=== dma_write_master_p ===
Figure 1. Sequential cells coloured by netlist name (dma_write_master_p).
Bar = 20 um. Other sequential cells in the stronger grey, the rest of the logic in the fainter grey.
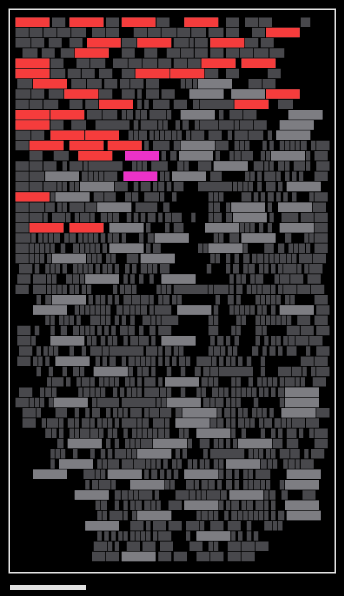

==> src/rtl/dma_write_master_p.sv <==
// dma_write_master_p -- streams words from a show-ahead-less FIFO onto an
// Avalon-MM write master, one beat per FIFO word.
//
// Beat sequence: REQ pops the FIFO, LATCH captures the word that arrives one
// cycle later, WRITE spends one cycle loading the registered Avalon outputs and
// then holds them until the slave drops waitrequest.  With no backpressure a
// beat therefore costs four cycles.
//
// Optional feature macro: DMA_WM_PARTIAL_BE_EN
//   defined   -> final beat with fewer than BE bytes left drives a partial
//                byteenable (low 'remaining' lanes set)
//   undefined -> every beat drives all byte lanes; the length is effectively
//                rounded up to a whole number of words
module dma_write_master_p #(
  parameter int DATA_W = 32,
  parameter int ADDR_W = 32,
  parameter int LEN_W  = 32
) (
  input  logic                iClk,
  input  logic                iReset_n,
  input  logic                Start,
  input  logic                Abort,
  input  logic [LEN_W-1:0]    Length,
  input  logic [ADDR_W-1:0]   WM_startaddress,
  input  logic                FF_empty,
  output logic                FF_readrequest,
  input  logic [DATA_W-1:0]   FF_q,
  output logic                oWM_write,
  output logic [ADDR_W-1:0]   oWM_writeaddress,
  output logic [DATA_W-1:0]   oWM_writedata,
  output logic [DATA_W/8-1:0] oWM_byteenable,
  input  logic                iWM_waitrequest,
  output logic                WM_done,
  output logic                WM_busy,
  output logic                WM_aborted
);

  localparam int BE = DATA_W / 8;

  typedef enum logic [1:0] {
    IDLE  = 2'd0,
    REQ   = 2'd1,
    LATCH = 2'd2,
    WRITE = 2'd3
  } state_t;

  state_t            state_r;
  state_t            next_state_s;
  logic [ADDR_W-1:0] addr_r;
  logic [LEN_W-1:0]  remaining_r;
  logic [DATA_W-1:0] data_r;
  logic [BE-1:0]     be_r;
  logic [BE-1:0]     be_s;
  logic              write_r;
  logic              done_r;
  logic              aborted_r;
  logic              abort_pend_r;
  logic              start_ok_s;
  logic              accept_s;
  logic              last_s;
  logic              abort_any_s;

  // A launch needs an idle engine and a non-zero length.
  assign start_ok_s  = (state_r == IDLE) && Start && (Length != {LEN_W{1'b0}});
  // The slave takes the beat on the first edge it sees write high without wait.
  assign accept_s    = (state_r == WRITE) && write_r && !iWM_waitrequest;
  // This beat covers everything that is left.
  assign last_s      = (remaining_r <= LEN_W'(BE));
  // An Abort seen at any point of the WRITE phase ends the transfer on acceptance.
  assign abort_any_s = Abort || abort_pend_r;

  // The FIFO pop is combinational so the word lands in time for LATCH.
  assign FF_readrequest   = (state_r == REQ) && !FF_empty;

  assign oWM_write        = write_r;
  assign oWM_writeaddress = addr_r;
  assign oWM_writedata    = data_r;
  assign oWM_byteenable   = be_r;
  assign WM_done          = done_r;
  assign WM_aborted       = aborted_r;
  assign WM_busy          = (state_r != IDLE);

  // Byte lanes for the beat about to be presented.
  always_comb begin
    be_s = {BE{1'b1}};
`ifdef DMA_WM_PARTIAL_BE_EN
    if (remaining_r < LEN_W'(BE)) begin
      for (int i = 0; i < BE; i++) begin
        be_s[i] = (LEN_W'(i) < remaining_r);
      end
    end else begin
      be_s = {BE{1'b1}};
    end
`endif
  end

  // State register.
  always_ff @(posedge iClk or negedge iReset_n) begin
    if (!iReset_n) begin
      state_r <= IDLE;
    end else begin
      state_r <= next_state_s;
    end
  end

  // Next-state decode.
  always_comb begin
    next_state_s = state_r;
    case (state_r)
      IDLE: begin
        if (start_ok_s) begin
          next_state_s = REQ;
        end else begin
          next_state_s = IDLE;
        end
      end
      REQ: begin
        if (Abort) begin
          next_state_s = IDLE;
        end else if (!FF_empty) begin
          next_state_s = LATCH;
        end else begin
          next_state_s = REQ;
        end
      end
      LATCH: begin
        if (Abort) begin
          next_state_s = IDLE;
        end else begin
          next_state_s = WRITE;
        end
      end
      WRITE: begin
        if (accept_s) begin
          if (abort_any_s || last_s) begin
            next_state_s = IDLE;
          end else begin
            next_state_s = REQ;
          end
        end else begin
          next_state_s = WRITE;
        end
      end
      default: next_state_s = IDLE;
    endcase
  end

  // Address, length, data and Avalon output registers plus status flags.
  always_ff @(posedge iClk or negedge iReset_n) begin
    if (!iReset_n) begin
      addr_r       <= {ADDR_W{1'b0}};
      remaining_r  <= {LEN_W{1'b0}};
      data_r       <= {DATA_W{1'b0}};
      be_r         <= {BE{1'b0}};
      write_r      <= 1'b0;
      done_r       <= 1'b0;
      aborted_r    <= 1'b0;
      abort_pend_r <= 1'b0;
    end else begin
      case (state_r)
        IDLE: begin
          if (start_ok_s) begin
            addr_r       <= WM_startaddress;
            remaining_r  <= Length;
            done_r       <= 1'b0;
            aborted_r    <= 1'b0;
            abort_pend_r <= 1'b0;
          end
        end
        REQ: begin
          if (Abort) begin
            aborted_r <= 1'b1;
            done_r    <= 1'b0;
          end
        end
        LATCH: begin
          // On Abort the word just popped is dropped rather than captured.
          if (Abort) begin
            aborted_r <= 1'b1;
            done_r    <= 1'b0;
          end else begin
            data_r <= FF_q;
          end
        end
        WRITE: begin
          if (Abort) begin
            abort_pend_r <= 1'b1;
          end
          if (!write_r) begin
            write_r <= 1'b1;
            be_r    <= be_s;
          end else if (!iWM_waitrequest) begin
            write_r     <= 1'b0;
            be_r        <= {BE{1'b0}};
            addr_r      <= addr_r + ADDR_W'(BE);
            remaining_r <= last_s ? {LEN_W{1'b0}} : (remaining_r - LEN_W'(BE));
            if (abort_any_s) begin
              aborted_r    <= 1'b1;
              done_r       <= 1'b0;
              abort_pend_r <= 1'b0;
            end else if (last_s) begin
              done_r <= 1'b1;
            end
          end
        end
        default: ;
      endcase
    end
  end

endmodule

==> config.mk <==
export PLATFORM = sky130hd
export DESIGN_NAME = dma_write_master_p
export DESIGN_NICKNAME = d
export VERILOG_FILES = /design/src/rtl/dma_write_master_p.sv
export SDC_FILE = /design/constraint.sdc
export NUM_CORES = 1
export LEC_CHECK = 0
export ABC_AREA = 1
export CORE_ASPECT_RATIO = 1.75
export CORE_UTILIZATION = 54
export CTS_CLUSTER_SIZE = 16
export DETAILED_ROUTE_END_ITERATION = 16
export PLACE_DENSITY = 0.95
export SLEW_MARGIN = 15
export SYNTH_ARGS = -nofsm -noshare
export SYNTH_HDL_FRONTEND = slang
export SYNTH_SLANG_ARGS = --single-unit
==> constraint.sdc <==
create_clock -name iClk -period 3.6 [get_ports iClk]
set_input_delay 0.54 -clock iClk [delete_from_list [all_inputs] [get_ports iClk]]
set_output_delay 0.54 -clock iClk [all_outputs]
set_load 0.005 [all_outputs]
=== inverse_sched_flat ===
<file path="src/rtl/inverse_sched_pkg.sv">
// inverse_sched_pkg: shared types and default schedule points for the inverse frame scheduler
package inverse_sched_pkg;
  typedef enum logic {IDLE, RUN} state_t;
  typedef enum logic [1:0] {PH_CHOL, PH_LTINV, PH_MULT, PH_FINAL} phase_t;
  localparam int DEF_CNT_W = 8;
  localparam int DEF_MAX = 229;
  localparam int DEF_MM_RST_0 = 28;
  localparam int DEF_MM_RST_1 = 98;
  localparam int DEF_MM_RST_2 = 214;
  localparam int DEF_MODE_LO = 89;
  localparam int DEF_MODE_HI = 98;
endpackage

</file>
<file path="src/rtl/inverse_sched_if.sv">
// inverse_sched_if: host handshake plus mat_mult/array_mult control bundle of the frame scheduler
// master: drives en/start/abort, observes the schedule outputs; slave: the scheduler itself
interface inverse_sched_if #(
  parameter int CNT_W = 8
);
  logic en;
  logic start;
  logic abort;
  logic [CNT_W-1:0] count;
  logic [1:0] phase;
  logic busy;
  logic done;
  logic mat_mult_rst;
  logic mat_mult_mode;
  logic array_mult_rst;
  modport master (
    output en, start, abort,
    input count, phase, busy, done, mat_mult_rst, mat_mult_mode, array_mult_rst
  );
  modport slave (
    input en, start, abort,
    output count, phase, busy, done, mat_mult_rst, mat_mult_mode, array_mult_rst
  );
endinterface

</file>
<file path="src/rtl/inverse_sched.sv">
// inverse_sched: runs one MAX-cycle frame per start, sequencing mat_mult resets/mode and array_mult reset
// clk, rst_n (asynchronous, active-low)
// bus.en/start/abort in; bus.count, phase, busy, done, mat_mult_rst, mat_mult_mode, array_mult_rst out
module inverse_sched
  import inverse_sched_pkg::*;
#(
  parameter int CNT_W = DEF_CNT_W,
  parameter int MAX = DEF_MAX,
  parameter int MM_RST_0 = DEF_MM_RST_0,
  parameter int MM_RST_1 = DEF_MM_RST_1,
  parameter int MM_RST_2 = DEF_MM_RST_2,
  parameter int MODE_LO = DEF_MODE_LO,
  parameter int MODE_HI = DEF_MODE_HI
) (
  input logic clk,
  input logic rst_n,
  inverse_sched_if.slave bus
);
  state_t state, state_n;
  logic [CNT_W-1:0] cnt, cnt_n;
  logic done_q, done_n, mmr_q, mmr_n, hit, last;
  phase_t ph;
  if (MAX < 1 || MAX > (1 << CNT_W)) begin : g_max_chk
    $error("inverse_sched: MAX must be in 1..2**CNT_W");
  end
  assign hit = cnt == CNT_W'(MM_RST_0) || cnt == CNT_W'(MM_RST_1) || cnt == CNT_W'(MM_RST_2);
  assign last = cnt == CNT_W'(MAX - 1);
  // abort wins over everything; en gates all RUN progress including the reset-pulse match
  always_comb begin
    state_n = state;
    cnt_n = cnt;
    done_n = 1'b0;
    mmr_n = 1'b0;
    if (bus.abort) begin
      state_n = IDLE;
      cnt_n = '0;
    end else if (state == IDLE) begin
      state_n = bus.start && bus.en ? RUN : IDLE;
    end else if (bus.en) begin
      mmr_n = hit;
      done_n = last;
      cnt_n = last ? '0 : cnt + 1'b1;
      state_n = last && !bus.start ? IDLE : RUN;
    end
  end
  always_ff @(posedge clk or negedge rst_n)
    if (!rst_n) begin
      state <= IDLE;
      cnt <= '0;
      done_q <= 1'b0;
      mmr_q <= 1'b0;
    end else begin
      state <= state_n;
      cnt <= cnt_n;
      done_q <= done_n;
      mmr_q <= mmr_n;
    end
  assign ph = cnt <= CNT_W'(MM_RST_0) ? PH_CHOL :
              cnt <= CNT_W'(MM_RST_1) ? PH_LTINV :
              cnt <= CNT_W'(MM_RST_2) ? PH_MULT : PH_FINAL;
  assign bus.count = cnt;
  assign bus.phase = ph;
  assign bus.busy = state == RUN;
  assign bus.done = done_q;
  assign bus.mat_mult_rst = mmr_q;
  assign bus.mat_mult_mode = !(cnt >= CNT_W'(MODE_LO) && cnt < CNT_W'(MODE_HI));
  assign bus.array_mult_rst = state != RUN;
endmodule

</file>
<file path="src/flat_wrapper.sv">
// flat-port wrapper written by rule: the top's interface ports become plain ports
module inverse_sched_flat import inverse_sched_pkg::*;
#(
  parameter int CNT_W = DEF_CNT_W,
  parameter int MAX = DEF_MAX,
  parameter int MM_RST_0 = DEF_MM_RST_0,
  parameter int MM_RST_1 = DEF_MM_RST_1,
  parameter int MM_RST_2 = DEF_MM_RST_2,
  parameter int MODE_LO = DEF_MODE_LO,
  parameter int MODE_HI = DEF_MODE_HI
)
  (clk, rst_n, bus_en, bus_start, bus_abort, bus_count, bus_phase, bus_busy, bus_done, bus_mat_mult_rst, bus_mat_mult_mode, bus_array_mult_rst);
  inverse_sched_if #(.CNT_W(CNT_W)) bus_i ();
  input logic clk;
  input logic rst_n;
  input wire logic [$bits(bus_i.en)-1:0] bus_en;
  input wire logic [$bits(bus_i.start)-1:0] bus_start;
  input wire logic [$bits(bus_i.abort)-1:0] bus_abort;
  output wire logic [$bits(bus_i.count)-1:0] bus_count;
  output wire logic [$bits(bus_i.phase)-1:0] bus_phase;
  output wire logic [$bits(bus_i.busy)-1:0] bus_busy;
  output wire logic [$bits(bus_i.done)-1:0] bus_done;
  output wire logic [$bits(bus_i.mat_mult_rst)-1:0] bus_mat_mult_rst;
  output wire logic [$bits(bus_i.mat_mult_mode)-1:0] bus_mat_mult_mode;
  output wire logic [$bits(bus_i.array_mult_rst)-1:0] bus_array_mult_rst;
  assign bus_i.en = bus_en;
  assign bus_i.start = bus_start;
  assign bus_i.abort = bus_abort;
  assign bus_count = bus_i.count;
  assign bus_phase = bus_i.phase;
  assign bus_busy = bus_i.busy;
  assign bus_done = bus_i.done;
  assign bus_mat_mult_rst = bus_i.mat_mult_rst;
  assign bus_mat_mult_mode = bus_i.mat_mult_mode;
  assign bus_array_mult_rst = bus_i.array_mult_rst;
  inverse_sched #(.CNT_W(CNT_W), .MAX(MAX), .MM_RST_0(MM_RST_0), .MM_RST_1(MM_RST_1), .MM_RST_2(MM_RST_2), .MODE_LO(MODE_LO), .MODE_HI(MODE_HI)) u_core (.clk(clk), .rst_n(rst_n), .bus(bus_i));
endmodule
</file>
<file path="config.mk">
export PLATFORM = sky130hd
export DESIGN_NAME = inverse_sched_flat
export DESIGN_NICKNAME = d
export VERILOG_FILES = /design/src/rtl/inverse_sched_pkg.sv /design/src/rtl/inverse_sched_if.sv /design/src/rtl/inverse_sched.sv /design/src/flat_wrapper.sv
export SDC_FILE = /design/constraint.sdc
export NUM_CORES = 1
export LEC_CHECK = 0
export CAP_MARGIN = 20
export CORE_ASPECT_RATIO = 1.2
export CORE_MARGIN = 8
export CORE_UTILIZATION = 51
export DETAILED_ROUTE_END_ITERATION = 12
export PLACE_DENSITY = 0.87
export SYNTH_ARGS = -nofsm -noshare
export SYNTH_HDL_FRONTEND = slang
export SYNTH_SLANG_ARGS = --single-unit
</file>
<file path="constraint.sdc">
create_clock -name clk -period 4.36 [get_ports clk]
set_input_delay 0.436 -clock clk [delete_from_list [all_inputs] [get_ports clk]]
set_output_delay 0.436 -clock clk [all_outputs]
set_load 0.05 [all_outputs]
</file>
=== mem_port_arbiter ===
$ cat config.mk
export PLATFORM = sky130hd
export DESIGN_NAME = mem_port_arbiter
export DESIGN_NICKNAME = d
export VERILOG_FILES = /design/src/rtl/mem_port_arbiter.sv
export SDC_FILE = /design/constraint.sdc
export NUM_CORES = 1
export LEC_CHECK = 0
export ABC_AREA = 0
export CAP_MARGIN = 20
export CORE_UTILIZATION = 41
export CTS_BUF_LIST = sky130_fd_sc_hd__clkbuf_8
export DETAILED_ROUTE_END_ITERATION = 8
export PLACE_DENSITY_LB_ADDON = 0.15
export SYNTH_ARGS = -nofsm -noshare
export SYNTH_HDL_FRONTEND = slang
export SYNTH_SLANG_ARGS = --single-unit
export TNS_END_PERCENT = 10
$ cat constraint.sdc
create_clock -name clk -period 1.7 [get_ports clk]
set_input_delay 0.255 -clock clk [delete_from_list [all_inputs] [get_ports clk]]
set_output_delay 0.255 -clock clk [all_outputs]
set_load 0.02 [all_outputs]
$ cat src/rtl/mem_port_arbiter.sv
// Two-port arbiter/sequencer in front of a single-ported 16-bit memory.
// Port A is instruction fetch (read-only, program region); port B is
// load/store. One access in flight at a time: IDLE -> ISSUE -> RESP.
module mem_port_arbiter #(
    parameter bit ROUND_ROBIN = 1'b1,
    parameter int ADDR_W      = 16
) (
    input  logic              clk,
    input  logic              rst,
    input  logic              a_req,
    input  logic [ADDR_W-1:0] a_addr,
    output logic              a_ack,
    output logic [15:0]       a_rdata,
    input  logic              b_req,
    input  logic              b_we,
    input  logic              b_region,
    input  logic [ADDR_W-1:0] b_addr,
    input  logic [15:0]       b_wdata,
    output logic              b_ack,
    output logic [15:0]       b_rdata,
    output logic              mem_e,
    output logic              mem_we,
    output logic              mem_region,
    output logic [ADDR_W-1:0] mem_addr,
    output logic [15:0]       mem_wdata,
    input  logic [15:0]       mem_rdata,
    output logic              busy
);

    localparam logic [1:0] ST_IDLE  = 2'd0;
    localparam logic [1:0] ST_ISSUE = 2'd1;
    localparam logic [1:0] ST_RESP  = 2'd2;

    logic [1:0]        state_q, state_d;
    logic              last_b_q, last_b_d;     // 1 = port B was granted last
    logic              port_b_q, port_b_d;     // port owning the access in flight
    logic              is_read_q, is_read_d;   // access returns data to its port
    logic              mem_e_q, mem_e_d;
    logic              mem_we_q, mem_we_d;
    logic              mem_region_q, mem_region_d;
    logic [ADDR_W-1:0] mem_addr_q, mem_addr_d;
    logic [15:0]       mem_wdata_q, mem_wdata_d;
    logic [15:0]       a_rdata_q, a_rdata_d;
    logic [15:0]       b_rdata_q, b_rdata_d;
    logic              grant_b;
    logic              resp_live;

    // B wins when alone, on any tie in fixed-priority mode, or on a tie when A was served last
    assign grant_b = b_req && (!a_req || !ROUND_ROBIN || !last_b_q);

    // Next-state logic: the memory-side registers are loaded only on the
    // IDLE->ISSUE transition, so they read zero outside ISSUE.
    always_comb begin
        state_d      = state_q;
        last_b_d     = last_b_q;
        port_b_d     = port_b_q;
        is_read_d    = is_read_q;
        mem_e_d      = 1'b0;
        mem_we_d     = 1'b0;
        mem_region_d = 1'b0;
        mem_addr_d   = '0;
        mem_wdata_d  = '0;
        a_rdata_d    = a_rdata_q;
        b_rdata_d    = b_rdata_q;
        case (state_q)
            ST_IDLE: begin
                if (a_req || b_req) begin
                    state_d  = ST_ISSUE;
                    port_b_d = grant_b;
                    last_b_d = grant_b;
                    mem_e_d  = 1'b1;
                    if (grant_b) begin
                        mem_we_d     = b_we;
                        mem_region_d = b_region;
                        mem_addr_d   = b_addr;
                        mem_wdata_d  = b_wdata;
                        is_read_d    = !b_we;
                    end else begin
                        mem_addr_d   = a_addr;
                        is_read_d    = 1'b1;
                    end
                end
            end
            ST_ISSUE: begin
                state_d = ST_RESP;
            end
            ST_RESP: begin
                state_d = ST_IDLE;
                if (is_read_q) begin
                    if (port_b_q) begin
                        b_rdata_d = mem_rdata;
                    end else begin
                        a_rdata_d = mem_rdata;
                    end
                end
            end
            default: begin
                state_d = ST_IDLE;
            end
        endcase
    end

    // State and command registers with synchronous reset
    always_ff @(posedge clk) begin
        if (rst) begin
            state_q      <= ST_IDLE;
            last_b_q     <= 1'b1;
            port_b_q     <= 1'b0;
            is_read_q    <= 1'b0;
            mem_e_q      <= 1'b0;
            mem_we_q     <= 1'b0;
            mem_region_q <= 1'b0;
            mem_addr_q   <= '0;
            mem_wdata_q  <= '0;
            a_rdata_q    <= '0;
            b_rdata_q    <= '0;
        end else begin
            state_q      <= state_d;
            last_b_q     <= last_b_d;
            port_b_q     <= port_b_d;
            is_read_q    <= is_read_d;
            mem_e_q      <= mem_e_d;
            mem_we_q     <= mem_we_d;
            mem_region_q <= mem_region_d;
            mem_addr_q   <= mem_addr_d;
            mem_wdata_q  <= mem_wdata_d;
            a_rdata_q    <= a_rdata_d;
            b_rdata_q    <= b_rdata_d;
        end
    end

    // A reset arriving during RESP suppresses the ack in that same cycle
    assign resp_live = (state_q == ST_RESP) && !rst;

    assign a_ack   = resp_live && !port_b_q;
    assign b_ack   = resp_live && port_b_q;
    // Read data is bypassed from the memory in the ack cycle, held afterwards
    assign a_rdata = (a_ack && is_read_q) ? mem_rdata : a_rdata_q;
    assign b_rdata = (b_ack && is_read_q) ? mem_rdata : b_rdata_q;

    assign mem_e      = mem_e_q;
    assign mem_we     = mem_we_q && mem_e_q;
    assign mem_region = mem_region_q;
    assign mem_addr   = mem_addr_q;
    assign mem_wdata  = mem_wdata_q;
    assign busy       = (state_q != ST_IDLE);

endmodule

=== bram_sdp_be ===
<file path="src/rtl/bram_sdp_be.sv">
// Simple dual-port block RAM with byte strobes, 1- or 2-cycle read latency,
// same-edge per-byte write-first forwarding and an optional post-reset clear.
module bram_sdp_be #(
    parameter int unsigned           LINE_WIDTH    = 32,
    parameter int unsigned           BYTE_WIDTH    = 8,
    parameter int unsigned           DEPTH         = 128,
    parameter int unsigned           READ_LATENCY  = 1,
    parameter bit                    INIT_ON_RESET = 1'b1,
    parameter logic [LINE_WIDTH-1:0] INIT_VALUE    = '0
) (
    input  logic                             clk,
    input  logic                             rst,
    input  logic                             wen,
    input  logic [LINE_WIDTH/BYTE_WIDTH-1:0] wstrb,
    input  logic [$clog2(DEPTH)-1:0]         waddr,
    input  logic [LINE_WIDTH-1:0]            wline,
    input  logic                             ren,
    input  logic [$clog2(DEPTH)-1:0]         raddr,
    output logic [LINE_WIDTH-1:0]            rline,
    output logic                             rvalid,
    output logic                             init_busy
);

    localparam int unsigned NB = LINE_WIDTH / BYTE_WIDTH;
    localparam int unsigned AW = $clog2(DEPTH);

    if (READ_LATENCY != 1 && READ_LATENCY != 2) begin : g_bad_latency
        $error("bram_sdp_be: READ_LATENCY must be 1 or 2");
    end
    if (LINE_WIDTH % BYTE_WIDTH != 0) begin : g_bad_width
        $error("bram_sdp_be: LINE_WIDTH must be a multiple of BYTE_WIDTH");
    end
    if (DEPTH < 2 || (DEPTH & (DEPTH - 1)) != 0) begin : g_bad_depth
        $error("bram_sdp_be: DEPTH must be a power of two, at least 2");
    end

    typedef enum logic {
        ST_INIT,
        ST_READY
    } state_e;

    state_e                state_q, state_d;
    logic [AW-1:0]         cnt_q, cnt_d;
    logic [LINE_WIDTH-1:0] mem_q [DEPTH];

    logic [NB-1:0]         mem_we;
    logic [AW-1:0]         mem_wa;
    logic [LINE_WIDTH-1:0] mem_wd;
    logic                  rd_acc;

    logic [LINE_WIDTH-1:0] arr_q, arr_d;
    logic [NB-1:0]         fwd_strb_q, fwd_strb_d;
    logic [LINE_WIDTH-1:0] fwd_line_q, fwd_line_d;
    logic                  v1_q, v1_d;
    logic                  v2_q, v2_d;
    logic [LINE_WIDTH-1:0] out_q, out_d;
    logic [LINE_WIDTH-1:0] merged;

    // Control FSM and write-port steering (clear sequencer owns port A in INIT)
    always_comb begin
        state_d = state_q;
        cnt_d   = cnt_q;
        mem_we  = '0;
        mem_wa  = waddr;
        mem_wd  = wline;
        rd_acc  = 1'b0;
        case (state_q)
            ST_INIT: begin
                mem_we = '1;
                mem_wa = cnt_q;
                mem_wd = INIT_VALUE;
                if (cnt_q == AW'(DEPTH - 1)) begin
                    state_d = ST_READY;
                end else begin
                    cnt_d = cnt_q + AW'(1);
                end
            end
            default: begin
                if (wen) begin
                    mem_we = wstrb;
                end
                rd_acc = ren;
            end
        endcase
        if (rst) begin
            mem_we = '0;
            rd_acc = 1'b0;
        end
    end

    // Read pipeline: array register, forwarding capture, optional output stage
    always_comb begin
        arr_d      = arr_q;
        fwd_strb_d = fwd_strb_q;
        fwd_line_d = fwd_line_q;
        v1_d       = rd_acc;
        v2_d       = v1_q;
        out_d      = out_q;
        if (rd_acc) begin
            arr_d      = mem_q[raddr];
            fwd_strb_d = (wen && (waddr == raddr)) ? wstrb : '0;
            fwd_line_d = wline;
        end
        for (int unsigned i = 0; i < NB; i++) begin
            merged[i*BYTE_WIDTH +: BYTE_WIDTH] = fwd_strb_q[i] ? fwd_line_q[i*BYTE_WIDTH +: BYTE_WIDTH]
                                                               : arr_q[i*BYTE_WIDTH +: BYTE_WIDTH];
        end
        if (v1_q) begin
            out_d = merged;
        end
    end

    always_ff @(posedge clk) begin
        for (int unsigned i = 0; i < NB; i++) begin
            if (mem_we[i]) begin
                mem_q[mem_wa][i*BYTE_WIDTH +: BYTE_WIDTH] <= mem_wd[i*BYTE_WIDTH +: BYTE_WIDTH];
            end
        end
    end

    always_ff @(posedge clk) begin
        if (rst) begin
            state_q    <= INIT_ON_RESET ? ST_INIT : ST_READY;
            cnt_q      <= '0;
            arr_q      <= '0;
            fwd_strb_q <= '0;
            fwd_line_q <= '0;
            v1_q       <= 1'b0;
            v2_q       <= 1'b0;
            out_q      <= '0;
        end else begin
            state_q    <= state_d;
            cnt_q      <= cnt_d;
            arr_q      <= arr_d;
            fwd_strb_q <= fwd_strb_d;
            fwd_line_q <= fwd_line_d;
            v1_q       <= v1_d;
            v2_q       <= v2_d;
            out_q      <= out_d;
        end
    end

    assign rline     = (READ_LATENCY == 2) ? out_q : merged;
    assign rvalid    = (READ_LATENCY == 2) ? v2_q : v1_q;
    assign init_busy = (state_q == ST_INIT);

endmodule

</file>
<file path="config.mk">
export PLATFORM = sky130hd
export DESIGN_NAME = bram_sdp_be
export DESIGN_NICKNAME = d
export VERILOG_FILES = /design/src/rtl/bram_sdp_be.sv
export SDC_FILE = /design/constraint.sdc
export NUM_CORES = 2
export LEC_CHECK = 0
export ABC_AREA = 0
export ABC_CLOCK_PERIOD_IN_PS = 4800
export CAP_MARGIN = 5
export CORE_UTILIZATION = 35
export DETAILED_ROUTE_END_ITERATION = 8
export HOLD_SLACK_MARGIN = 0.02
export PLACE_DENSITY_LB_ADDON = 0.1
export SLEW_MARGIN = 0
export SYNTH_ARGS = -nofsm -noshare
export SYNTH_HDL_FRONTEND = slang
export SYNTH_SLANG_ARGS = --single-unit
export TNS_END_PERCENT = 100
</file>
<file path="constraint.sdc">
create_clock -name clk -period 4.8 [get_ports clk]
set_clock_uncertainty 0.15 [all_clocks]
set_input_delay 0.96 -clock clk [delete_from_list [all_inputs] [get_ports clk]]
set_output_delay 0.96 -clock clk [all_outputs]
set_load 0.05 [all_outputs]
</file>
Figure 2. Routing congestion map (bram_sdp_be).
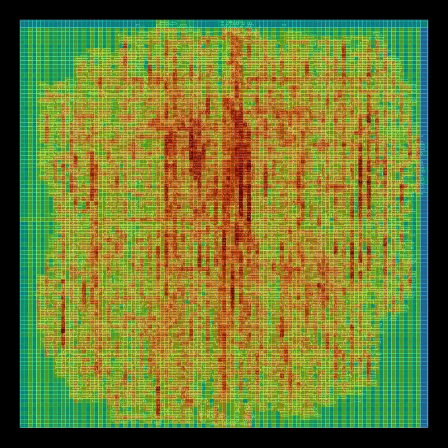
grt peak-use layer: met2
gr usage total: 22.7%
met3 usage: 3.57%
met1 usage: 31.1%
met2 GRT Util: 37.1%

==> qor.csv, bram_sdp_be <==
stage,metric,value,unit
synth,Mapped Nets,8051,
pwr,Clk pwr share,44.4,%
clocking,CTS tree,done,
clocking,post-CTS sizing,0,
clocking,clk root buf,clkbuf_16,
layout,most numerous logic cells after layout,"edfxtp_1, mux4_2, buf_4",
critical_path,critical path class,register to output pin,
placed_design,DP Wirelength,354000,um
outcome,status,"complete, no violations",
placed_design,RePlAce Congestion,0.850,
critical_path,"delay-heaviest family, CP",flip-flops,
global_route,largest net degree at the start of global routing,129,
global_route,first-pass GRT wire length,729000,um
layout,Top cell excl fill/tap,edfxtp_1,
critical_path,crit path max fanout,9,
layout,number of fill cells in the layout,40737,
synth,chip area line of the yosys report,162000,um2
routing,DR WL met3,31600,um
clocking,# Post-CTS Setup Buffers,0,
routing,Max Used Layer,met5,
synth,Synth Flop Type,edfxtp_1,
synth,post-synth top area cell,edfxtp_1,
pwr,seq pwr,39.5,mW
pwr,Int Pwr,60.4,mW
routing,final WL,536000,um
-- bram_sdp_be: per-layer routing --
| metal | up-vias | GRT usage, % |
|---|---|---|
| met2 | 2905 | 37.1 |
| met3 | 652 | 3.57 |
| li1 | 34661 | - |
| met1 | 45985 | 31.1 |
| met4 | 4 | 7.28 |
| met5 | - | 0 |
-- bram_sdp_be: stage by stage --
stage	TNS (ns)	hold WS (ns)	instances
floorplan	0	0.272	7996
global placement	-0.226	0.288	14470
detailed placement	-0.139	0.296	14470
CTS	0	0.168	15291
global route	0	0.227	15306
finish	0	0.261	15320
-- bram_sdp_be: sequential cells by signal, indices dropped and copies added (netlist names) --
register and flops:
state_q 1, fwd_line_q 32, rvalid 1, arr_q 32, cnt_q 7, fwd_strb_q 4
mem_q 4096
-- bram_sdp_be: layout make-up --
cell class | count | share of cell area [%]
diodes | 29 | 0.0383
clock buffers | 567 | 6.26
clock inverters | 254 | 1.37
inverters | 8 | 0.0172
multi-input cells | 3312 | 18.4
flip-flops and latches | 4173 | 65.8
well taps | 6149 | 4.07
repair buffers | 828 | 4.00
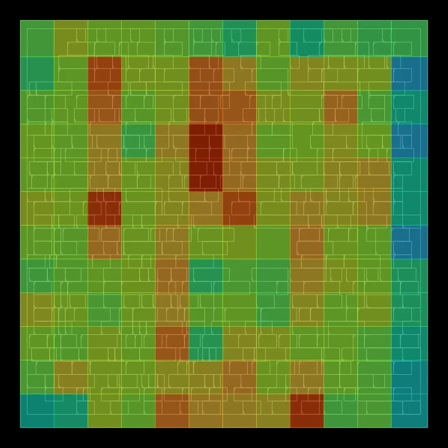
Figure 3: mem_port_arbiter, routing congestion map.
met1 usage: 22.2%
gr usage total: 19.3%
utilization after layout: 72.4%

Figure 4. Placement density heat map (mem_port_arbiter).
The die is cut into 8 by 8 equal tiles; black is low, pale yellow is high, 0 to 100% covered.
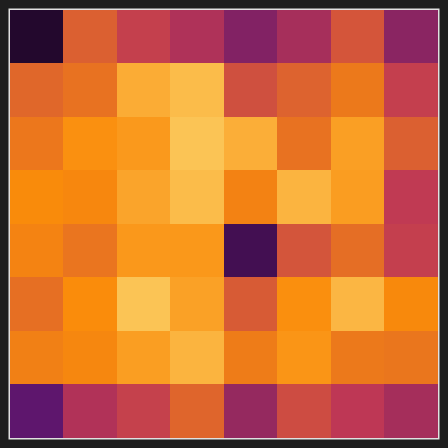
tiles over 75% full = 33%
fullest tile = 87%
mean over tiles = 65%
core area: 6350 um2
FP Util: 42.7%

==> qor.csv, mem_port_arbiter <==
stage,metric,value,unit
final_timing,RSZ-0062 raised after global routing,true,
outcome,status,"finished, violations left",
pwr,sequential share of power,47.4,%
synth,Mux area share,13.3,%
floorplanning,die boundary width,83.3,um
placed_design,IO Port Bufs,139,
pwr,Power Clock,1.36,mW
synth,simple share,12.5,%
outcome,failing checks,setup timing,
synth,post-synth top area cell,dfxtp_1,
worst_hold_path,worst hold path type,input pin to register,
placed_design,Placed Area,4460,um2
layout,register area,1440,um2
global_route,met3 usage,5.77,%
synth,Synth Cell Area,2710,um2
routing,DR WL met3,495,um
final_timing,Tcrit/Tclk final,127,%
routing,drt pass-1 iters,4,
worst_hold_path,Hold Path End,mem_addr[15],
synth,fa+ha+maj area frac,0,%
synth,"XOR Share, Synth",0,%
pwr,Max VDD drop,600,uV
synth,Mapped Nets,317,
routing,Max Used Layer,met4,
final_timing,Final WS setup,-0.451,ns
global_route,initial antenna violation count,0,
global_route,largest net degree at the start of global routing,32,
pwr,seq pwr,1.77,mW
synth,post-synthesis async set-or-reset flop share,0,%
floorplanning,io pins,140,
global_route,met2 GRT Util,33.8,%
clocking,CTS tree,done,
pwr,Total Power,3.73,mW
layout,final instance area,4600,um2
synth,Top cell area share,53.2,%
final_timing,final setup fails,32,
final_timing,Worst Skew,0.00983,ns
critical_path,worst reg2reg path depth,7,
routing,Vias,2403,
critical_path,Crit. Startpoint,state_q[0],
final_timing,Worst Hold Slack,0.467,ns
## mem_port_arbiter: what timing repair did
action	4_1_cts	5_1_grt
cloned	0	1
buffers inserted	0	2
resized	133	22
endpoints found under the setup margin	35	33
pin swaps	0	3
## mem_port_arbiter: cell usage in the layout (no fill, tap or decap), types with 2 or more instances in the layout
| master | n |
|---|---|
| a21oi_1 | 9 |
| a21oi_2 | 8 |
| a22o_1 | 32 |
| and2_1 | 19 |
| buf_12 | 6 |
| buf_2 | 27 |
| buf_4 | 30 |
| buf_6 | 5 |
| clkbuf_8 | 11 |
| clkdlybuf4s50_1 | 104 |
| clkinv_4 | 2 |
| dfxtp_1 | 70 |
| dfxtp_2 | 2 |
| inv_1 | 4 |
| mux2_2 | 26 |
| mux2_4 | 6 |
| nand2_1 | 35 |
| nor2_1 | 2 |
| nor2_4 | 2 |
| nor3_1 | 2 |
| nor3_4 | 2 |
## mem_port_arbiter: layout make-up
| type | count | area share, % |
|---|---|---|
| Timing Repair Buffer | 176 | 35.4 |
| Sequential cell | 72 | 31.4 |
| Multi-Input combinational cell | 155 | 26.3 |
| Clock buffer | 11 | 3.29 |
| Tap cell | 77 | 2.09 |
| Clock inverter | 5 | 1.22 |
| Inverter | 4 | 0.326 |
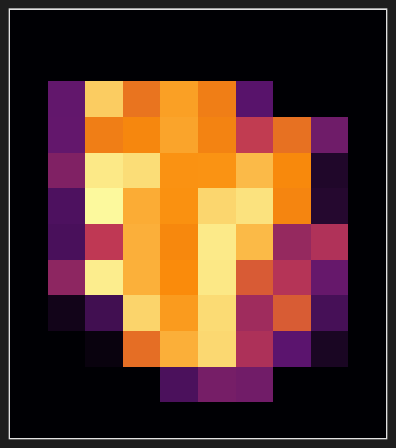
Figure 5: inverse_sched_flat, placement density heat map.
The die is cut into 10 by 12 equal tiles; black is low, pale yellow is high, 0 to 100% covered.
mean over tiles = 31%
tiles over 75% full = 20%
fullest tile = 99%
emptiest ninth of the die = bottom left
densest ninth of the die = middle
utilization after layout: 67.6%
FP Util: 54.7%
core area: 1460 um2

==> qor.csv, inverse_sched_flat <==
stage,metric,value,unit
outcome,status,"complete, no violations",
synth,fa+ha+maj area frac,6.25,%
synth,Synth Cell Area,801,um2
clocking,clock slew at reported path FFs,0.08,ns
clocking,TritonCTS Buffers,3,
final_timing,accumulated negative setup slack,0,ns
global_route,initial antenna violation count,0,
pwr,Int Pwr,149,uW
job,max_cap viols,0,
floorplanning,die boundary width,52.2,um
final_timing,final setup fails,0,
layout,"Cell Count, Final, Fillers Out",121,
synth,Synth Flop Type,dfrtp_1,
clocking,post-CTS sizing,0,
clocking,CTS tree,done,
clocking,# Post-CTS Setup Buffers,0,
synth,post-synthesis async set-or-reset flop share,100,%
routing,drt drc,0,
routing,Vias,729,
pwr,sequential share of power,51.4,%
routing,wire per inst,15.0,um
synth,Main logic family,simple AND/OR/NAND/NOR gates,
synth,yosys cell count,86,
layout,max FFs per register,8,
clocking,Post-CTS Hold Buffers,0,
synth,Mapped Nets,95,
critical_path,crit path DRT,3.92,ns
routing,final WL,1820,um
floorplanning,Die Area,3100,um2
final_timing,Slew Limit Fails,0,
clocking,CTS H-tree lvls,1,
layout,Diodes inserted,0,
critical_path,delay of the slowest cell on the worst path,0.80,ns
pwr,Combinational Power,27.8,uW
clocking,clock sink count,11,
critical_path,Crit-path slowest cell,clkdlybuf4s50_1,
pwr,PD cells,208,nW/um2
floorplanning,Row Count,15,
placed_design,# placed instances,117,
routing,1st-iter DRT viols,32,
floorplanning,die height,59.4,um
placed_design,Placed Area,963,um2
synth,"Seq share, synth",34.4,%
pwr,leakage power,0.391,nW
final_timing,Tightest Pin Transition,0.515,ns
## inverse_sched_flat: final timing paths
kind	start	to	slack (ns)	cells after the start
max in group asynchronous	rst_n	u_core.bus.busy	3.54	1
setup / recovery	u_core.bus.count[0]	bus_phase[0]	1.39	7
min in group clk	u_core.bus.count[6]	u_core.bus.count[6]	0.67	2
setup reg to reg	u_core.bus.count[1]	u_core.bus.count[2]	2.76	5
hold / removal	rst_n	u_core.bus.count[6]	0.48	1
hold reg to reg	u_core.bus.count[6]	u_core.bus.count[6]	0.67	2
## inverse_sched_flat: final cells by class
type | count | area [um2] | area share [%]
Multi-Input combinational cell | 65 | 458 | 46.3
Clock buffer | 4 | 26.3 | 2.65
Timing Repair Buffer | 19 | 190 | 19.2
Tap cell | 17 | 21.3 | 2.15
Inverter | 5 | 18.8 | 1.90
Sequential cell | 11 | 275 | 27.8
## inverse_sched_flat: per-layer routing
metal | part of all wire, % | up-vias
met1 | 39 | 336
li1 | - | 347
met3 | 10 | 4
met2 | 49 | 42
met4 | 1.8 | 0
met5 | 0 | -
Figure 6. Routed metal, one colour a layer (dma_write_master_p).
Bar = 20 um. Two of the layers only.
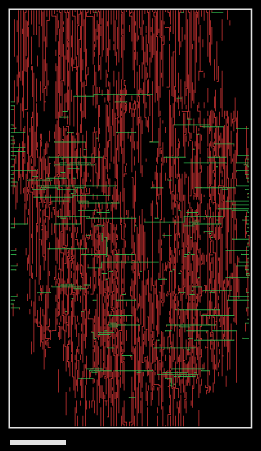
green -> metal 3  # wire length 973 um
red -> metal 2  # wire length 11,100 um

## Picture notes: Figure 1
magenta -> `state_r`  # flops 2
red -> `oWM_writedata`  # flops 32, where a horizontal strip, top
utilization after layout: 72.8%
register area: 2580 um2

==> qor.csv, dma_write_master_p <==
stage,metric,value,unit
outcome,status,"complete, no violations",
critical_path,critical path buffer and inverter count,1,
pwr,seq pwr,2.32,mW
synth,YS warnings,0,
pwr,switching pwr,2.55,mW
floorplanning,TAP cells,165,
layout,register share of the cell area,29.5,%
clocking,post-CTS sizing,0,
synth,Post-Syn Instances,962,
pwr,Int Pwr,3.57,mW
pwr,Total Power,6.12,mW
layout,comb_multi_in,761,
placed_design,RePlAce Congestion,0.992,
pwr,switching share of power,41.7,%
layout,Diodes inserted,0,
layout,most numerous logic cells after layout,"nand2_1, clkdlybuf4s50_1, nor2_1",
clocking,clock sink count,103,
critical_path,cell chain of the critical path,"clkdlybuf4s50_1, nor2_1, nand2_1, nor2_1, nand2_1, o21ai_2, nand2_2, nand2_4, o21ai_1",
pwr,Max VDD drop,463,uV
floorplanning,io pins,175,
==> dma_write_master_p: worst paths after layout <==
kind	startpoint	endpoint	slack, ns	cells after the start
worst max-delay path	Length[13]	oWM_writeaddress[24]	1.20	9
worst min-delay path	iReset_n	oWM_writedata[2]	0.33	1
worst max register to register	state_r[0]	oWM_writeaddress[13]	1.22	7
worst min register to register	remaining_r[0]	remaining_r[0]	0.49	2
max in group asynchronous	iReset_n	oWM_writedata[13]	2.29	2
min in group iClk	remaining_r[0]	remaining_r[0]	0.49	2
==> dma_write_master_p: registers in the layout (all words and copies together), names as in the netlist <==
signal / count
remaining_r: 32
abort_pend_r: 1
WM_aborted: 1
oWM_write: 1
oWM_writedata: 32
oWM_writeaddress: 32
WM_done: 1
oWM_byteenable: 1
state_r: 2
==> dma_write_master_p: cell usage after synthesis (8+ instances only) <==
| library cell | n |
|---|---|
| nand2_1 | 417 |
| nor2_1 | 125 |
| dfrtp_1 | 103 |
| inv_1 | 66 |
| o21ai_0 | 47 |
| nand3_1 | 39 |
| mux2_2 | 32 |
| xor2_1 | 14 |
| buf_6 | 9 |
| o21ai_1 | 9 |
| buf_2 | 8 |
| ha_1 | 8 |
| nand4_1 | 8 |

=== seg7_to_binary ===
Figure 7. Routing congestion map (seg7_to_binary).
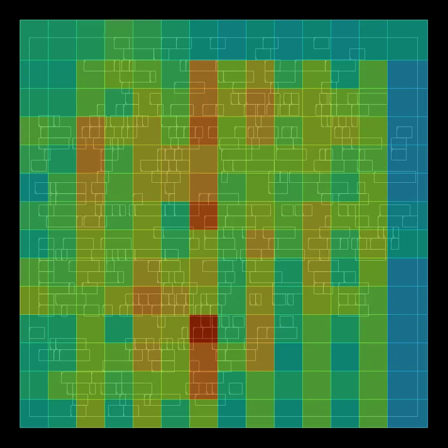

## config.mk

```make
export PLATFORM = sky130hd
export DESIGN_NAME = seg7_to_binary
export DESIGN_NICKNAME = d
export VERILOG_FILES = /design/src/rtl/seg7_to_binary.sv
export SDC_FILE = /design/constraint.sdc
export NUM_CORES = 1
export LEC_CHECK = 0
export ABC_CLOCK_PERIOD_IN_PS = 4320
export CAP_MARGIN = 30
export CORE_MARGIN = 2
export CORE_UTILIZATION = 31
export DETAILED_ROUTE_END_ITERATION = 8
export PLACE_DENSITY_LB_ADDON = 0.12
export SLEW_MARGIN = 25
export SYNTH_ARGS = -nofsm -noshare
export SYNTH_HDL_FRONTEND = slang
export SYNTH_SLANG_ARGS = --single-unit
```

## constraint.sdc

```tcl
create_clock -name i_Clk -period 4.32 [get_ports i_Clk]
set_clock_uncertainty 0.2 [all_clocks]
set_input_delay 0.432 -clock i_Clk [delete_from_list [all_inputs] [get_ports i_Clk]]
set_output_delay 0.432 -clock i_Clk [all_outputs]
set_load 0.02 [all_outputs]
```

## src/rtl/seg7_to_binary.sv

```systemverilog
// Loop-back monitor for a two-digit 7-segment display: waits for the pin pattern
// to settle, decodes it back to the 8-bit hex value, and tracks undecodable glyphs.
module seg7_to_binary #(
   parameter int c_STABLE_CYCLES = 4,
   parameter bit c_ACTIVE_LOW    = 1'b1
) (
   input  logic       i_Clk,
   input  logic       i_Rst,
   input  logic [6:0] i_Seg1,
   input  logic [6:0] i_Seg2,
   output logic [7:0] o_Value,
   output logic       o_Valid,
   output logic       o_Locked,
   output logic       o_Invalid,
   output logic [7:0] o_Err_Count
);

   localparam logic [1:0] s_IDLE     = 2'd0;
   localparam logic [1:0] s_SETTLING = 2'd1;
   localparam logic [1:0] s_LOCKED   = 2'd2;

   localparam logic [13:0] c_POL_MASK   = c_ACTIVE_LOW ? 14'h3FFF : 14'h0000;
   localparam logic [8:0]  c_LOCK_COUNT = 9'(c_STABLE_CYCLES);

   // Returns {glyph_ok, nibble}; blank and unknown patterns both report glyph_ok=0.
   function automatic logic [4:0] decode_glyph(input logic [6:0] seg);
      logic [4:0] result;
      case (seg)
         7'h7E:   result = 5'h10;
         7'h30:   result = 5'h11;
         7'h6D:   result = 5'h12;
         7'h79:   result = 5'h13;
         7'h33:   result = 5'h14;
         7'h5B:   result = 5'h15;
         7'h5F:   result = 5'h16;
         7'h70:   result = 5'h17;
         7'h7F:   result = 5'h18;
         7'h7B:   result = 5'h19;
         7'h77:   result = 5'h1A;
         7'h1F:   result = 5'h1B;
         7'h4E:   result = 5'h1C;
         7'h3D:   result = 5'h1D;
         7'h4F:   result = 5'h1E;
         7'h47:   result = 5'h1F;
         default: result = 5'h00;
      endcase
      return result;
   endfunction

   logic [13:0] r_In;
   logic [13:0] r_Prev;
   logic [7:0]  r_Count;
   logic [1:0]  r_State;

   logic [4:0] w_Dig1;
   logic [4:0] w_Dig2;
   logic       w_Blank;
   logic       w_Good;
   logic       w_Restart;
   logic [8:0] w_Next_Count;

   assign w_Dig1       = decode_glyph(r_In[13:7]);
   assign w_Dig2       = decode_glyph(r_In[6:0]);
   assign w_Blank      = (r_In == 14'h0000);
   assign w_Good       = w_Dig1[4] & w_Dig2[4];
   assign w_Next_Count = {1'b0, r_Count} + 9'd1;
   assign w_Restart    = ((r_State != s_SETTLING) && (r_State != s_LOCKED)) || (r_In != r_Prev);

   always_ff @(posedge i_Clk) begin
      if (i_Rst) begin
         r_In <= 14'h0000;
      end else begin
         r_In <= {i_Seg1, i_Seg2} ^ c_POL_MASK;
      end
   end

   // Any difference from the previous sample restarts the window, even on the lock edge.
   always_ff @(posedge i_Clk) begin
      if (i_Rst) begin
         r_Prev      <= 14'h0000;
         r_Count     <= 8'd0;
         r_State     <= s_IDLE;
         o_Value     <= 8'h00;
         o_Valid     <= 1'b0;
         o_Locked    <= 1'b0;
         o_Invalid   <= 1'b0;
         o_Err_Count <= 8'h00;
      end else begin
         o_Valid <= 1'b0;
         if (w_Restart) begin
            r_Prev   <= r_In;
            r_Count  <= 8'd1;
            r_State  <= s_SETTLING;
            o_Locked <= 1'b0;
         end else if (r_State == s_SETTLING) begin
            if (w_Next_Count < c_LOCK_COUNT) begin
               r_Count <= w_Next_Count[7:0];
            end else begin
               r_State  <= s_LOCKED;
               o_Locked <= 1'b1;
               if (w_Good) begin
                  o_Value   <= {w_Dig1[3:0], w_Dig2[3:0]};
                  o_Valid   <= 1'b1;
                  o_Invalid <= 1'b0;
               end else if (w_Blank) begin
                  o_Invalid <= 1'b0;
               end else begin
                  o_Invalid <= 1'b1;
                  if (o_Err_Count != 8'hFF) begin
                     o_Err_Count <= o_Err_Count + 8'd1;
                  end
               end
            end
         end
      end
   end

endmodule

```

=== adc_readout_mux ===
### src/rtl/adc_readout_mux.sv
// ----------------------------------------------------------------------------
// adc_readout_mux
//
// Serialises one parallel set of NADC ADC samples per capture strobe onto a
// single output bus, one word per clock. It accumulates a CRC-16 over the
// payload words and, on request, appends a trailer made of an L1A word,
// NSTAT status words and a CRC word. Sample sets that arrive while the
// serialiser is busy are dropped and flagged by a sticky overlap bit. While
// idle, a data-load mode passes words straight through and into the CRC.
//
// Ports
//   clk25ns  : single 25 ns clock; all logic on the rising edge
//   rst      : asynchronous, active-high reset
//   adc_vld  : one-cycle capture strobe for the adc bus
//   adc      : NADC packed samples, channel 0 in bits [ADC_W-1:0]
//   end_req  : one-cycle strobe requesting the trailer
//   dload    : data-load qualifier (honoured in IDLE only)
//   data     : data-load word
//   l1a      : L1A number, sampled on the edge that enters the trailer
//   status   : status vector, sampled on the edge that enters the trailer
//   out      : output word, 0 whenever out_vld is low
//   out_vld  : out carries a word
//   out_last : high with the CRC word only
//   overlap  : sticky overlap flag, cleared with the CRC word
//   busy     : a set or trailer is in progress
// ----------------------------------------------------------------------------
module adc_readout_mux #(
  parameter int NADC   = 6,
  parameter int ADC_W  = 13,
  parameter int OUT_W  = 16,
  parameter int L1A_W  = 6,
  parameter int STAT_W = 24
) (
  input  logic                  clk25ns,
  input  logic                  rst,
  input  logic                  adc_vld,
  input  logic [NADC*ADC_W-1:0] adc,
  input  logic                  end_req,
  input  logic                  dload,
  input  logic [OUT_W-1:0]      data,
  input  logic [L1A_W-1:0]      l1a,
  input  logic [STAT_W-1:0]     status,
  output logic [OUT_W-1:0]      out,
  output logic                  out_vld,
  output logic                  out_last,
  output logic                  overlap,
  output logic                  busy
);

  // Each status word carries a 2-bit tag, leaving CHUNK_W bits of payload.
  localparam int CHUNK_W    = OUT_W - 2;
  localparam int NSTAT      = (STAT_W + CHUNK_W - 1) / CHUNK_W;
  localparam int STAT_PAD_W = NSTAT * CHUNK_W;
  // One counter walks the channels in SHIFT and the chunks in TR_STAT.
  localparam int CNT_MAX    = (NADC > NSTAT) ? NADC : NSTAT;
  localparam int CNT_W      = (CNT_MAX > 1) ? $clog2(CNT_MAX) : 1;
  localparam logic [CNT_W-1:0] LAST_CH   = CNT_W'(NADC - 1);
  localparam logic [CNT_W-1:0] LAST_STAT = CNT_W'(NSTAT - 1);
  localparam logic [15:0]      CRC_POLY  = 16'h8005;

  typedef enum logic [2:0] {
    S_IDLE,
    S_SHIFT,
    S_TR_L1A,
    S_TR_STAT,
    S_TR_CRC
  } state_t;

  state_t                  state, state_nxt;
  logic [NADC*ADC_W-1:0]   samp_q, samp_nxt;
  logic [STAT_PAD_W-1:0]   stat_q, stat_nxt;
  logic [L1A_W-1:0]        l1a_q, l1a_nxt;
  logic [CNT_W-1:0]        cnt, cnt_nxt;
  logic [15:0]             crc, crc_nxt;
  logic                    end_pend, end_pend_nxt;
  logic [OUT_W-1:0]        out_nxt;
  logic                    out_vld_nxt, out_last_nxt, overlap_nxt, busy_nxt;
  logic                    last_ch, last_stat, accept, drop;

  // Folds one output word into the CRC, MSB first, polynomial 0x8005.
  function automatic logic [15:0] crc_fold(input logic [15:0] c,
                                           input logic [OUT_W-1:0] w);
    logic [15:0] r;
    logic        fb;
    // NOTE: blocking assignments here are intentional; each bit step must
    // see the previous one within the same evaluation.
    r = c;
    for (int i = OUT_W - 1; i >= 0; i--) begin
      fb = r[15] ^ w[i];
      r  = {r[14:0], 1'b0} ^ (fb ? CRC_POLY : 16'h0000);
    end
    return r;
  endfunction

  assign last_ch   = (cnt == LAST_CH);
  assign last_stat = (cnt == LAST_STAT);

  // A set is taken in IDLE, or back-to-back on the last sample word unless a
  // trailer is about to start; anything else is an overlap.
  assign accept = adc_vld &&
                  ((state == S_IDLE) ||
                   ((state == S_SHIFT) && last_ch && !end_pend && !end_req));
  assign drop   = adc_vld && !accept;

  // State register.
  always_ff @(posedge clk25ns or posedge rst) begin
    if (rst) state <= S_IDLE;
    else     state <= state_nxt;
  end

  // Next-state logic.
  always_comb begin
    // NOTE: every variable written in a combinational block gets a default
    // first so that no path leaves it unassigned and infers a latch.
    state_nxt = state;
    unique case (state)
      S_IDLE: begin
        if (adc_vld)      state_nxt = S_SHIFT;
        else if (end_req) state_nxt = S_TR_L1A;
      end
      S_SHIFT: begin
        if (last_ch) begin
          if (end_pend || end_req) state_nxt = S_TR_L1A;
          else if (adc_vld)        state_nxt = S_SHIFT;
          else                     state_nxt = S_IDLE;
        end
      end
      S_TR_L1A:  state_nxt = S_TR_STAT;
      S_TR_STAT: if (last_stat) state_nxt = S_TR_CRC;
      S_TR_CRC:  state_nxt = S_IDLE;
      default:   state_nxt = S_IDLE;
    endcase
  end

  // Output and datapath next values.
  always_comb begin
    samp_nxt     = samp_q;
    stat_nxt     = stat_q;
    l1a_nxt      = l1a_q;
    cnt_nxt      = '0;
    crc_nxt      = crc;
    end_pend_nxt = end_pend;
    out_nxt      = '0;
    out_vld_nxt  = 1'b0;
    out_last_nxt = 1'b0;
    // A drop on the CRC cycle still sets the flag for the next event.
    overlap_nxt  = drop | (overlap & (state != S_TR_CRC));
    // Covers both the cycle after acceptance and the last emitted word.
    busy_nxt     = (state != S_IDLE) || (state_nxt != S_IDLE);

    if (accept) samp_nxt = adc;

    if (end_req && ((state == S_SHIFT) || ((state == S_IDLE) && adc_vld)))
      end_pend_nxt = 1'b1;

    if (state_nxt == S_TR_L1A) begin
      end_pend_nxt = 1'b0;
      l1a_nxt      = l1a;
      stat_nxt     = STAT_PAD_W'(status);
    end

    unique case (state)
      S_IDLE: begin
        if (dload && !adc_vld && !end_req) begin
          out_nxt     = data;
          out_vld_nxt = 1'b1;
          crc_nxt     = crc_fold(crc, data);
        end
      end
      S_SHIFT: begin
        // Bit OUT_W-1 mirrors the overlap flag as it will read with this word.
        out_nxt     = {overlap_nxt, (OUT_W - 1)'(samp_q[ADC_W-1:0])};
        out_vld_nxt = 1'b1;
        crc_nxt     = crc_fold(crc, out_nxt);
        if (!accept) samp_nxt = samp_q >> ADC_W;
        if (!last_ch) cnt_nxt = cnt + CNT_W'(1);
      end
      S_TR_L1A: begin
        out_nxt     = {2'b11, CHUNK_W'(l1a_q)};
        out_vld_nxt = 1'b1;
      end
      S_TR_STAT: begin
        out_nxt     = {2'b10, stat_q[CHUNK_W-1:0]};
        out_vld_nxt = 1'b1;
        stat_nxt    = stat_q >> CHUNK_W;
        if (!last_stat) cnt_nxt = cnt + CNT_W'(1);
      end
      S_TR_CRC: begin
        out_nxt      = OUT_W'(crc);
        out_vld_nxt  = 1'b1;
        out_last_nxt = 1'b1;
        crc_nxt      = '0;
      end
      default: ;
    endcase
  end

  // Datapath and output registers.
  // NOTE: the sample and status holding registers are reset along with the
  // control state; they are small and a defined value simplifies debug.
  always_ff @(posedge clk25ns or posedge rst) begin
    if (rst) begin
      samp_q   <= '0;
      stat_q   <= '0;
      l1a_q    <= '0;
      cnt      <= '0;
      crc      <= '0;
      end_pend <= 1'b0;
      out      <= '0;
      out_vld  <= 1'b0;
      out_last <= 1'b0;
      overlap  <= 1'b0;
      busy     <= 1'b0;
    end else begin
      // NOTE: non-blocking assignments for all state so every register
      // updates from pre-edge values regardless of statement order.
      samp_q   <= samp_nxt;
      stat_q   <= stat_nxt;
      l1a_q    <= l1a_nxt;
      cnt      <= cnt_nxt;
      crc      <= crc_nxt;
      end_pend <= end_pend_nxt;
      out      <= out_nxt;
      out_vld  <= out_vld_nxt;
      out_last <= out_last_nxt;
      overlap  <= overlap_nxt;
      busy     <= busy_nxt;
    end
  end

endmodule

### config.mk
export PLATFORM = sky130hd
export DESIGN_NAME = adc_readout_mux
export DESIGN_NICKNAME = d
export VERILOG_FILES = /design/src/rtl/adc_readout_mux.sv
export SDC_FILE = /design/constraint.sdc
export NUM_CORES = 1
export LEC_CHECK = 0
export ABC_AREA = 0
export CAP_MARGIN = 20
export CORE_ASPECT_RATIO = 2
export CORE_MARGIN = 4
export CORE_UTILIZATION = 25
export DETAILED_ROUTE_END_ITERATION = 7
export GPL_TIMING_DRIVEN = 0
export SLEW_MARGIN = 10
export SYNTH_ARGS = -nofsm -noshare
export SYNTH_HDL_FRONTEND = slang
export SYNTH_SLANG_ARGS = --single-unit
### constraint.sdc
create_clock -name clk25ns -period 7.69 [get_ports clk25ns]
set_clock_uncertainty 0.15 [all_clocks]
set_input_delay 1.9225 -clock clk25ns [delete_from_list [all_inputs] [get_ports clk25ns]]
set_output_delay 1.9225 -clock clk25ns [all_outputs]
set_load 0.1 [all_outputs]
=== sieve_ctrl ===
===== src/rtl/sieve_pkg.sv =====
// Shared types and constants for the sieve controller.
// Contents: sequencer state enum, bitmap bus widths, sieve limit, and a
// saturating 6-bit increment used for the prime counter.
package sieve_pkg;

    localparam int SIEVE_AW = 8;
    localparam int SIEVE_DW = 8;
    localparam logic [SIEVE_DW-1:0] SIEVE_MAX = 8'd100;

    typedef enum logic [1:0] {
        IDLE,
        CLEAR,
        RUN,
        DONE
    } state_t;

    function automatic logic [5:0] sat_inc6(input logic [5:0] v);
        return (v == 6'd63) ? v : v + 6'd1;
    endfunction

endpackage


===== src/rtl/sieve_prime_fifo.sv =====
// First-word fall-through FIFO holding the primes reported by the engine.
// Ports:
//   clk, rst      clock, asynchronous active-low reset (empties the FIFO)
//   flush         synchronous empty, wins over push/pop
//   push, din     write; the caller only pushes when not full, or when a pop
//                 happens in the same cycle (the pop frees the slot first)
//   pop           advance head; ignored when empty
//   dout          head entry, valid while !empty
//   full, empty   status
module sieve_prime_fifo #(
    parameter int DEPTH = 32,
    parameter int DW    = 8
) (
    input  logic          clk,
    input  logic          rst,
    input  logic          flush,
    input  logic          push,
    input  logic          pop,
    input  logic [DW-1:0] din,
    output logic [DW-1:0] dout,
    output logic          full,
    output logic          empty
);
    localparam int AW = $clog2(DEPTH);

    logic [DW-1:0] mem [DEPTH];
    // One extra pointer bit separates full from empty.
    logic [AW:0]   wp, rp;
    logic [AW:0]   ptr_one;

    assign ptr_one = {{AW{1'b0}}, 1'b1};
    assign empty   = (wp == rp);
    assign full    = (wp[AW] != rp[AW]) && (wp[AW-1:0] == rp[AW-1:0]);
    assign dout    = mem[rp[AW-1:0]];

    always_ff @(posedge clk or negedge rst) begin
        if (!rst) begin
            wp <= '0;
            rp <= '0;
        end else if (flush) begin
            wp <= '0;
            rp <= '0;
        end else begin
            if (push)
                wp <= wp + ptr_one;
            if (pop && !empty)
                rp <= rp + ptr_one;
        end
    end

    // At full with a simultaneous pop, wp indexes the slot being popped this
    // cycle, so overwriting it on the same edge is safe.
    always_ff @(posedge clk) begin
        if (push && !flush)
            mem[wp[AW-1:0]] <= din;
    end

endmodule


===== src/rtl/sieve_ctrl.sv =====
// Sequencer and bitmap-RAM owner for the prime sieve engine.
// Holds the engine in reset until start, gives it the RAM for the whole run,
// captures reported primes into a FIFO drained by the host (valid/ready),
// and flags completion.
// Ports:
//   clk, rst                      clock, asynchronous active-low reset
//   start                         begin a run (honoured in IDLE/DONE only)
//   busy, done                    CLEAR/RUN, DONE status
//   overflow                      sticky prime-dropped flag, cleared by start
//   prm_count                     primes accepted this run, saturating
//   prm_valid/prm_ready/prm_data  prime FIFO head handshake
//   eng_rst                       synchronous reset to engine, low only in RUN
//   eng_wr/eng_addr/eng_dout      engine RAM request / reported prime
//   eng_rdy, eng_done             engine result-valid level, completion
//   eng_din                       RAM read data back to engine
//   mem_we/mem_addr/mem_wdata     RAM request
//   mem_rdata                     RAM read data, 1-cycle latency
// Optional feature, macro SIEVE_BITMAP_RD_EN: host bitmap readback ports
//   bm_req/bm_addr (in), bm_ack/bm_data (out), served in IDLE/DONE only.
module sieve_ctrl
    import sieve_pkg::*;
#(
    parameter int FIFO_DEPTH = 32,
    parameter int CLR_CYCLES = 2
) (
    input  logic                clk,
    input  logic                rst,
    input  logic                start,
    output logic                busy,
    output logic                done,
    output logic                overflow,
    output logic [5:0]          prm_count,
    output logic                prm_valid,
    input  logic                prm_ready,
    output logic [SIEVE_DW-1:0] prm_data,
    output logic                eng_rst,
    input  logic                eng_wr,
    input  logic [SIEVE_AW-1:0] eng_addr,
    input  logic [SIEVE_DW-1:0] eng_dout,
    input  logic                eng_rdy,
    input  logic                eng_done,
    output logic [SIEVE_DW-1:0] eng_din,
    output logic                mem_we,
    output logic [SIEVE_AW-1:0] mem_addr,
    output logic [SIEVE_DW-1:0] mem_wdata,
    input  logic [SIEVE_DW-1:0] mem_rdata
`ifdef SIEVE_BITMAP_RD_EN
   ,input  logic                bm_req,
    input  logic [SIEVE_AW-1:0] bm_addr,
    output logic                bm_ack,
    output logic [SIEVE_DW-1:0] bm_data
`endif
);
    state_t              state;
    logic [3:0]          clr_cnt;
    logic [SIEVE_DW-1:0] last;
    logic                run, idle, flush, pop_fire, new_prime, accept;
    logic                full, empty;

    assign run       = (state == RUN);
    assign idle      = (state == IDLE) || (state == DONE);
    assign flush     = start & idle;
    assign prm_valid = ~empty;
    assign pop_fire  = prm_valid & prm_ready;
    // The engine holds eng_rdy as a level; only a changed value is a new prime.
    assign new_prime = run & eng_rdy & (eng_dout != last);
    // A pop in the same cycle frees the slot, so a full FIFO still accepts.
    assign accept    = new_prime & (~full | pop_fire);
    assign eng_din   = mem_rdata;

    sieve_prime_fifo #(
        .DEPTH (FIFO_DEPTH),
        .DW    (SIEVE_DW)
    ) u_fifo (
        .clk   (clk),
        .rst   (rst),
        .flush (flush),
        .push  (accept),
        .pop   (pop_fire),
        .din   (eng_dout),
        .dout  (prm_data),
        .full  (full),
        .empty (empty)
    );

    always_ff @(posedge clk or negedge rst) begin
        if (!rst) begin
            state     <= IDLE;
            clr_cnt   <= '0;
            busy      <= 1'b0;
            done      <= 1'b0;
            overflow  <= 1'b0;
            prm_count <= '0;
            eng_rst   <= 1'b1;
            last      <= '0;
        end else begin
            case (state)
                IDLE, DONE: begin
                    if (start) begin
                        state     <= CLEAR;
                        clr_cnt   <= '0;
                        busy      <= 1'b1;
                        done      <= 1'b0;
                        overflow  <= 1'b0;
                        prm_count <= '0;
                        last      <= '0;
                    end
                end
                CLEAR: begin
                    if (clr_cnt == 4'(CLR_CYCLES - 1)) begin
                        state   <= RUN;
                        eng_rst <= 1'b0;
                    end else begin
                        clr_cnt <= clr_cnt + 4'd1;
                    end
                end
                RUN: begin
                    if (new_prime) begin
                        last <= eng_dout;
                        if (accept)
                            prm_count <= sat_inc6(prm_count);
                        else
                            overflow <= 1'b1;
                    end
                    if (eng_done) begin
                        state   <= DONE;
                        busy    <= 1'b0;
                        done    <= 1'b1;
                        eng_rst <= 1'b1;
                    end
                end
                default: state <= IDLE;
            endcase
        end
    end

    // Engine outputs are meaningless outside RUN (its reset drives wr=1),
    // so they never reach the RAM there.
    always_comb begin
        mem_we    = 1'b0;
        mem_addr  = '0;
        mem_wdata = '0;
        if (run) begin
            mem_we    = eng_wr;
            mem_addr  = eng_addr;
            mem_wdata = eng_dout;
        end
`ifdef SIEVE_BITMAP_RD_EN
        else if (idle && bm_req) begin
            mem_addr = bm_addr;
        end
`endif
    end

`ifdef SIEVE_BITMAP_RD_EN
    // vld_pipe[1]: RAM read issued last cycle; vld_pipe[2]: ack cycle.
    // A request held across CLEAR/RUN issues on the first DONE cycle.
    logic [2:1] vld_pipe;
    logic       bm_issue;

    assign bm_issue = bm_req & idle & ~(|vld_pipe);
    assign bm_ack   = vld_pipe[2];

    always_ff @(posedge clk or negedge rst) begin
        if (!rst) begin
            vld_pipe <= '0;
            bm_data  <= '0;
        end else begin
            vld_pipe <= {vld_pipe[1], bm_issue};
            if (vld_pipe[1])
                bm_data <= mem_rdata;
        end
    end
`endif

endmodule

===== config.mk =====
export PLATFORM = sky130hd
export DESIGN_NAME = sieve_ctrl
export DESIGN_NICKNAME = d
export VERILOG_FILES = /design/src/rtl/sieve_pkg.sv /design/src/rtl/sieve_prime_fifo.sv /design/src/rtl/sieve_ctrl.sv
export SDC_FILE = /design/constraint.sdc
export NUM_CORES = 1
export LEC_CHECK = 0
export CAP_MARGIN = 0
export CELL_PAD_IN_SITES_DETAIL_PLACEMENT = 0
export CELL_PAD_IN_SITES_GLOBAL_PLACEMENT = 1
export CORE_MARGIN = 2
export CORE_UTILIZATION = 50
export DETAILED_ROUTE_END_ITERATION = 8
export PLACE_DENSITY = 0.74
export SYNTH_ARGS = -nofsm -noshare
export SYNTH_HDL_FRONTEND = slang
export SYNTH_HIERARCHICAL = 1
export SYNTH_SLANG_ARGS = --single-unit

===== constraint.sdc =====
create_clock -name clk -period 4.9 [get_ports clk]
set_clock_uncertainty 0.15 [all_clocks]
set_input_delay 0.98 -clock clk [delete_from_list [all_inputs] [get_ports clk]]
set_output_delay 0.98 -clock clk [all_outputs]
set_load 0.005 [all_outputs]

=== enc_sched ===
### config.mk
export PLATFORM = sky130hd
export DESIGN_NAME = enc_sched
export DESIGN_NICKNAME = d
export VERILOG_FILES = /design/src/rtl/enc_sched.sv
export SDC_FILE = /design/constraint.sdc
export NUM_CORES = 2
export LEC_CHECK = 0
export CORE_AREA = 4 4 452 454
export CTS_BUF_LIST = sky130_fd_sc_hd__clkbuf_4 sky130_fd_sc_hd__clkbuf_8
export DETAILED_ROUTE_END_ITERATION = 7
export DIE_AREA = 0 0 456 458
export HOLD_SLACK_MARGIN = 0.1
export PLACE_DENSITY = 0.54
export SYNTH_ARGS = -nofsm -noshare
export SYNTH_HDL_FRONTEND = slang
export SYNTH_SLANG_ARGS = --single-unit
### constraint.sdc
create_clock -name clk -period 6 [get_ports clk]
set_input_delay 0.6 -clock clk [delete_from_list [all_inputs] [get_ports clk]]
set_output_delay 0.6 -clock clk [all_outputs]
set_load 0.02 [all_outputs]
### src/rtl/enc_sched.sv
// enc_sched: round-robin scheduler sharing one fully pipelined AES-128 encryptor
// between NREQ requesters. Issues at most one block per cycle, tracks the owner of
// each in-flight block in a tag pipe matched to the encryptor latency, and steers
// each ciphertext into a per-requester response FIFO. Per-requester credits bound
// in-flight + queued blocks to BUF_DEPTH, so a FIFO can never overflow even though
// the encryptor has no backpressure.
//
// Optional build macro ENC_SCHED_STATS_EN adds done_cnt: per-requester 16-bit
// saturating completion counters.
//
// Ports:
//   clk, rst_n           clock, asynchronous active-low reset
//   req_valid/req_ready  per-requester request handshake (ready is one-hot or zero)
//   req_pt/req_key       128-bit plaintext/key per requester, requester i at [128*i +: 128]
//   enc_pt/enc_key       registered block to the encryptor
//   enc_enable           issue strobe, one cycle after the grant
//   enc_ct/enc_valid     ciphertext returning from the encryptor
//   rsp_valid/rsp_ready  per-requester FIFO non-empty / pop
//   rsp_ct               FIFO head per requester (zero when empty)
//   err                  sticky flag: tag pipe and enc_valid disagreed
//   done_cnt             (ENC_SCHED_STATS_EN only) completion counters, 16 bits each
module enc_sched #(
  parameter int unsigned NREQ        = 2,
  parameter int unsigned BUF_DEPTH   = 4,
  parameter int unsigned ENC_LATENCY = 10
) (
  input  logic                clk,
  input  logic                rst_n,
  input  logic [NREQ-1:0]     req_valid,
  output logic [NREQ-1:0]     req_ready,
  input  logic [128*NREQ-1:0] req_pt,
  input  logic [128*NREQ-1:0] req_key,
  output logic [127:0]        enc_pt,
  output logic [127:0]        enc_key,
  output logic                enc_enable,
  input  logic [127:0]        enc_ct,
  input  logic                enc_valid,
  output logic [NREQ-1:0]     rsp_valid,
  input  logic [NREQ-1:0]     rsp_ready,
  output logic [128*NREQ-1:0] rsp_ct,
  output logic                err
`ifdef ENC_SCHED_STATS_EN
  ,
  output logic [16*NREQ-1:0]  done_cnt
`endif
);

  localparam int unsigned IdxW  = (NREQ > 1) ? $clog2(NREQ) : 1;
  localparam int unsigned AddrW = $clog2(BUF_DEPTH);
  localparam int unsigned CredW = AddrW + 1;
  localparam int unsigned CntW  = $clog2(ENC_LATENCY + 2);
  localparam logic [CntW-1:0] DrainInit = CntW'(ENC_LATENCY + 1);

  // ---------------------------------------------------------------------------
  // Drain FSM: the encryptor has no reset, so its output is ignored until
  // everything issued before reset has flushed out.
  // ---------------------------------------------------------------------------
  typedef enum logic [0:0] {StDrain, StRun} state_e;

  state_e          state_q, state_d;
  logic [CntW-1:0] drain_cnt_q, drain_cnt_d;
  logic            run;

  always_comb begin
    state_d     = state_q;
    drain_cnt_d = drain_cnt_q;
    case (state_q)
      StDrain: begin
        if (drain_cnt_q != '0) drain_cnt_d = drain_cnt_q - 1'b1;
        if (drain_cnt_q <= CntW'(1)) state_d = StRun;
      end
      default: ;
    endcase
  end

  always_ff @(posedge clk or negedge rst_n) begin
    if (!rst_n) begin
      state_q     <= StDrain;
      drain_cnt_q <= DrainInit;
    end else begin
      state_q     <= state_d;
      drain_cnt_q <= drain_cnt_d;
    end
  end

  assign run = (state_q == StRun);

  // ---------------------------------------------------------------------------
  // Round-robin arbitration over requesters holding a credit
  // ---------------------------------------------------------------------------
  logic [NREQ-1:0][CredW-1:0] credit_q, credit_d;
  logic [NREQ-1:0]            eligible, grant_oh, pop, push;
  logic                       grant_vld;
  logic [IdxW-1:0]            grant_idx, cand, ptr_q, ptr_d;
  logic [127:0]               sel_pt, sel_key;

  always_comb begin
    for (int i = 0; i < NREQ; i++) begin
      eligible[i] = run && req_valid[i] && (credit_q[i] != '0);
    end
  end

  always_comb begin
    grant_vld = 1'b0;
    grant_idx = ptr_q;
    cand      = ptr_q;
    for (int k = 0; k < NREQ; k++) begin
      if (!grant_vld && eligible[cand]) begin
        grant_vld = 1'b1;
        grant_idx = cand;
      end
      cand = (cand == IdxW'(NREQ - 1)) ? '0 : cand + 1'b1;
    end
  end

  always_comb begin
    ptr_d   = ptr_q;
    sel_pt  = '0;
    sel_key = '0;
    if (grant_vld) ptr_d = (grant_idx == IdxW'(NREQ - 1)) ? '0 : grant_idx + 1'b1;
    for (int i = 0; i < NREQ; i++) begin
      grant_oh[i] = grant_vld && (grant_idx == IdxW'(i));
      if (grant_oh[i]) begin
        sel_pt  = req_pt[128*i +: 128];
        sel_key = req_key[128*i +: 128];
      end
    end
  end

  assign req_ready = grant_oh;

  // ---------------------------------------------------------------------------
  // Issue registers and tag pipe
  // ---------------------------------------------------------------------------
  logic                             issue_q;
  logic [IdxW-1:0]                  tag_q;
  logic [127:0]                     pt_q, key_q;
  logic [ENC_LATENCY-1:0]           pipe_vld_q;
  logic [ENC_LATENCY-1:0][IdxW-1:0] pipe_idx_q;
  logic                             tail_vld;
  logic [IdxW-1:0]                  tail_idx;
  logic                             err_q;

  always_ff @(posedge clk or negedge rst_n) begin
    if (!rst_n) begin
      issue_q    <= 1'b0;
      tag_q      <= '0;
      pt_q       <= '0;
      key_q      <= '0;
      ptr_q      <= '0;
      pipe_vld_q <= '0;
      pipe_idx_q <= '0;
      err_q      <= 1'b0;
    end else begin
      issue_q    <= grant_vld;
      ptr_q      <= ptr_d;
      if (grant_vld) begin
        tag_q <= grant_idx;
        pt_q  <= sel_pt;
        key_q <= sel_key;
      end
      // Stage 0 lines up with enc_enable, so the tail lines up with enc_valid.
      pipe_vld_q <= {pipe_vld_q[ENC_LATENCY-2:0], issue_q};
      pipe_idx_q <= {pipe_idx_q[ENC_LATENCY-2:0], tag_q};
      if (run && (tail_vld != enc_valid)) err_q <= 1'b1;
    end
  end

  assign enc_enable = issue_q;
  assign enc_pt     = pt_q;
  assign enc_key    = key_q;
  assign err        = err_q;
  assign tail_vld   = pipe_vld_q[ENC_LATENCY-1];
  assign tail_idx   = pipe_idx_q[ENC_LATENCY-1];

  // ---------------------------------------------------------------------------
  // Credits: one per free FIFO slot not already claimed by an in-flight block
  // ---------------------------------------------------------------------------
  always_comb begin
    credit_d = credit_q;
    for (int i = 0; i < NREQ; i++) begin
      case ({grant_oh[i], pop[i]})
        2'b10:   credit_d[i] = credit_q[i] - 1'b1;
        2'b01:   credit_d[i] = credit_q[i] + 1'b1;
        default: ;
      endcase
    end
  end

  always_ff @(posedge clk or negedge rst_n) begin
    if (!rst_n) credit_q <= {NREQ{CredW'(BUF_DEPTH)}};
    else        credit_q <= credit_d;
  end

  // ---------------------------------------------------------------------------
  // Response FIFOs
  // ---------------------------------------------------------------------------
  for (genvar i = 0; i < NREQ; i++) begin : g_fifo
    logic [127:0]   mem [BUF_DEPTH];
    logic [AddrW:0] wr_q, rd_q;
    logic           empty;

    assign push[i]              = run && tail_vld && enc_valid && (tail_idx == IdxW'(i));
    assign empty                = (wr_q == rd_q);
    assign rsp_valid[i]         = !empty;
    assign pop[i]               = rsp_valid[i] && rsp_ready[i];
    assign rsp_ct[128*i +: 128] = empty ? '0 : mem[rd_q[AddrW-1:0]];

    always_ff @(posedge clk or negedge rst_n) begin
      if (!rst_n) begin
        wr_q <= '0;
        rd_q <= '0;
      end else begin
        if (push[i]) wr_q <= wr_q + 1'b1;
        if (pop[i])  rd_q <= rd_q + 1'b1;
      end
    end

    always_ff @(posedge clk) begin
      if (push[i]) mem[wr_q[AddrW-1:0]] <= enc_ct;
    end
  end

`ifdef ENC_SCHED_STATS_EN
  logic [NREQ-1:0][15:0] done_q;

  always_ff @(posedge clk or negedge rst_n) begin
    if (!rst_n) begin
      done_q <= '0;
    end else begin
      for (int i = 0; i < NREQ; i++) begin
        if (push[i] && (done_q[i] != 16'hFFFF)) done_q[i] <= done_q[i] + 16'd1;
      end
    end
  end

  assign done_cnt = done_q;
`endif

endmodule


==> screenshots <==
Cell classes on the final placement.
image #1
Bar = 100 um. Fill, decap, tap and diode cells in grey.
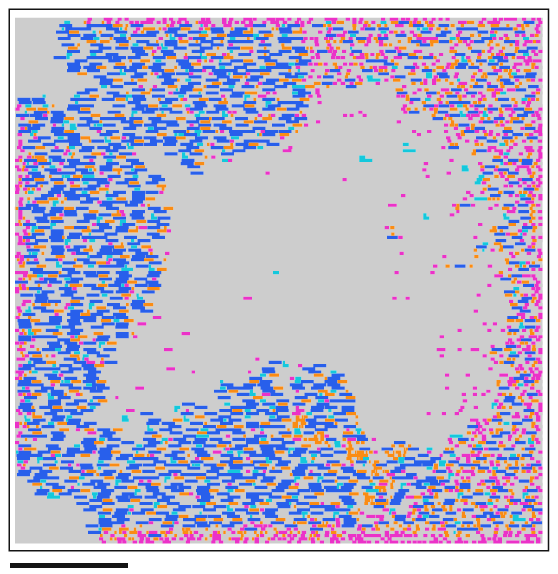
image #2
Bar = 20 um. Fill, decap, tap and diode cells in grey.
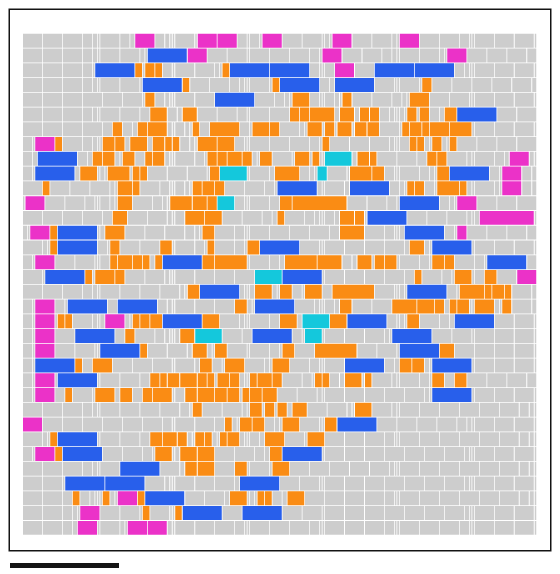
image #3
Bar = 50 um. Fill, decap, tap and diode cells in grey.
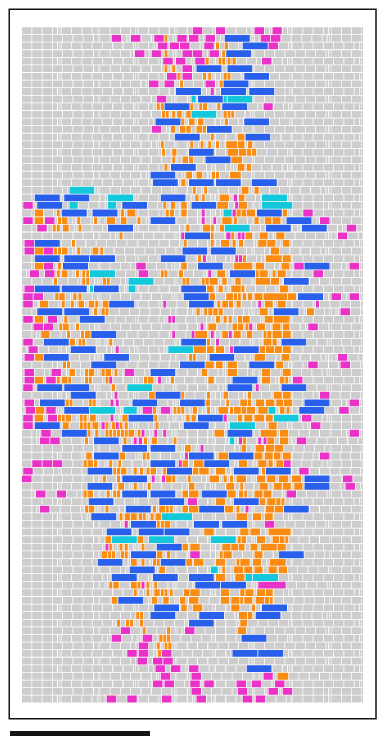
image #4
Bar = 50 um. Fill, decap, tap and diode cells in grey.
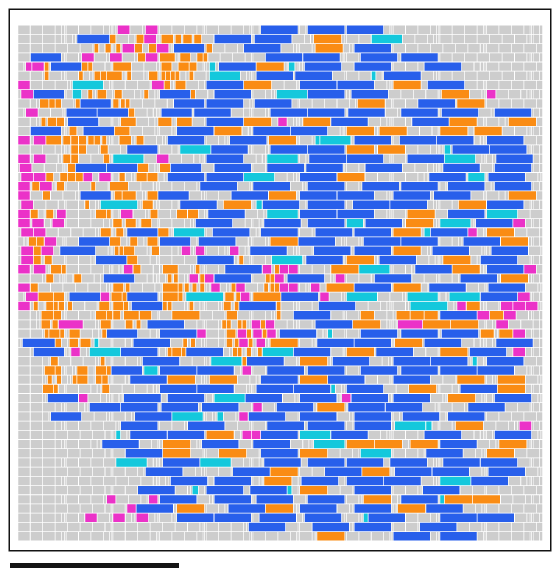
Of these, most sequential cells: image #1
Of these, largest die: image #1
sieve_ctrl -> image #4
adc_readout_mux -> image #3
seg7_to_binary -> image #2
enc_sched -> image #1

Key to image #1:
blue -> flops  # cells 1,327
cyan -> clock drivers and dummy loads  # cells 412
magenta -> other buffers and delay cells  # cells 1,219
orange -> combinational and other logic  # cells 1,130

Figure 8. Placement density heat map (enc_sched).
The die is cut into 23 by 23 equal tiles; black is low, pale yellow is high, 0 to 100% covered.
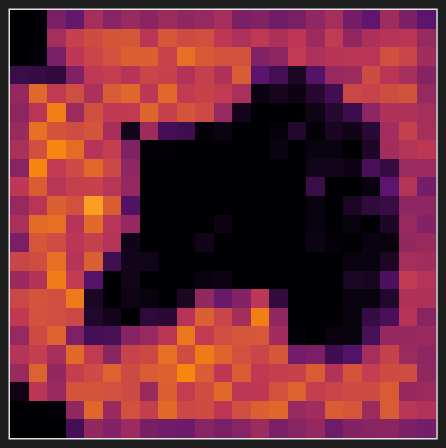
fullest tile = 79%
tiles over 75% full = 0.20%
mean over tiles = 33%
nearly empty tiles = 21%
emptiest ninth of the die = middle
FP Util: 26.1%
core area: 200,000 um2
utilization after layout: 35.9%

==> qor.csv, enc_sched <==
stage,metric,value,unit
outcome,status,"complete, no violations",
pwr,Total Power,38.4,mW
critical_path,crit path DRT,5.40,ns
pwr,Combinational Power,17.3,mW
pwr,PD cells,536,nW/um2
clocking,clock slew at reported path FFs,0.07,ns
floorplanning,io pins,1165,
critical_path,Crit Reg-Reg Startpoint,run,
final_timing,Tcrit/Tclk final,82.5,%
global_route,total congestion overflow,0,
layout,register area,38400,um2
global_route,met3 usage,6.18,%
final_timing,Worst Hold Slack,0.228,ns
clocking,clk root buf,clkbuf_8,
global_route,met2 GRT Util,34.1,%
pwr,Max VDD drop,537,uV
job,tool warnings,59,
layout,final instance area,71600,um2
final_timing,Worst Skew,0.0707,ns
synth,Syn Area/Cell,19.6,um2
routing,wire per inst,32.5,um
global_route,vias in the first global route,33198,
synth,"Seq share, synth",73.6,%
critical_path,CP Launch Type,register,
floorplanning,die height,458,um
synth,Synth Flop Type,edfxtp_1,
placed_design,Placed Area,66800,um2
synth,YS warnings,0,
placed_design,DP Wirelength,160000,um
synth,Post-Syn Instances,2659,
placed_design,IO Port Bufs,1164,
pwr,Int Pwr,23.8,mW
layout,number of fill cells in the layout,18898,
layout,"Cell Count, Final, Fillers Out",6809,
final_timing,fin crit period,4.95,ns
layout,area delta synth->final,37.5,%
clocking,CTS H-tree lvls,4,
layout,Non-CTS buffers,1219,
synth,Mapped Nets,3322,
final_timing,Slew Limit Fails,0,
pwr,switching pwr,14.6,mW
clocking,# Post-CTS Setup Buffers,0,
synth,Synth Cell Area,52100,um2
## enc_sched: placed cells by master, fill, tap and decap left out, types with 5 or more instances in the layout
master,instances
o21ai_0,6
edfxtp_1,1024
buf_4,30
clkbuf_8,241
inv_12,5
clkdlybuf4s50_1,1163
xnor2_1,9
clkbuf_4,58
clkinv_1,60
clkinv_2,27
a221o_1,256
buf_12,24
dfstp_2,5
mux4_2,256
xor2_1,13
and2b_1,10
diode_2,65
clkinvlp_4,7
nand2_1,5
nor3b_1,256
dfrtp_1,294
bufinv_16,7
nor2b_1,246
ha_1,14
inv_1,15
and2_4,8
## enc_sched: critical path, stage by stage, from the launching register on
cell	delay, ns
dfrtp_4	0.82
buf_12	0.42
buf_4	0.46
mux4_2	0.56
nor2b_1	0.15
clkdlybuf4s50_1	0.56
## enc_sched: logic make-up after synthesis
family | Yosys count | share of synthesized area, %
flops | 1327 | 73.6
mux | 261 | 11.2
fa+ha+maj | 16 | 0.413
compound gates | 276 | 5.22
xor+xnor | 22 | 0.370
buf+inv | 217 | 2.09
simple gates | 540 | 7.10
## enc_sched: layer usage
metal  vias up  wire (um)
li1      13475          -
met1     17385      80400
met2      1399     110000
met3       374      17500
met4        20      12600
met5         -        126
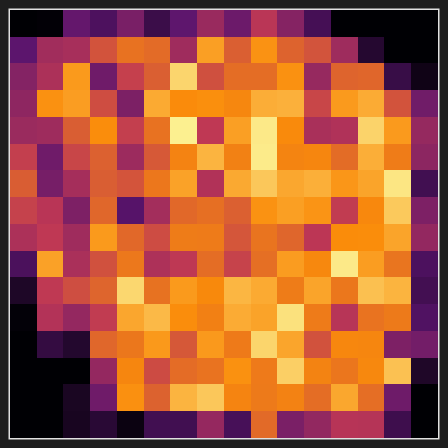
Figure 9: sieve_ctrl, placement density heat map.
The die is cut into 16 by 16 equal tiles; black is low, pale yellow is high, 0 to 100% covered.
emptiest ninth of the die = bottom left
nearly empty tiles = 7.4%
fullest tile = 97%
mean over tiles = 54%
utilization after layout: 60.2%
FP Util: 51.2%
core area: 23,600 um2

==> qor.csv, sieve_ctrl <==
stage,metric,value,unit
outcome,status,"complete, no violations",
layout,clk cell area share,6.96,%
routing,routed wl met2,12600,um
pwr,Clk pwr share,34.2,%
routing,drt drc,0,
critical_path,crit path DRT,3.77,ns
final_timing,Worst Hold Slack,0.335,ns
pwr,switching share of power,26.1,%
final_timing,RSZ-0062 raised after global routing,false,
pwr,switching pwr,1.72,mW
floorplanning,TAP cells,319,
pwr,Total Power,6.58,mW
layout,Leading cell kind,flip-flops and latches,
global_route,met1 usage,32.0,%
routing,DR WL met3,1900,um
layout,area delta synth->final,17.6,%
synth,YS warnings,6,
critical_path,CP endpoint kind,output pin,
synth,Post-synth area hogs,"edfxtp_1, mux4_2, dfrtp_1, nor2_1, ha_1",
critical_path,delay of the slowest cell on the worst path,0.70,ns
placed_design,DP Wirelength,16900,um
layout,register area,8590,um2
synth,Synth Cell Area,12100,um2
job,max_cap viols,0,
routing,Via density,5.84,
routing,Max Used Layer,met4,
==> sieve_ctrl: synth_stat cells, types with 2 or more instances <==
library cell and count:
mux2i_1 3, buf_2 5, a22o_1 8, a31oi_1 7
dfrtp_1 35, a221oi_1 2, o21ai_0 7, nand3b_1 3
a21oi_1 11, buf_1 6, nand2b_1 4, xnor2_1 14
and3_1 4, ha_1 11, o31ai_1 4, nand2_1 16
and2_1 21, nor3_1 2, buf_6 4, clkbuf_1 13
nand4_1 7, or3_1 2, nand3_1 4, inv_1 13
edfxtp_1 256, nor2_1 56, xor2_1 8, nor2b_1 3
buf_4 10, o31a_1 2, mux4_2 80, mux2_2 9
==> sieve_ctrl: worst paths after layout <==
check,start,end,slack [ns]
worst max-delay path,u_fifo/rp[0],prm_data[1],0.28
max in group asynchronous,rst,u_fifo/rp[0],3.59
worst max register to register,u_fifo/rp[0],u_fifo/mem[23][3],1.16
worst min-delay path,busy,busy,0.34
min in group asynchronous,rst,busy,0.39
worst min register to register,busy,busy,0.34
==> sieve_ctrl: worst max-delay path: cells and delay by family (launching register included) <==
| family | cells | cell delay [ns] |
|---|---|---|
| buffers and inverters | 2 | 0.83 |
| flip-flops | 1 | 0.70 |
| multiplexers | 3 | 1.39 |
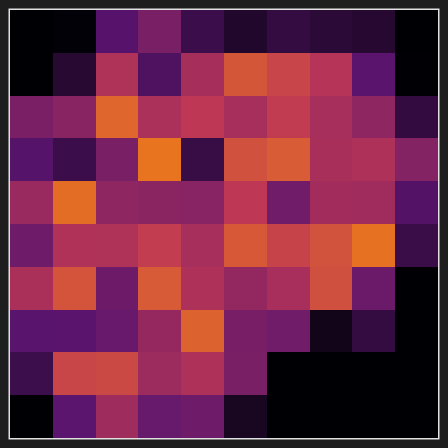
Figure 10: seg7_to_binary, placement density heat map.
The die is cut into 10 by 10 equal tiles; black is low, pale yellow is high, 0 to 100% covered.
nearly empty tiles = 16%
densest ninth of the die = middle
fullest tile = 68%
FP Util: 32.3%
core area: 8760 um2
utilization after layout: 37.5%

Figure 11. Routed metal, one colour a layer (seg7_to_binary).
Bar = 20 um. Two of the layers only.
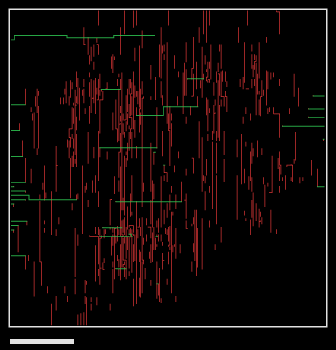
green -> metal 3  # wire length 228 um
red -> metal 2  # wire length 2,590 um

Notes on Figure 7 above:
gr usage total: 12.4%
met2 GRT Util: 17.8%
met3 usage: 2.81%

==> qor.csv, seg7_to_binary <==
stage,metric,value,unit
outcome,status,"complete, no violations",
routing,wire per inst,13.6,um
clocking,post-CTS sizing,0,
layout,Top cell excl fill/tap,dfxtp_1,
global_route,vias in the first global route,2007,
layout,final instance area,3290,um2
pwr,Combinational Power,80.4,uW
clocking,Max Buffers Root-to-Sink,2,
final_timing,accumulated negative setup slack,0,ns
synth,Syn Area/Cell,8.84,um2
layout,number of fill cells in the layout,905,
critical_path,CP endpoint kind,register,
pwr,Power Clock,302,uW
worst_hold_path,Hold Crit Start,r_Count[6],
placed_design,DP Wirelength,4110,um
synth,AO/OA Area Share,12.9,%
layout,# clk buffers,5,
synth,Post-synth area hogs,"dfxtp_1, nor2_1, nor2b_1, a21oi_1, nand3_1",
synth,Synth Cell Area,2830,um2
layout,Diodes inserted,0,
==> seg7_to_binary: synthesized netlist by cell type, drive strengths merged (2+ instances only) <==
library cell and number:
inv 6, nand4b 2, nand4 8, nand3 16, nor4 8, ha 3
nand3b 6, xor2 6, nor2b 17, nor2 36, mux2 3, nor3 5
and2 9, a21oi 19, and3 3, clkbuf 3, a211oi 3, nand2 19
a31oi 4, dfxtp 56, mux2i 5, a21o 3, and4b 2, xnor2 12
or3 4, or4b 2, or3b 2, o32ai 2, o21ai 8, buf 21
o31ai 3, nor4bb 2, nand2b 5
==> seg7_to_binary: worst max-delay path: stages (launching register included) <==
cell and delay (ns):
dfxtp_1 0.69, nand2_1 0.20, or4b_1 0.57, o2111ai_2 0.28, nand3_1 0.47, a31o_2 0.39
a21oi_1 0.12
==> seg7_to_binary: per-layer routing <==
metal  global-route usage (%)  vias to the layer above  routed length, um
li1                         -                     1156                  -
met1                     18.3                     1058               3180
met2                     17.8                       42               2590
met3                     2.81                        6                227
met4                     3.79                        0                 67
met5                        0                        -                  0
Figure 12. Routed metal, one colour a layer (adc_readout_mux).
Bar = 50 um. Two of the layers only.
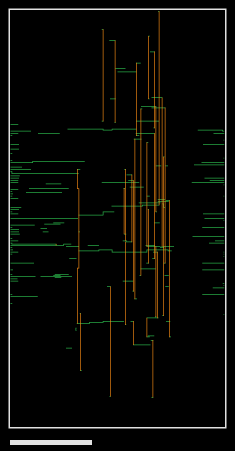
green -> metal 3  # wire length 1,210 um
orange -> metal 4  # wire length 1,720 um

==> qor.csv, adc_readout_mux <==
stage,metric,value,unit
outcome,status,"complete, no violations",
global_route,met3 usage,3.60,%
final_timing,RSZ-0062 raised after global routing,false,
critical_path,Setup crit end,out[5],
final_timing,Final Hold Viols,0,
pwr,Clk pwr share,14.3,%
synth,AO/OA Area Share,16.1,%
clocking,Post-CTS Hold Buffers,0,
synth,"Seq share, synth",50.1,%
pwr,leakage power,4.25,nW
layout,final instance area,10100,um2
clocking,CTS tree,done,
placed_design,Post-Place Worst Slack,2.88,ns
routing,DR WL met3,1210,um
global_route,largest net degree at the start of global routing,85,
critical_path,crit path max fanout,10,
final_timing,f_max,228,MHz
global_route,grt peak-use layer,met2,
floorplanning,FP Util,25.5,%
synth,Synth Cell Area,7540,um2
synth,Syn Area/Cell,9.44,um2
layout,share of cells above drive strength 1,4.50,%
routing,routed wl met2,14800,um
worst_hold_path,hold path cells,1,
final_timing,Tightest Pin Transition,0.999,ns
final_timing,accumulated negative setup slack,0,ns
pwr,Int Pwr,3.17,mW
synth,post-synth top area cell,dfrtp_1,
synth,Synth Flop Type,dfrtp_1,
critical_path,critical path class,input pin to register,
synth,Synth top cells by count,"nand2_1, dfrtp_1, nor2_1",
pwr,sequential share of power,24.4,%
synth,Top cell area share,50.1,%
routing,1st-iter DRT viols,294,
pwr,top power group,combinational logic,
placed_design,RePlAce Congestion,0.906,
critical_path,r2r endpoint,out[5],
final_timing,Slew Limit Fails,0,
global_route,vias in the first global route,6998,
placed_design,Placed Area,9500,um2
synth,fa+ha+maj area frac,0.332,%
global_route,met1 usage,15.5,%
pwr,seq pwr,1.41,mW
floorplanning,die height,254,um
global_route,met2 GRT Util,30.7,%
placed_design,DP Wirelength,21200,um
layout,max FFs per register,78,
worst_hold_path,worst hold path type,register to register,
[adc_readout_mux: critical path, stage by stage]
cell and delay [ns]:
clkdlybuf4s50_1 0.53, nor3b_1 0.30, o31ai_1 0.11, nor2_1 0.65, clkbuf_1 0.51, a22oi_1 0.31
o21ai_1 0.23
[adc_readout_mux: area by class of cell]
| type | instances | area (um2) | share of cell area (%) |
|---|---|---|---|
| tap | 364 | 455 | 4.52 |
| inverter | 6 | 30.0 | 0.298 |
| clock inverter | 11 | 126 | 1.25 |
| antenna | 1 | 2.50 | 0.0248 |
| clock buffer | 20 | 447 | 4.43 |
| sequential | 151 | 3780 | 37.5 |
| buffer | 57 | 219 | 2.17 |
| timing repair buffer | 148 | 1500 | 14.9 |
| multi-input combinational | 585 | 3520 | 34.9 |
[adc_readout_mux: through the flow]
| stage | hold WS, ns | util, % | total power, mW |
|---|---|---|---|
| floorplan | 0.285 | - | 4.06 |
| global placement | 0.295 | 32.0 | 4.91 |
| detailed placement | 0.313 | 32.1 | 4.97 |
| CTS | 0.321 | 34.0 | 5.82 |
| global route | 0.346 | 34.0 | 6.18 |
| finish | 0.320 | 34.0 | 5.79 |


## Gallery

Placement density heat map.
shot_01.png
The die is cut into 9 by 15 equal tiles; black is low, pale yellow is high, 0 to 100% covered.
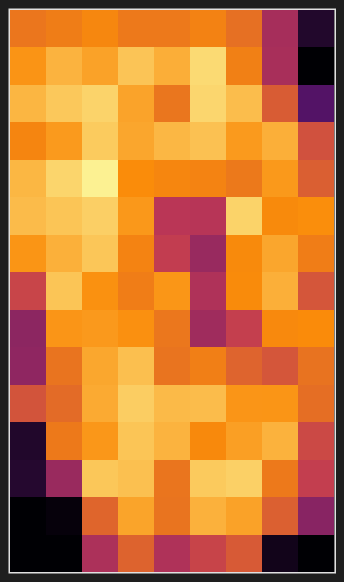
shot_02.png
The die is cut into 13 by 25 equal tiles; black is low, pale yellow is high, 0 to 100% covered.
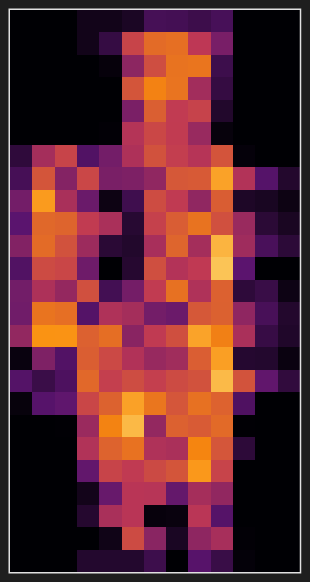
shot_03.png
The die is cut into 34 by 34 equal tiles; black is low, pale yellow is high, 0 to 100% covered.
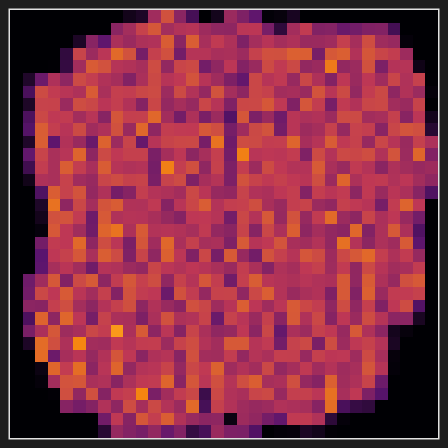
shot_01.png is dma_write_master_p.
shot_02.png is adc_readout_mux.
shot_03.png is bram_sdp_be.
- highest utilization: shot_01.png


## Gallery

Sequential cells coloured by netlist name.
panel A
Bar = 200 um. Other sequential cells in the stronger grey, the rest of the logic in the fainter grey.
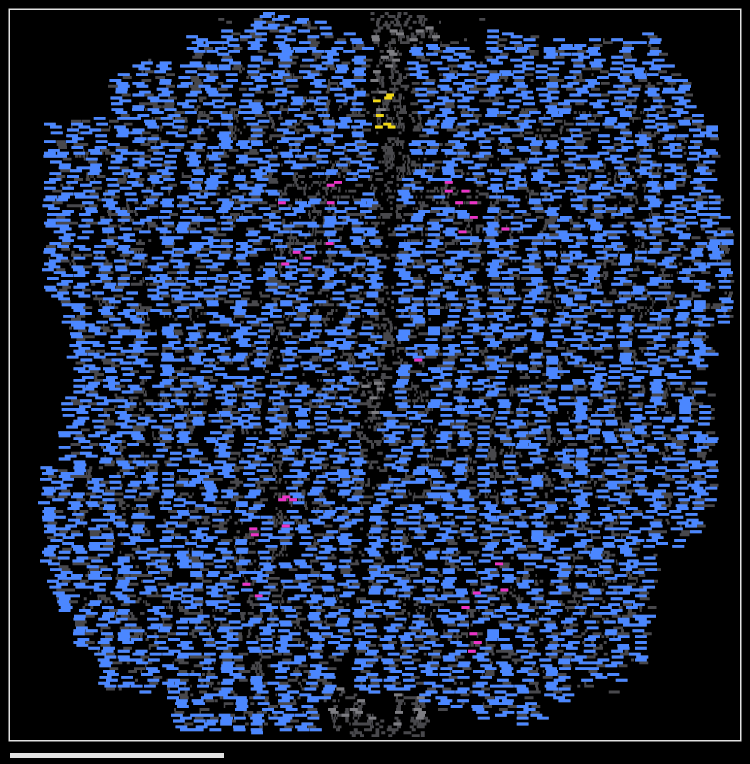
panel B
Bar = 20 um. Other sequential cells in the stronger grey, the rest of the logic in the fainter grey.
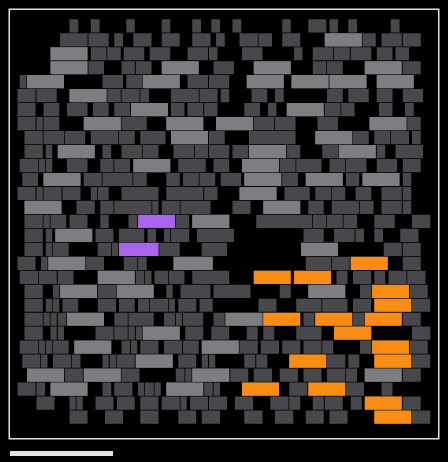
panel C
Bar = 50 um. Other sequential cells in the stronger grey, the rest of the logic in the fainter grey.
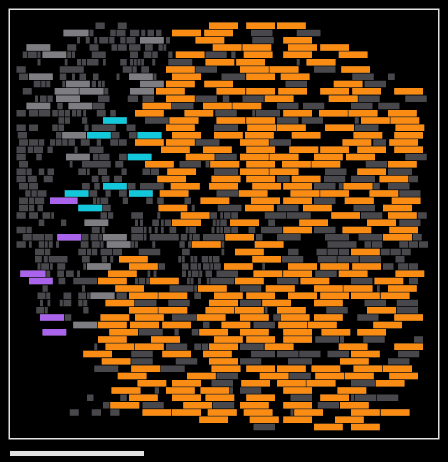
panel D
Bar = 20 um. Other sequential cells in the stronger grey, the rest of the logic in the fainter grey.
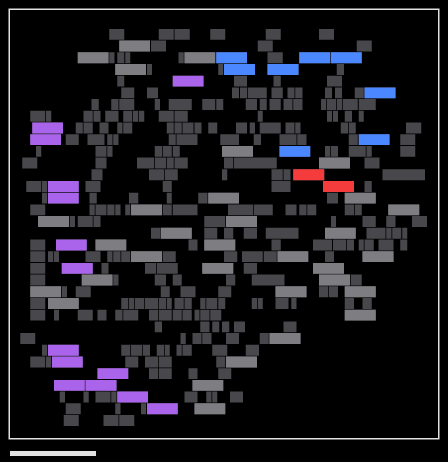
panel E
Bar = 50 um. Other sequential cells in the stronger grey, the rest of the logic in the fainter grey.
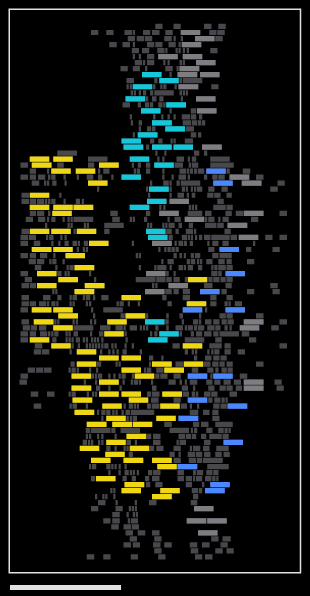
panel F
Bar = 100 um. Other sequential cells in the stronger grey, the rest of the logic in the fainter grey.
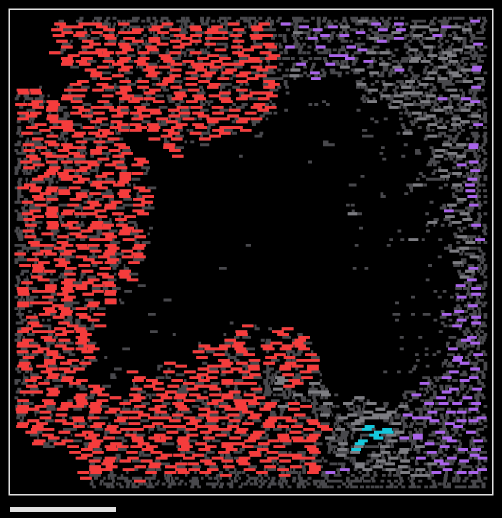
- fewest sequential cells: panel D
- most sequential cells: panel A
- panel B = mem_port_arbiter
- panel C = sieve_ctrl
- panel D = seg7_to_binary
- panel E = adc_readout_mux
- panel F = enc_sched
- panel A = bram_sdp_be

Key to panel E:
yellow -> `samp_q`  # flops 78
blue -> `crc`  # flops 16
cyan -> `stat_q`  # flops 24

Power and IR drop assume default switching activity.
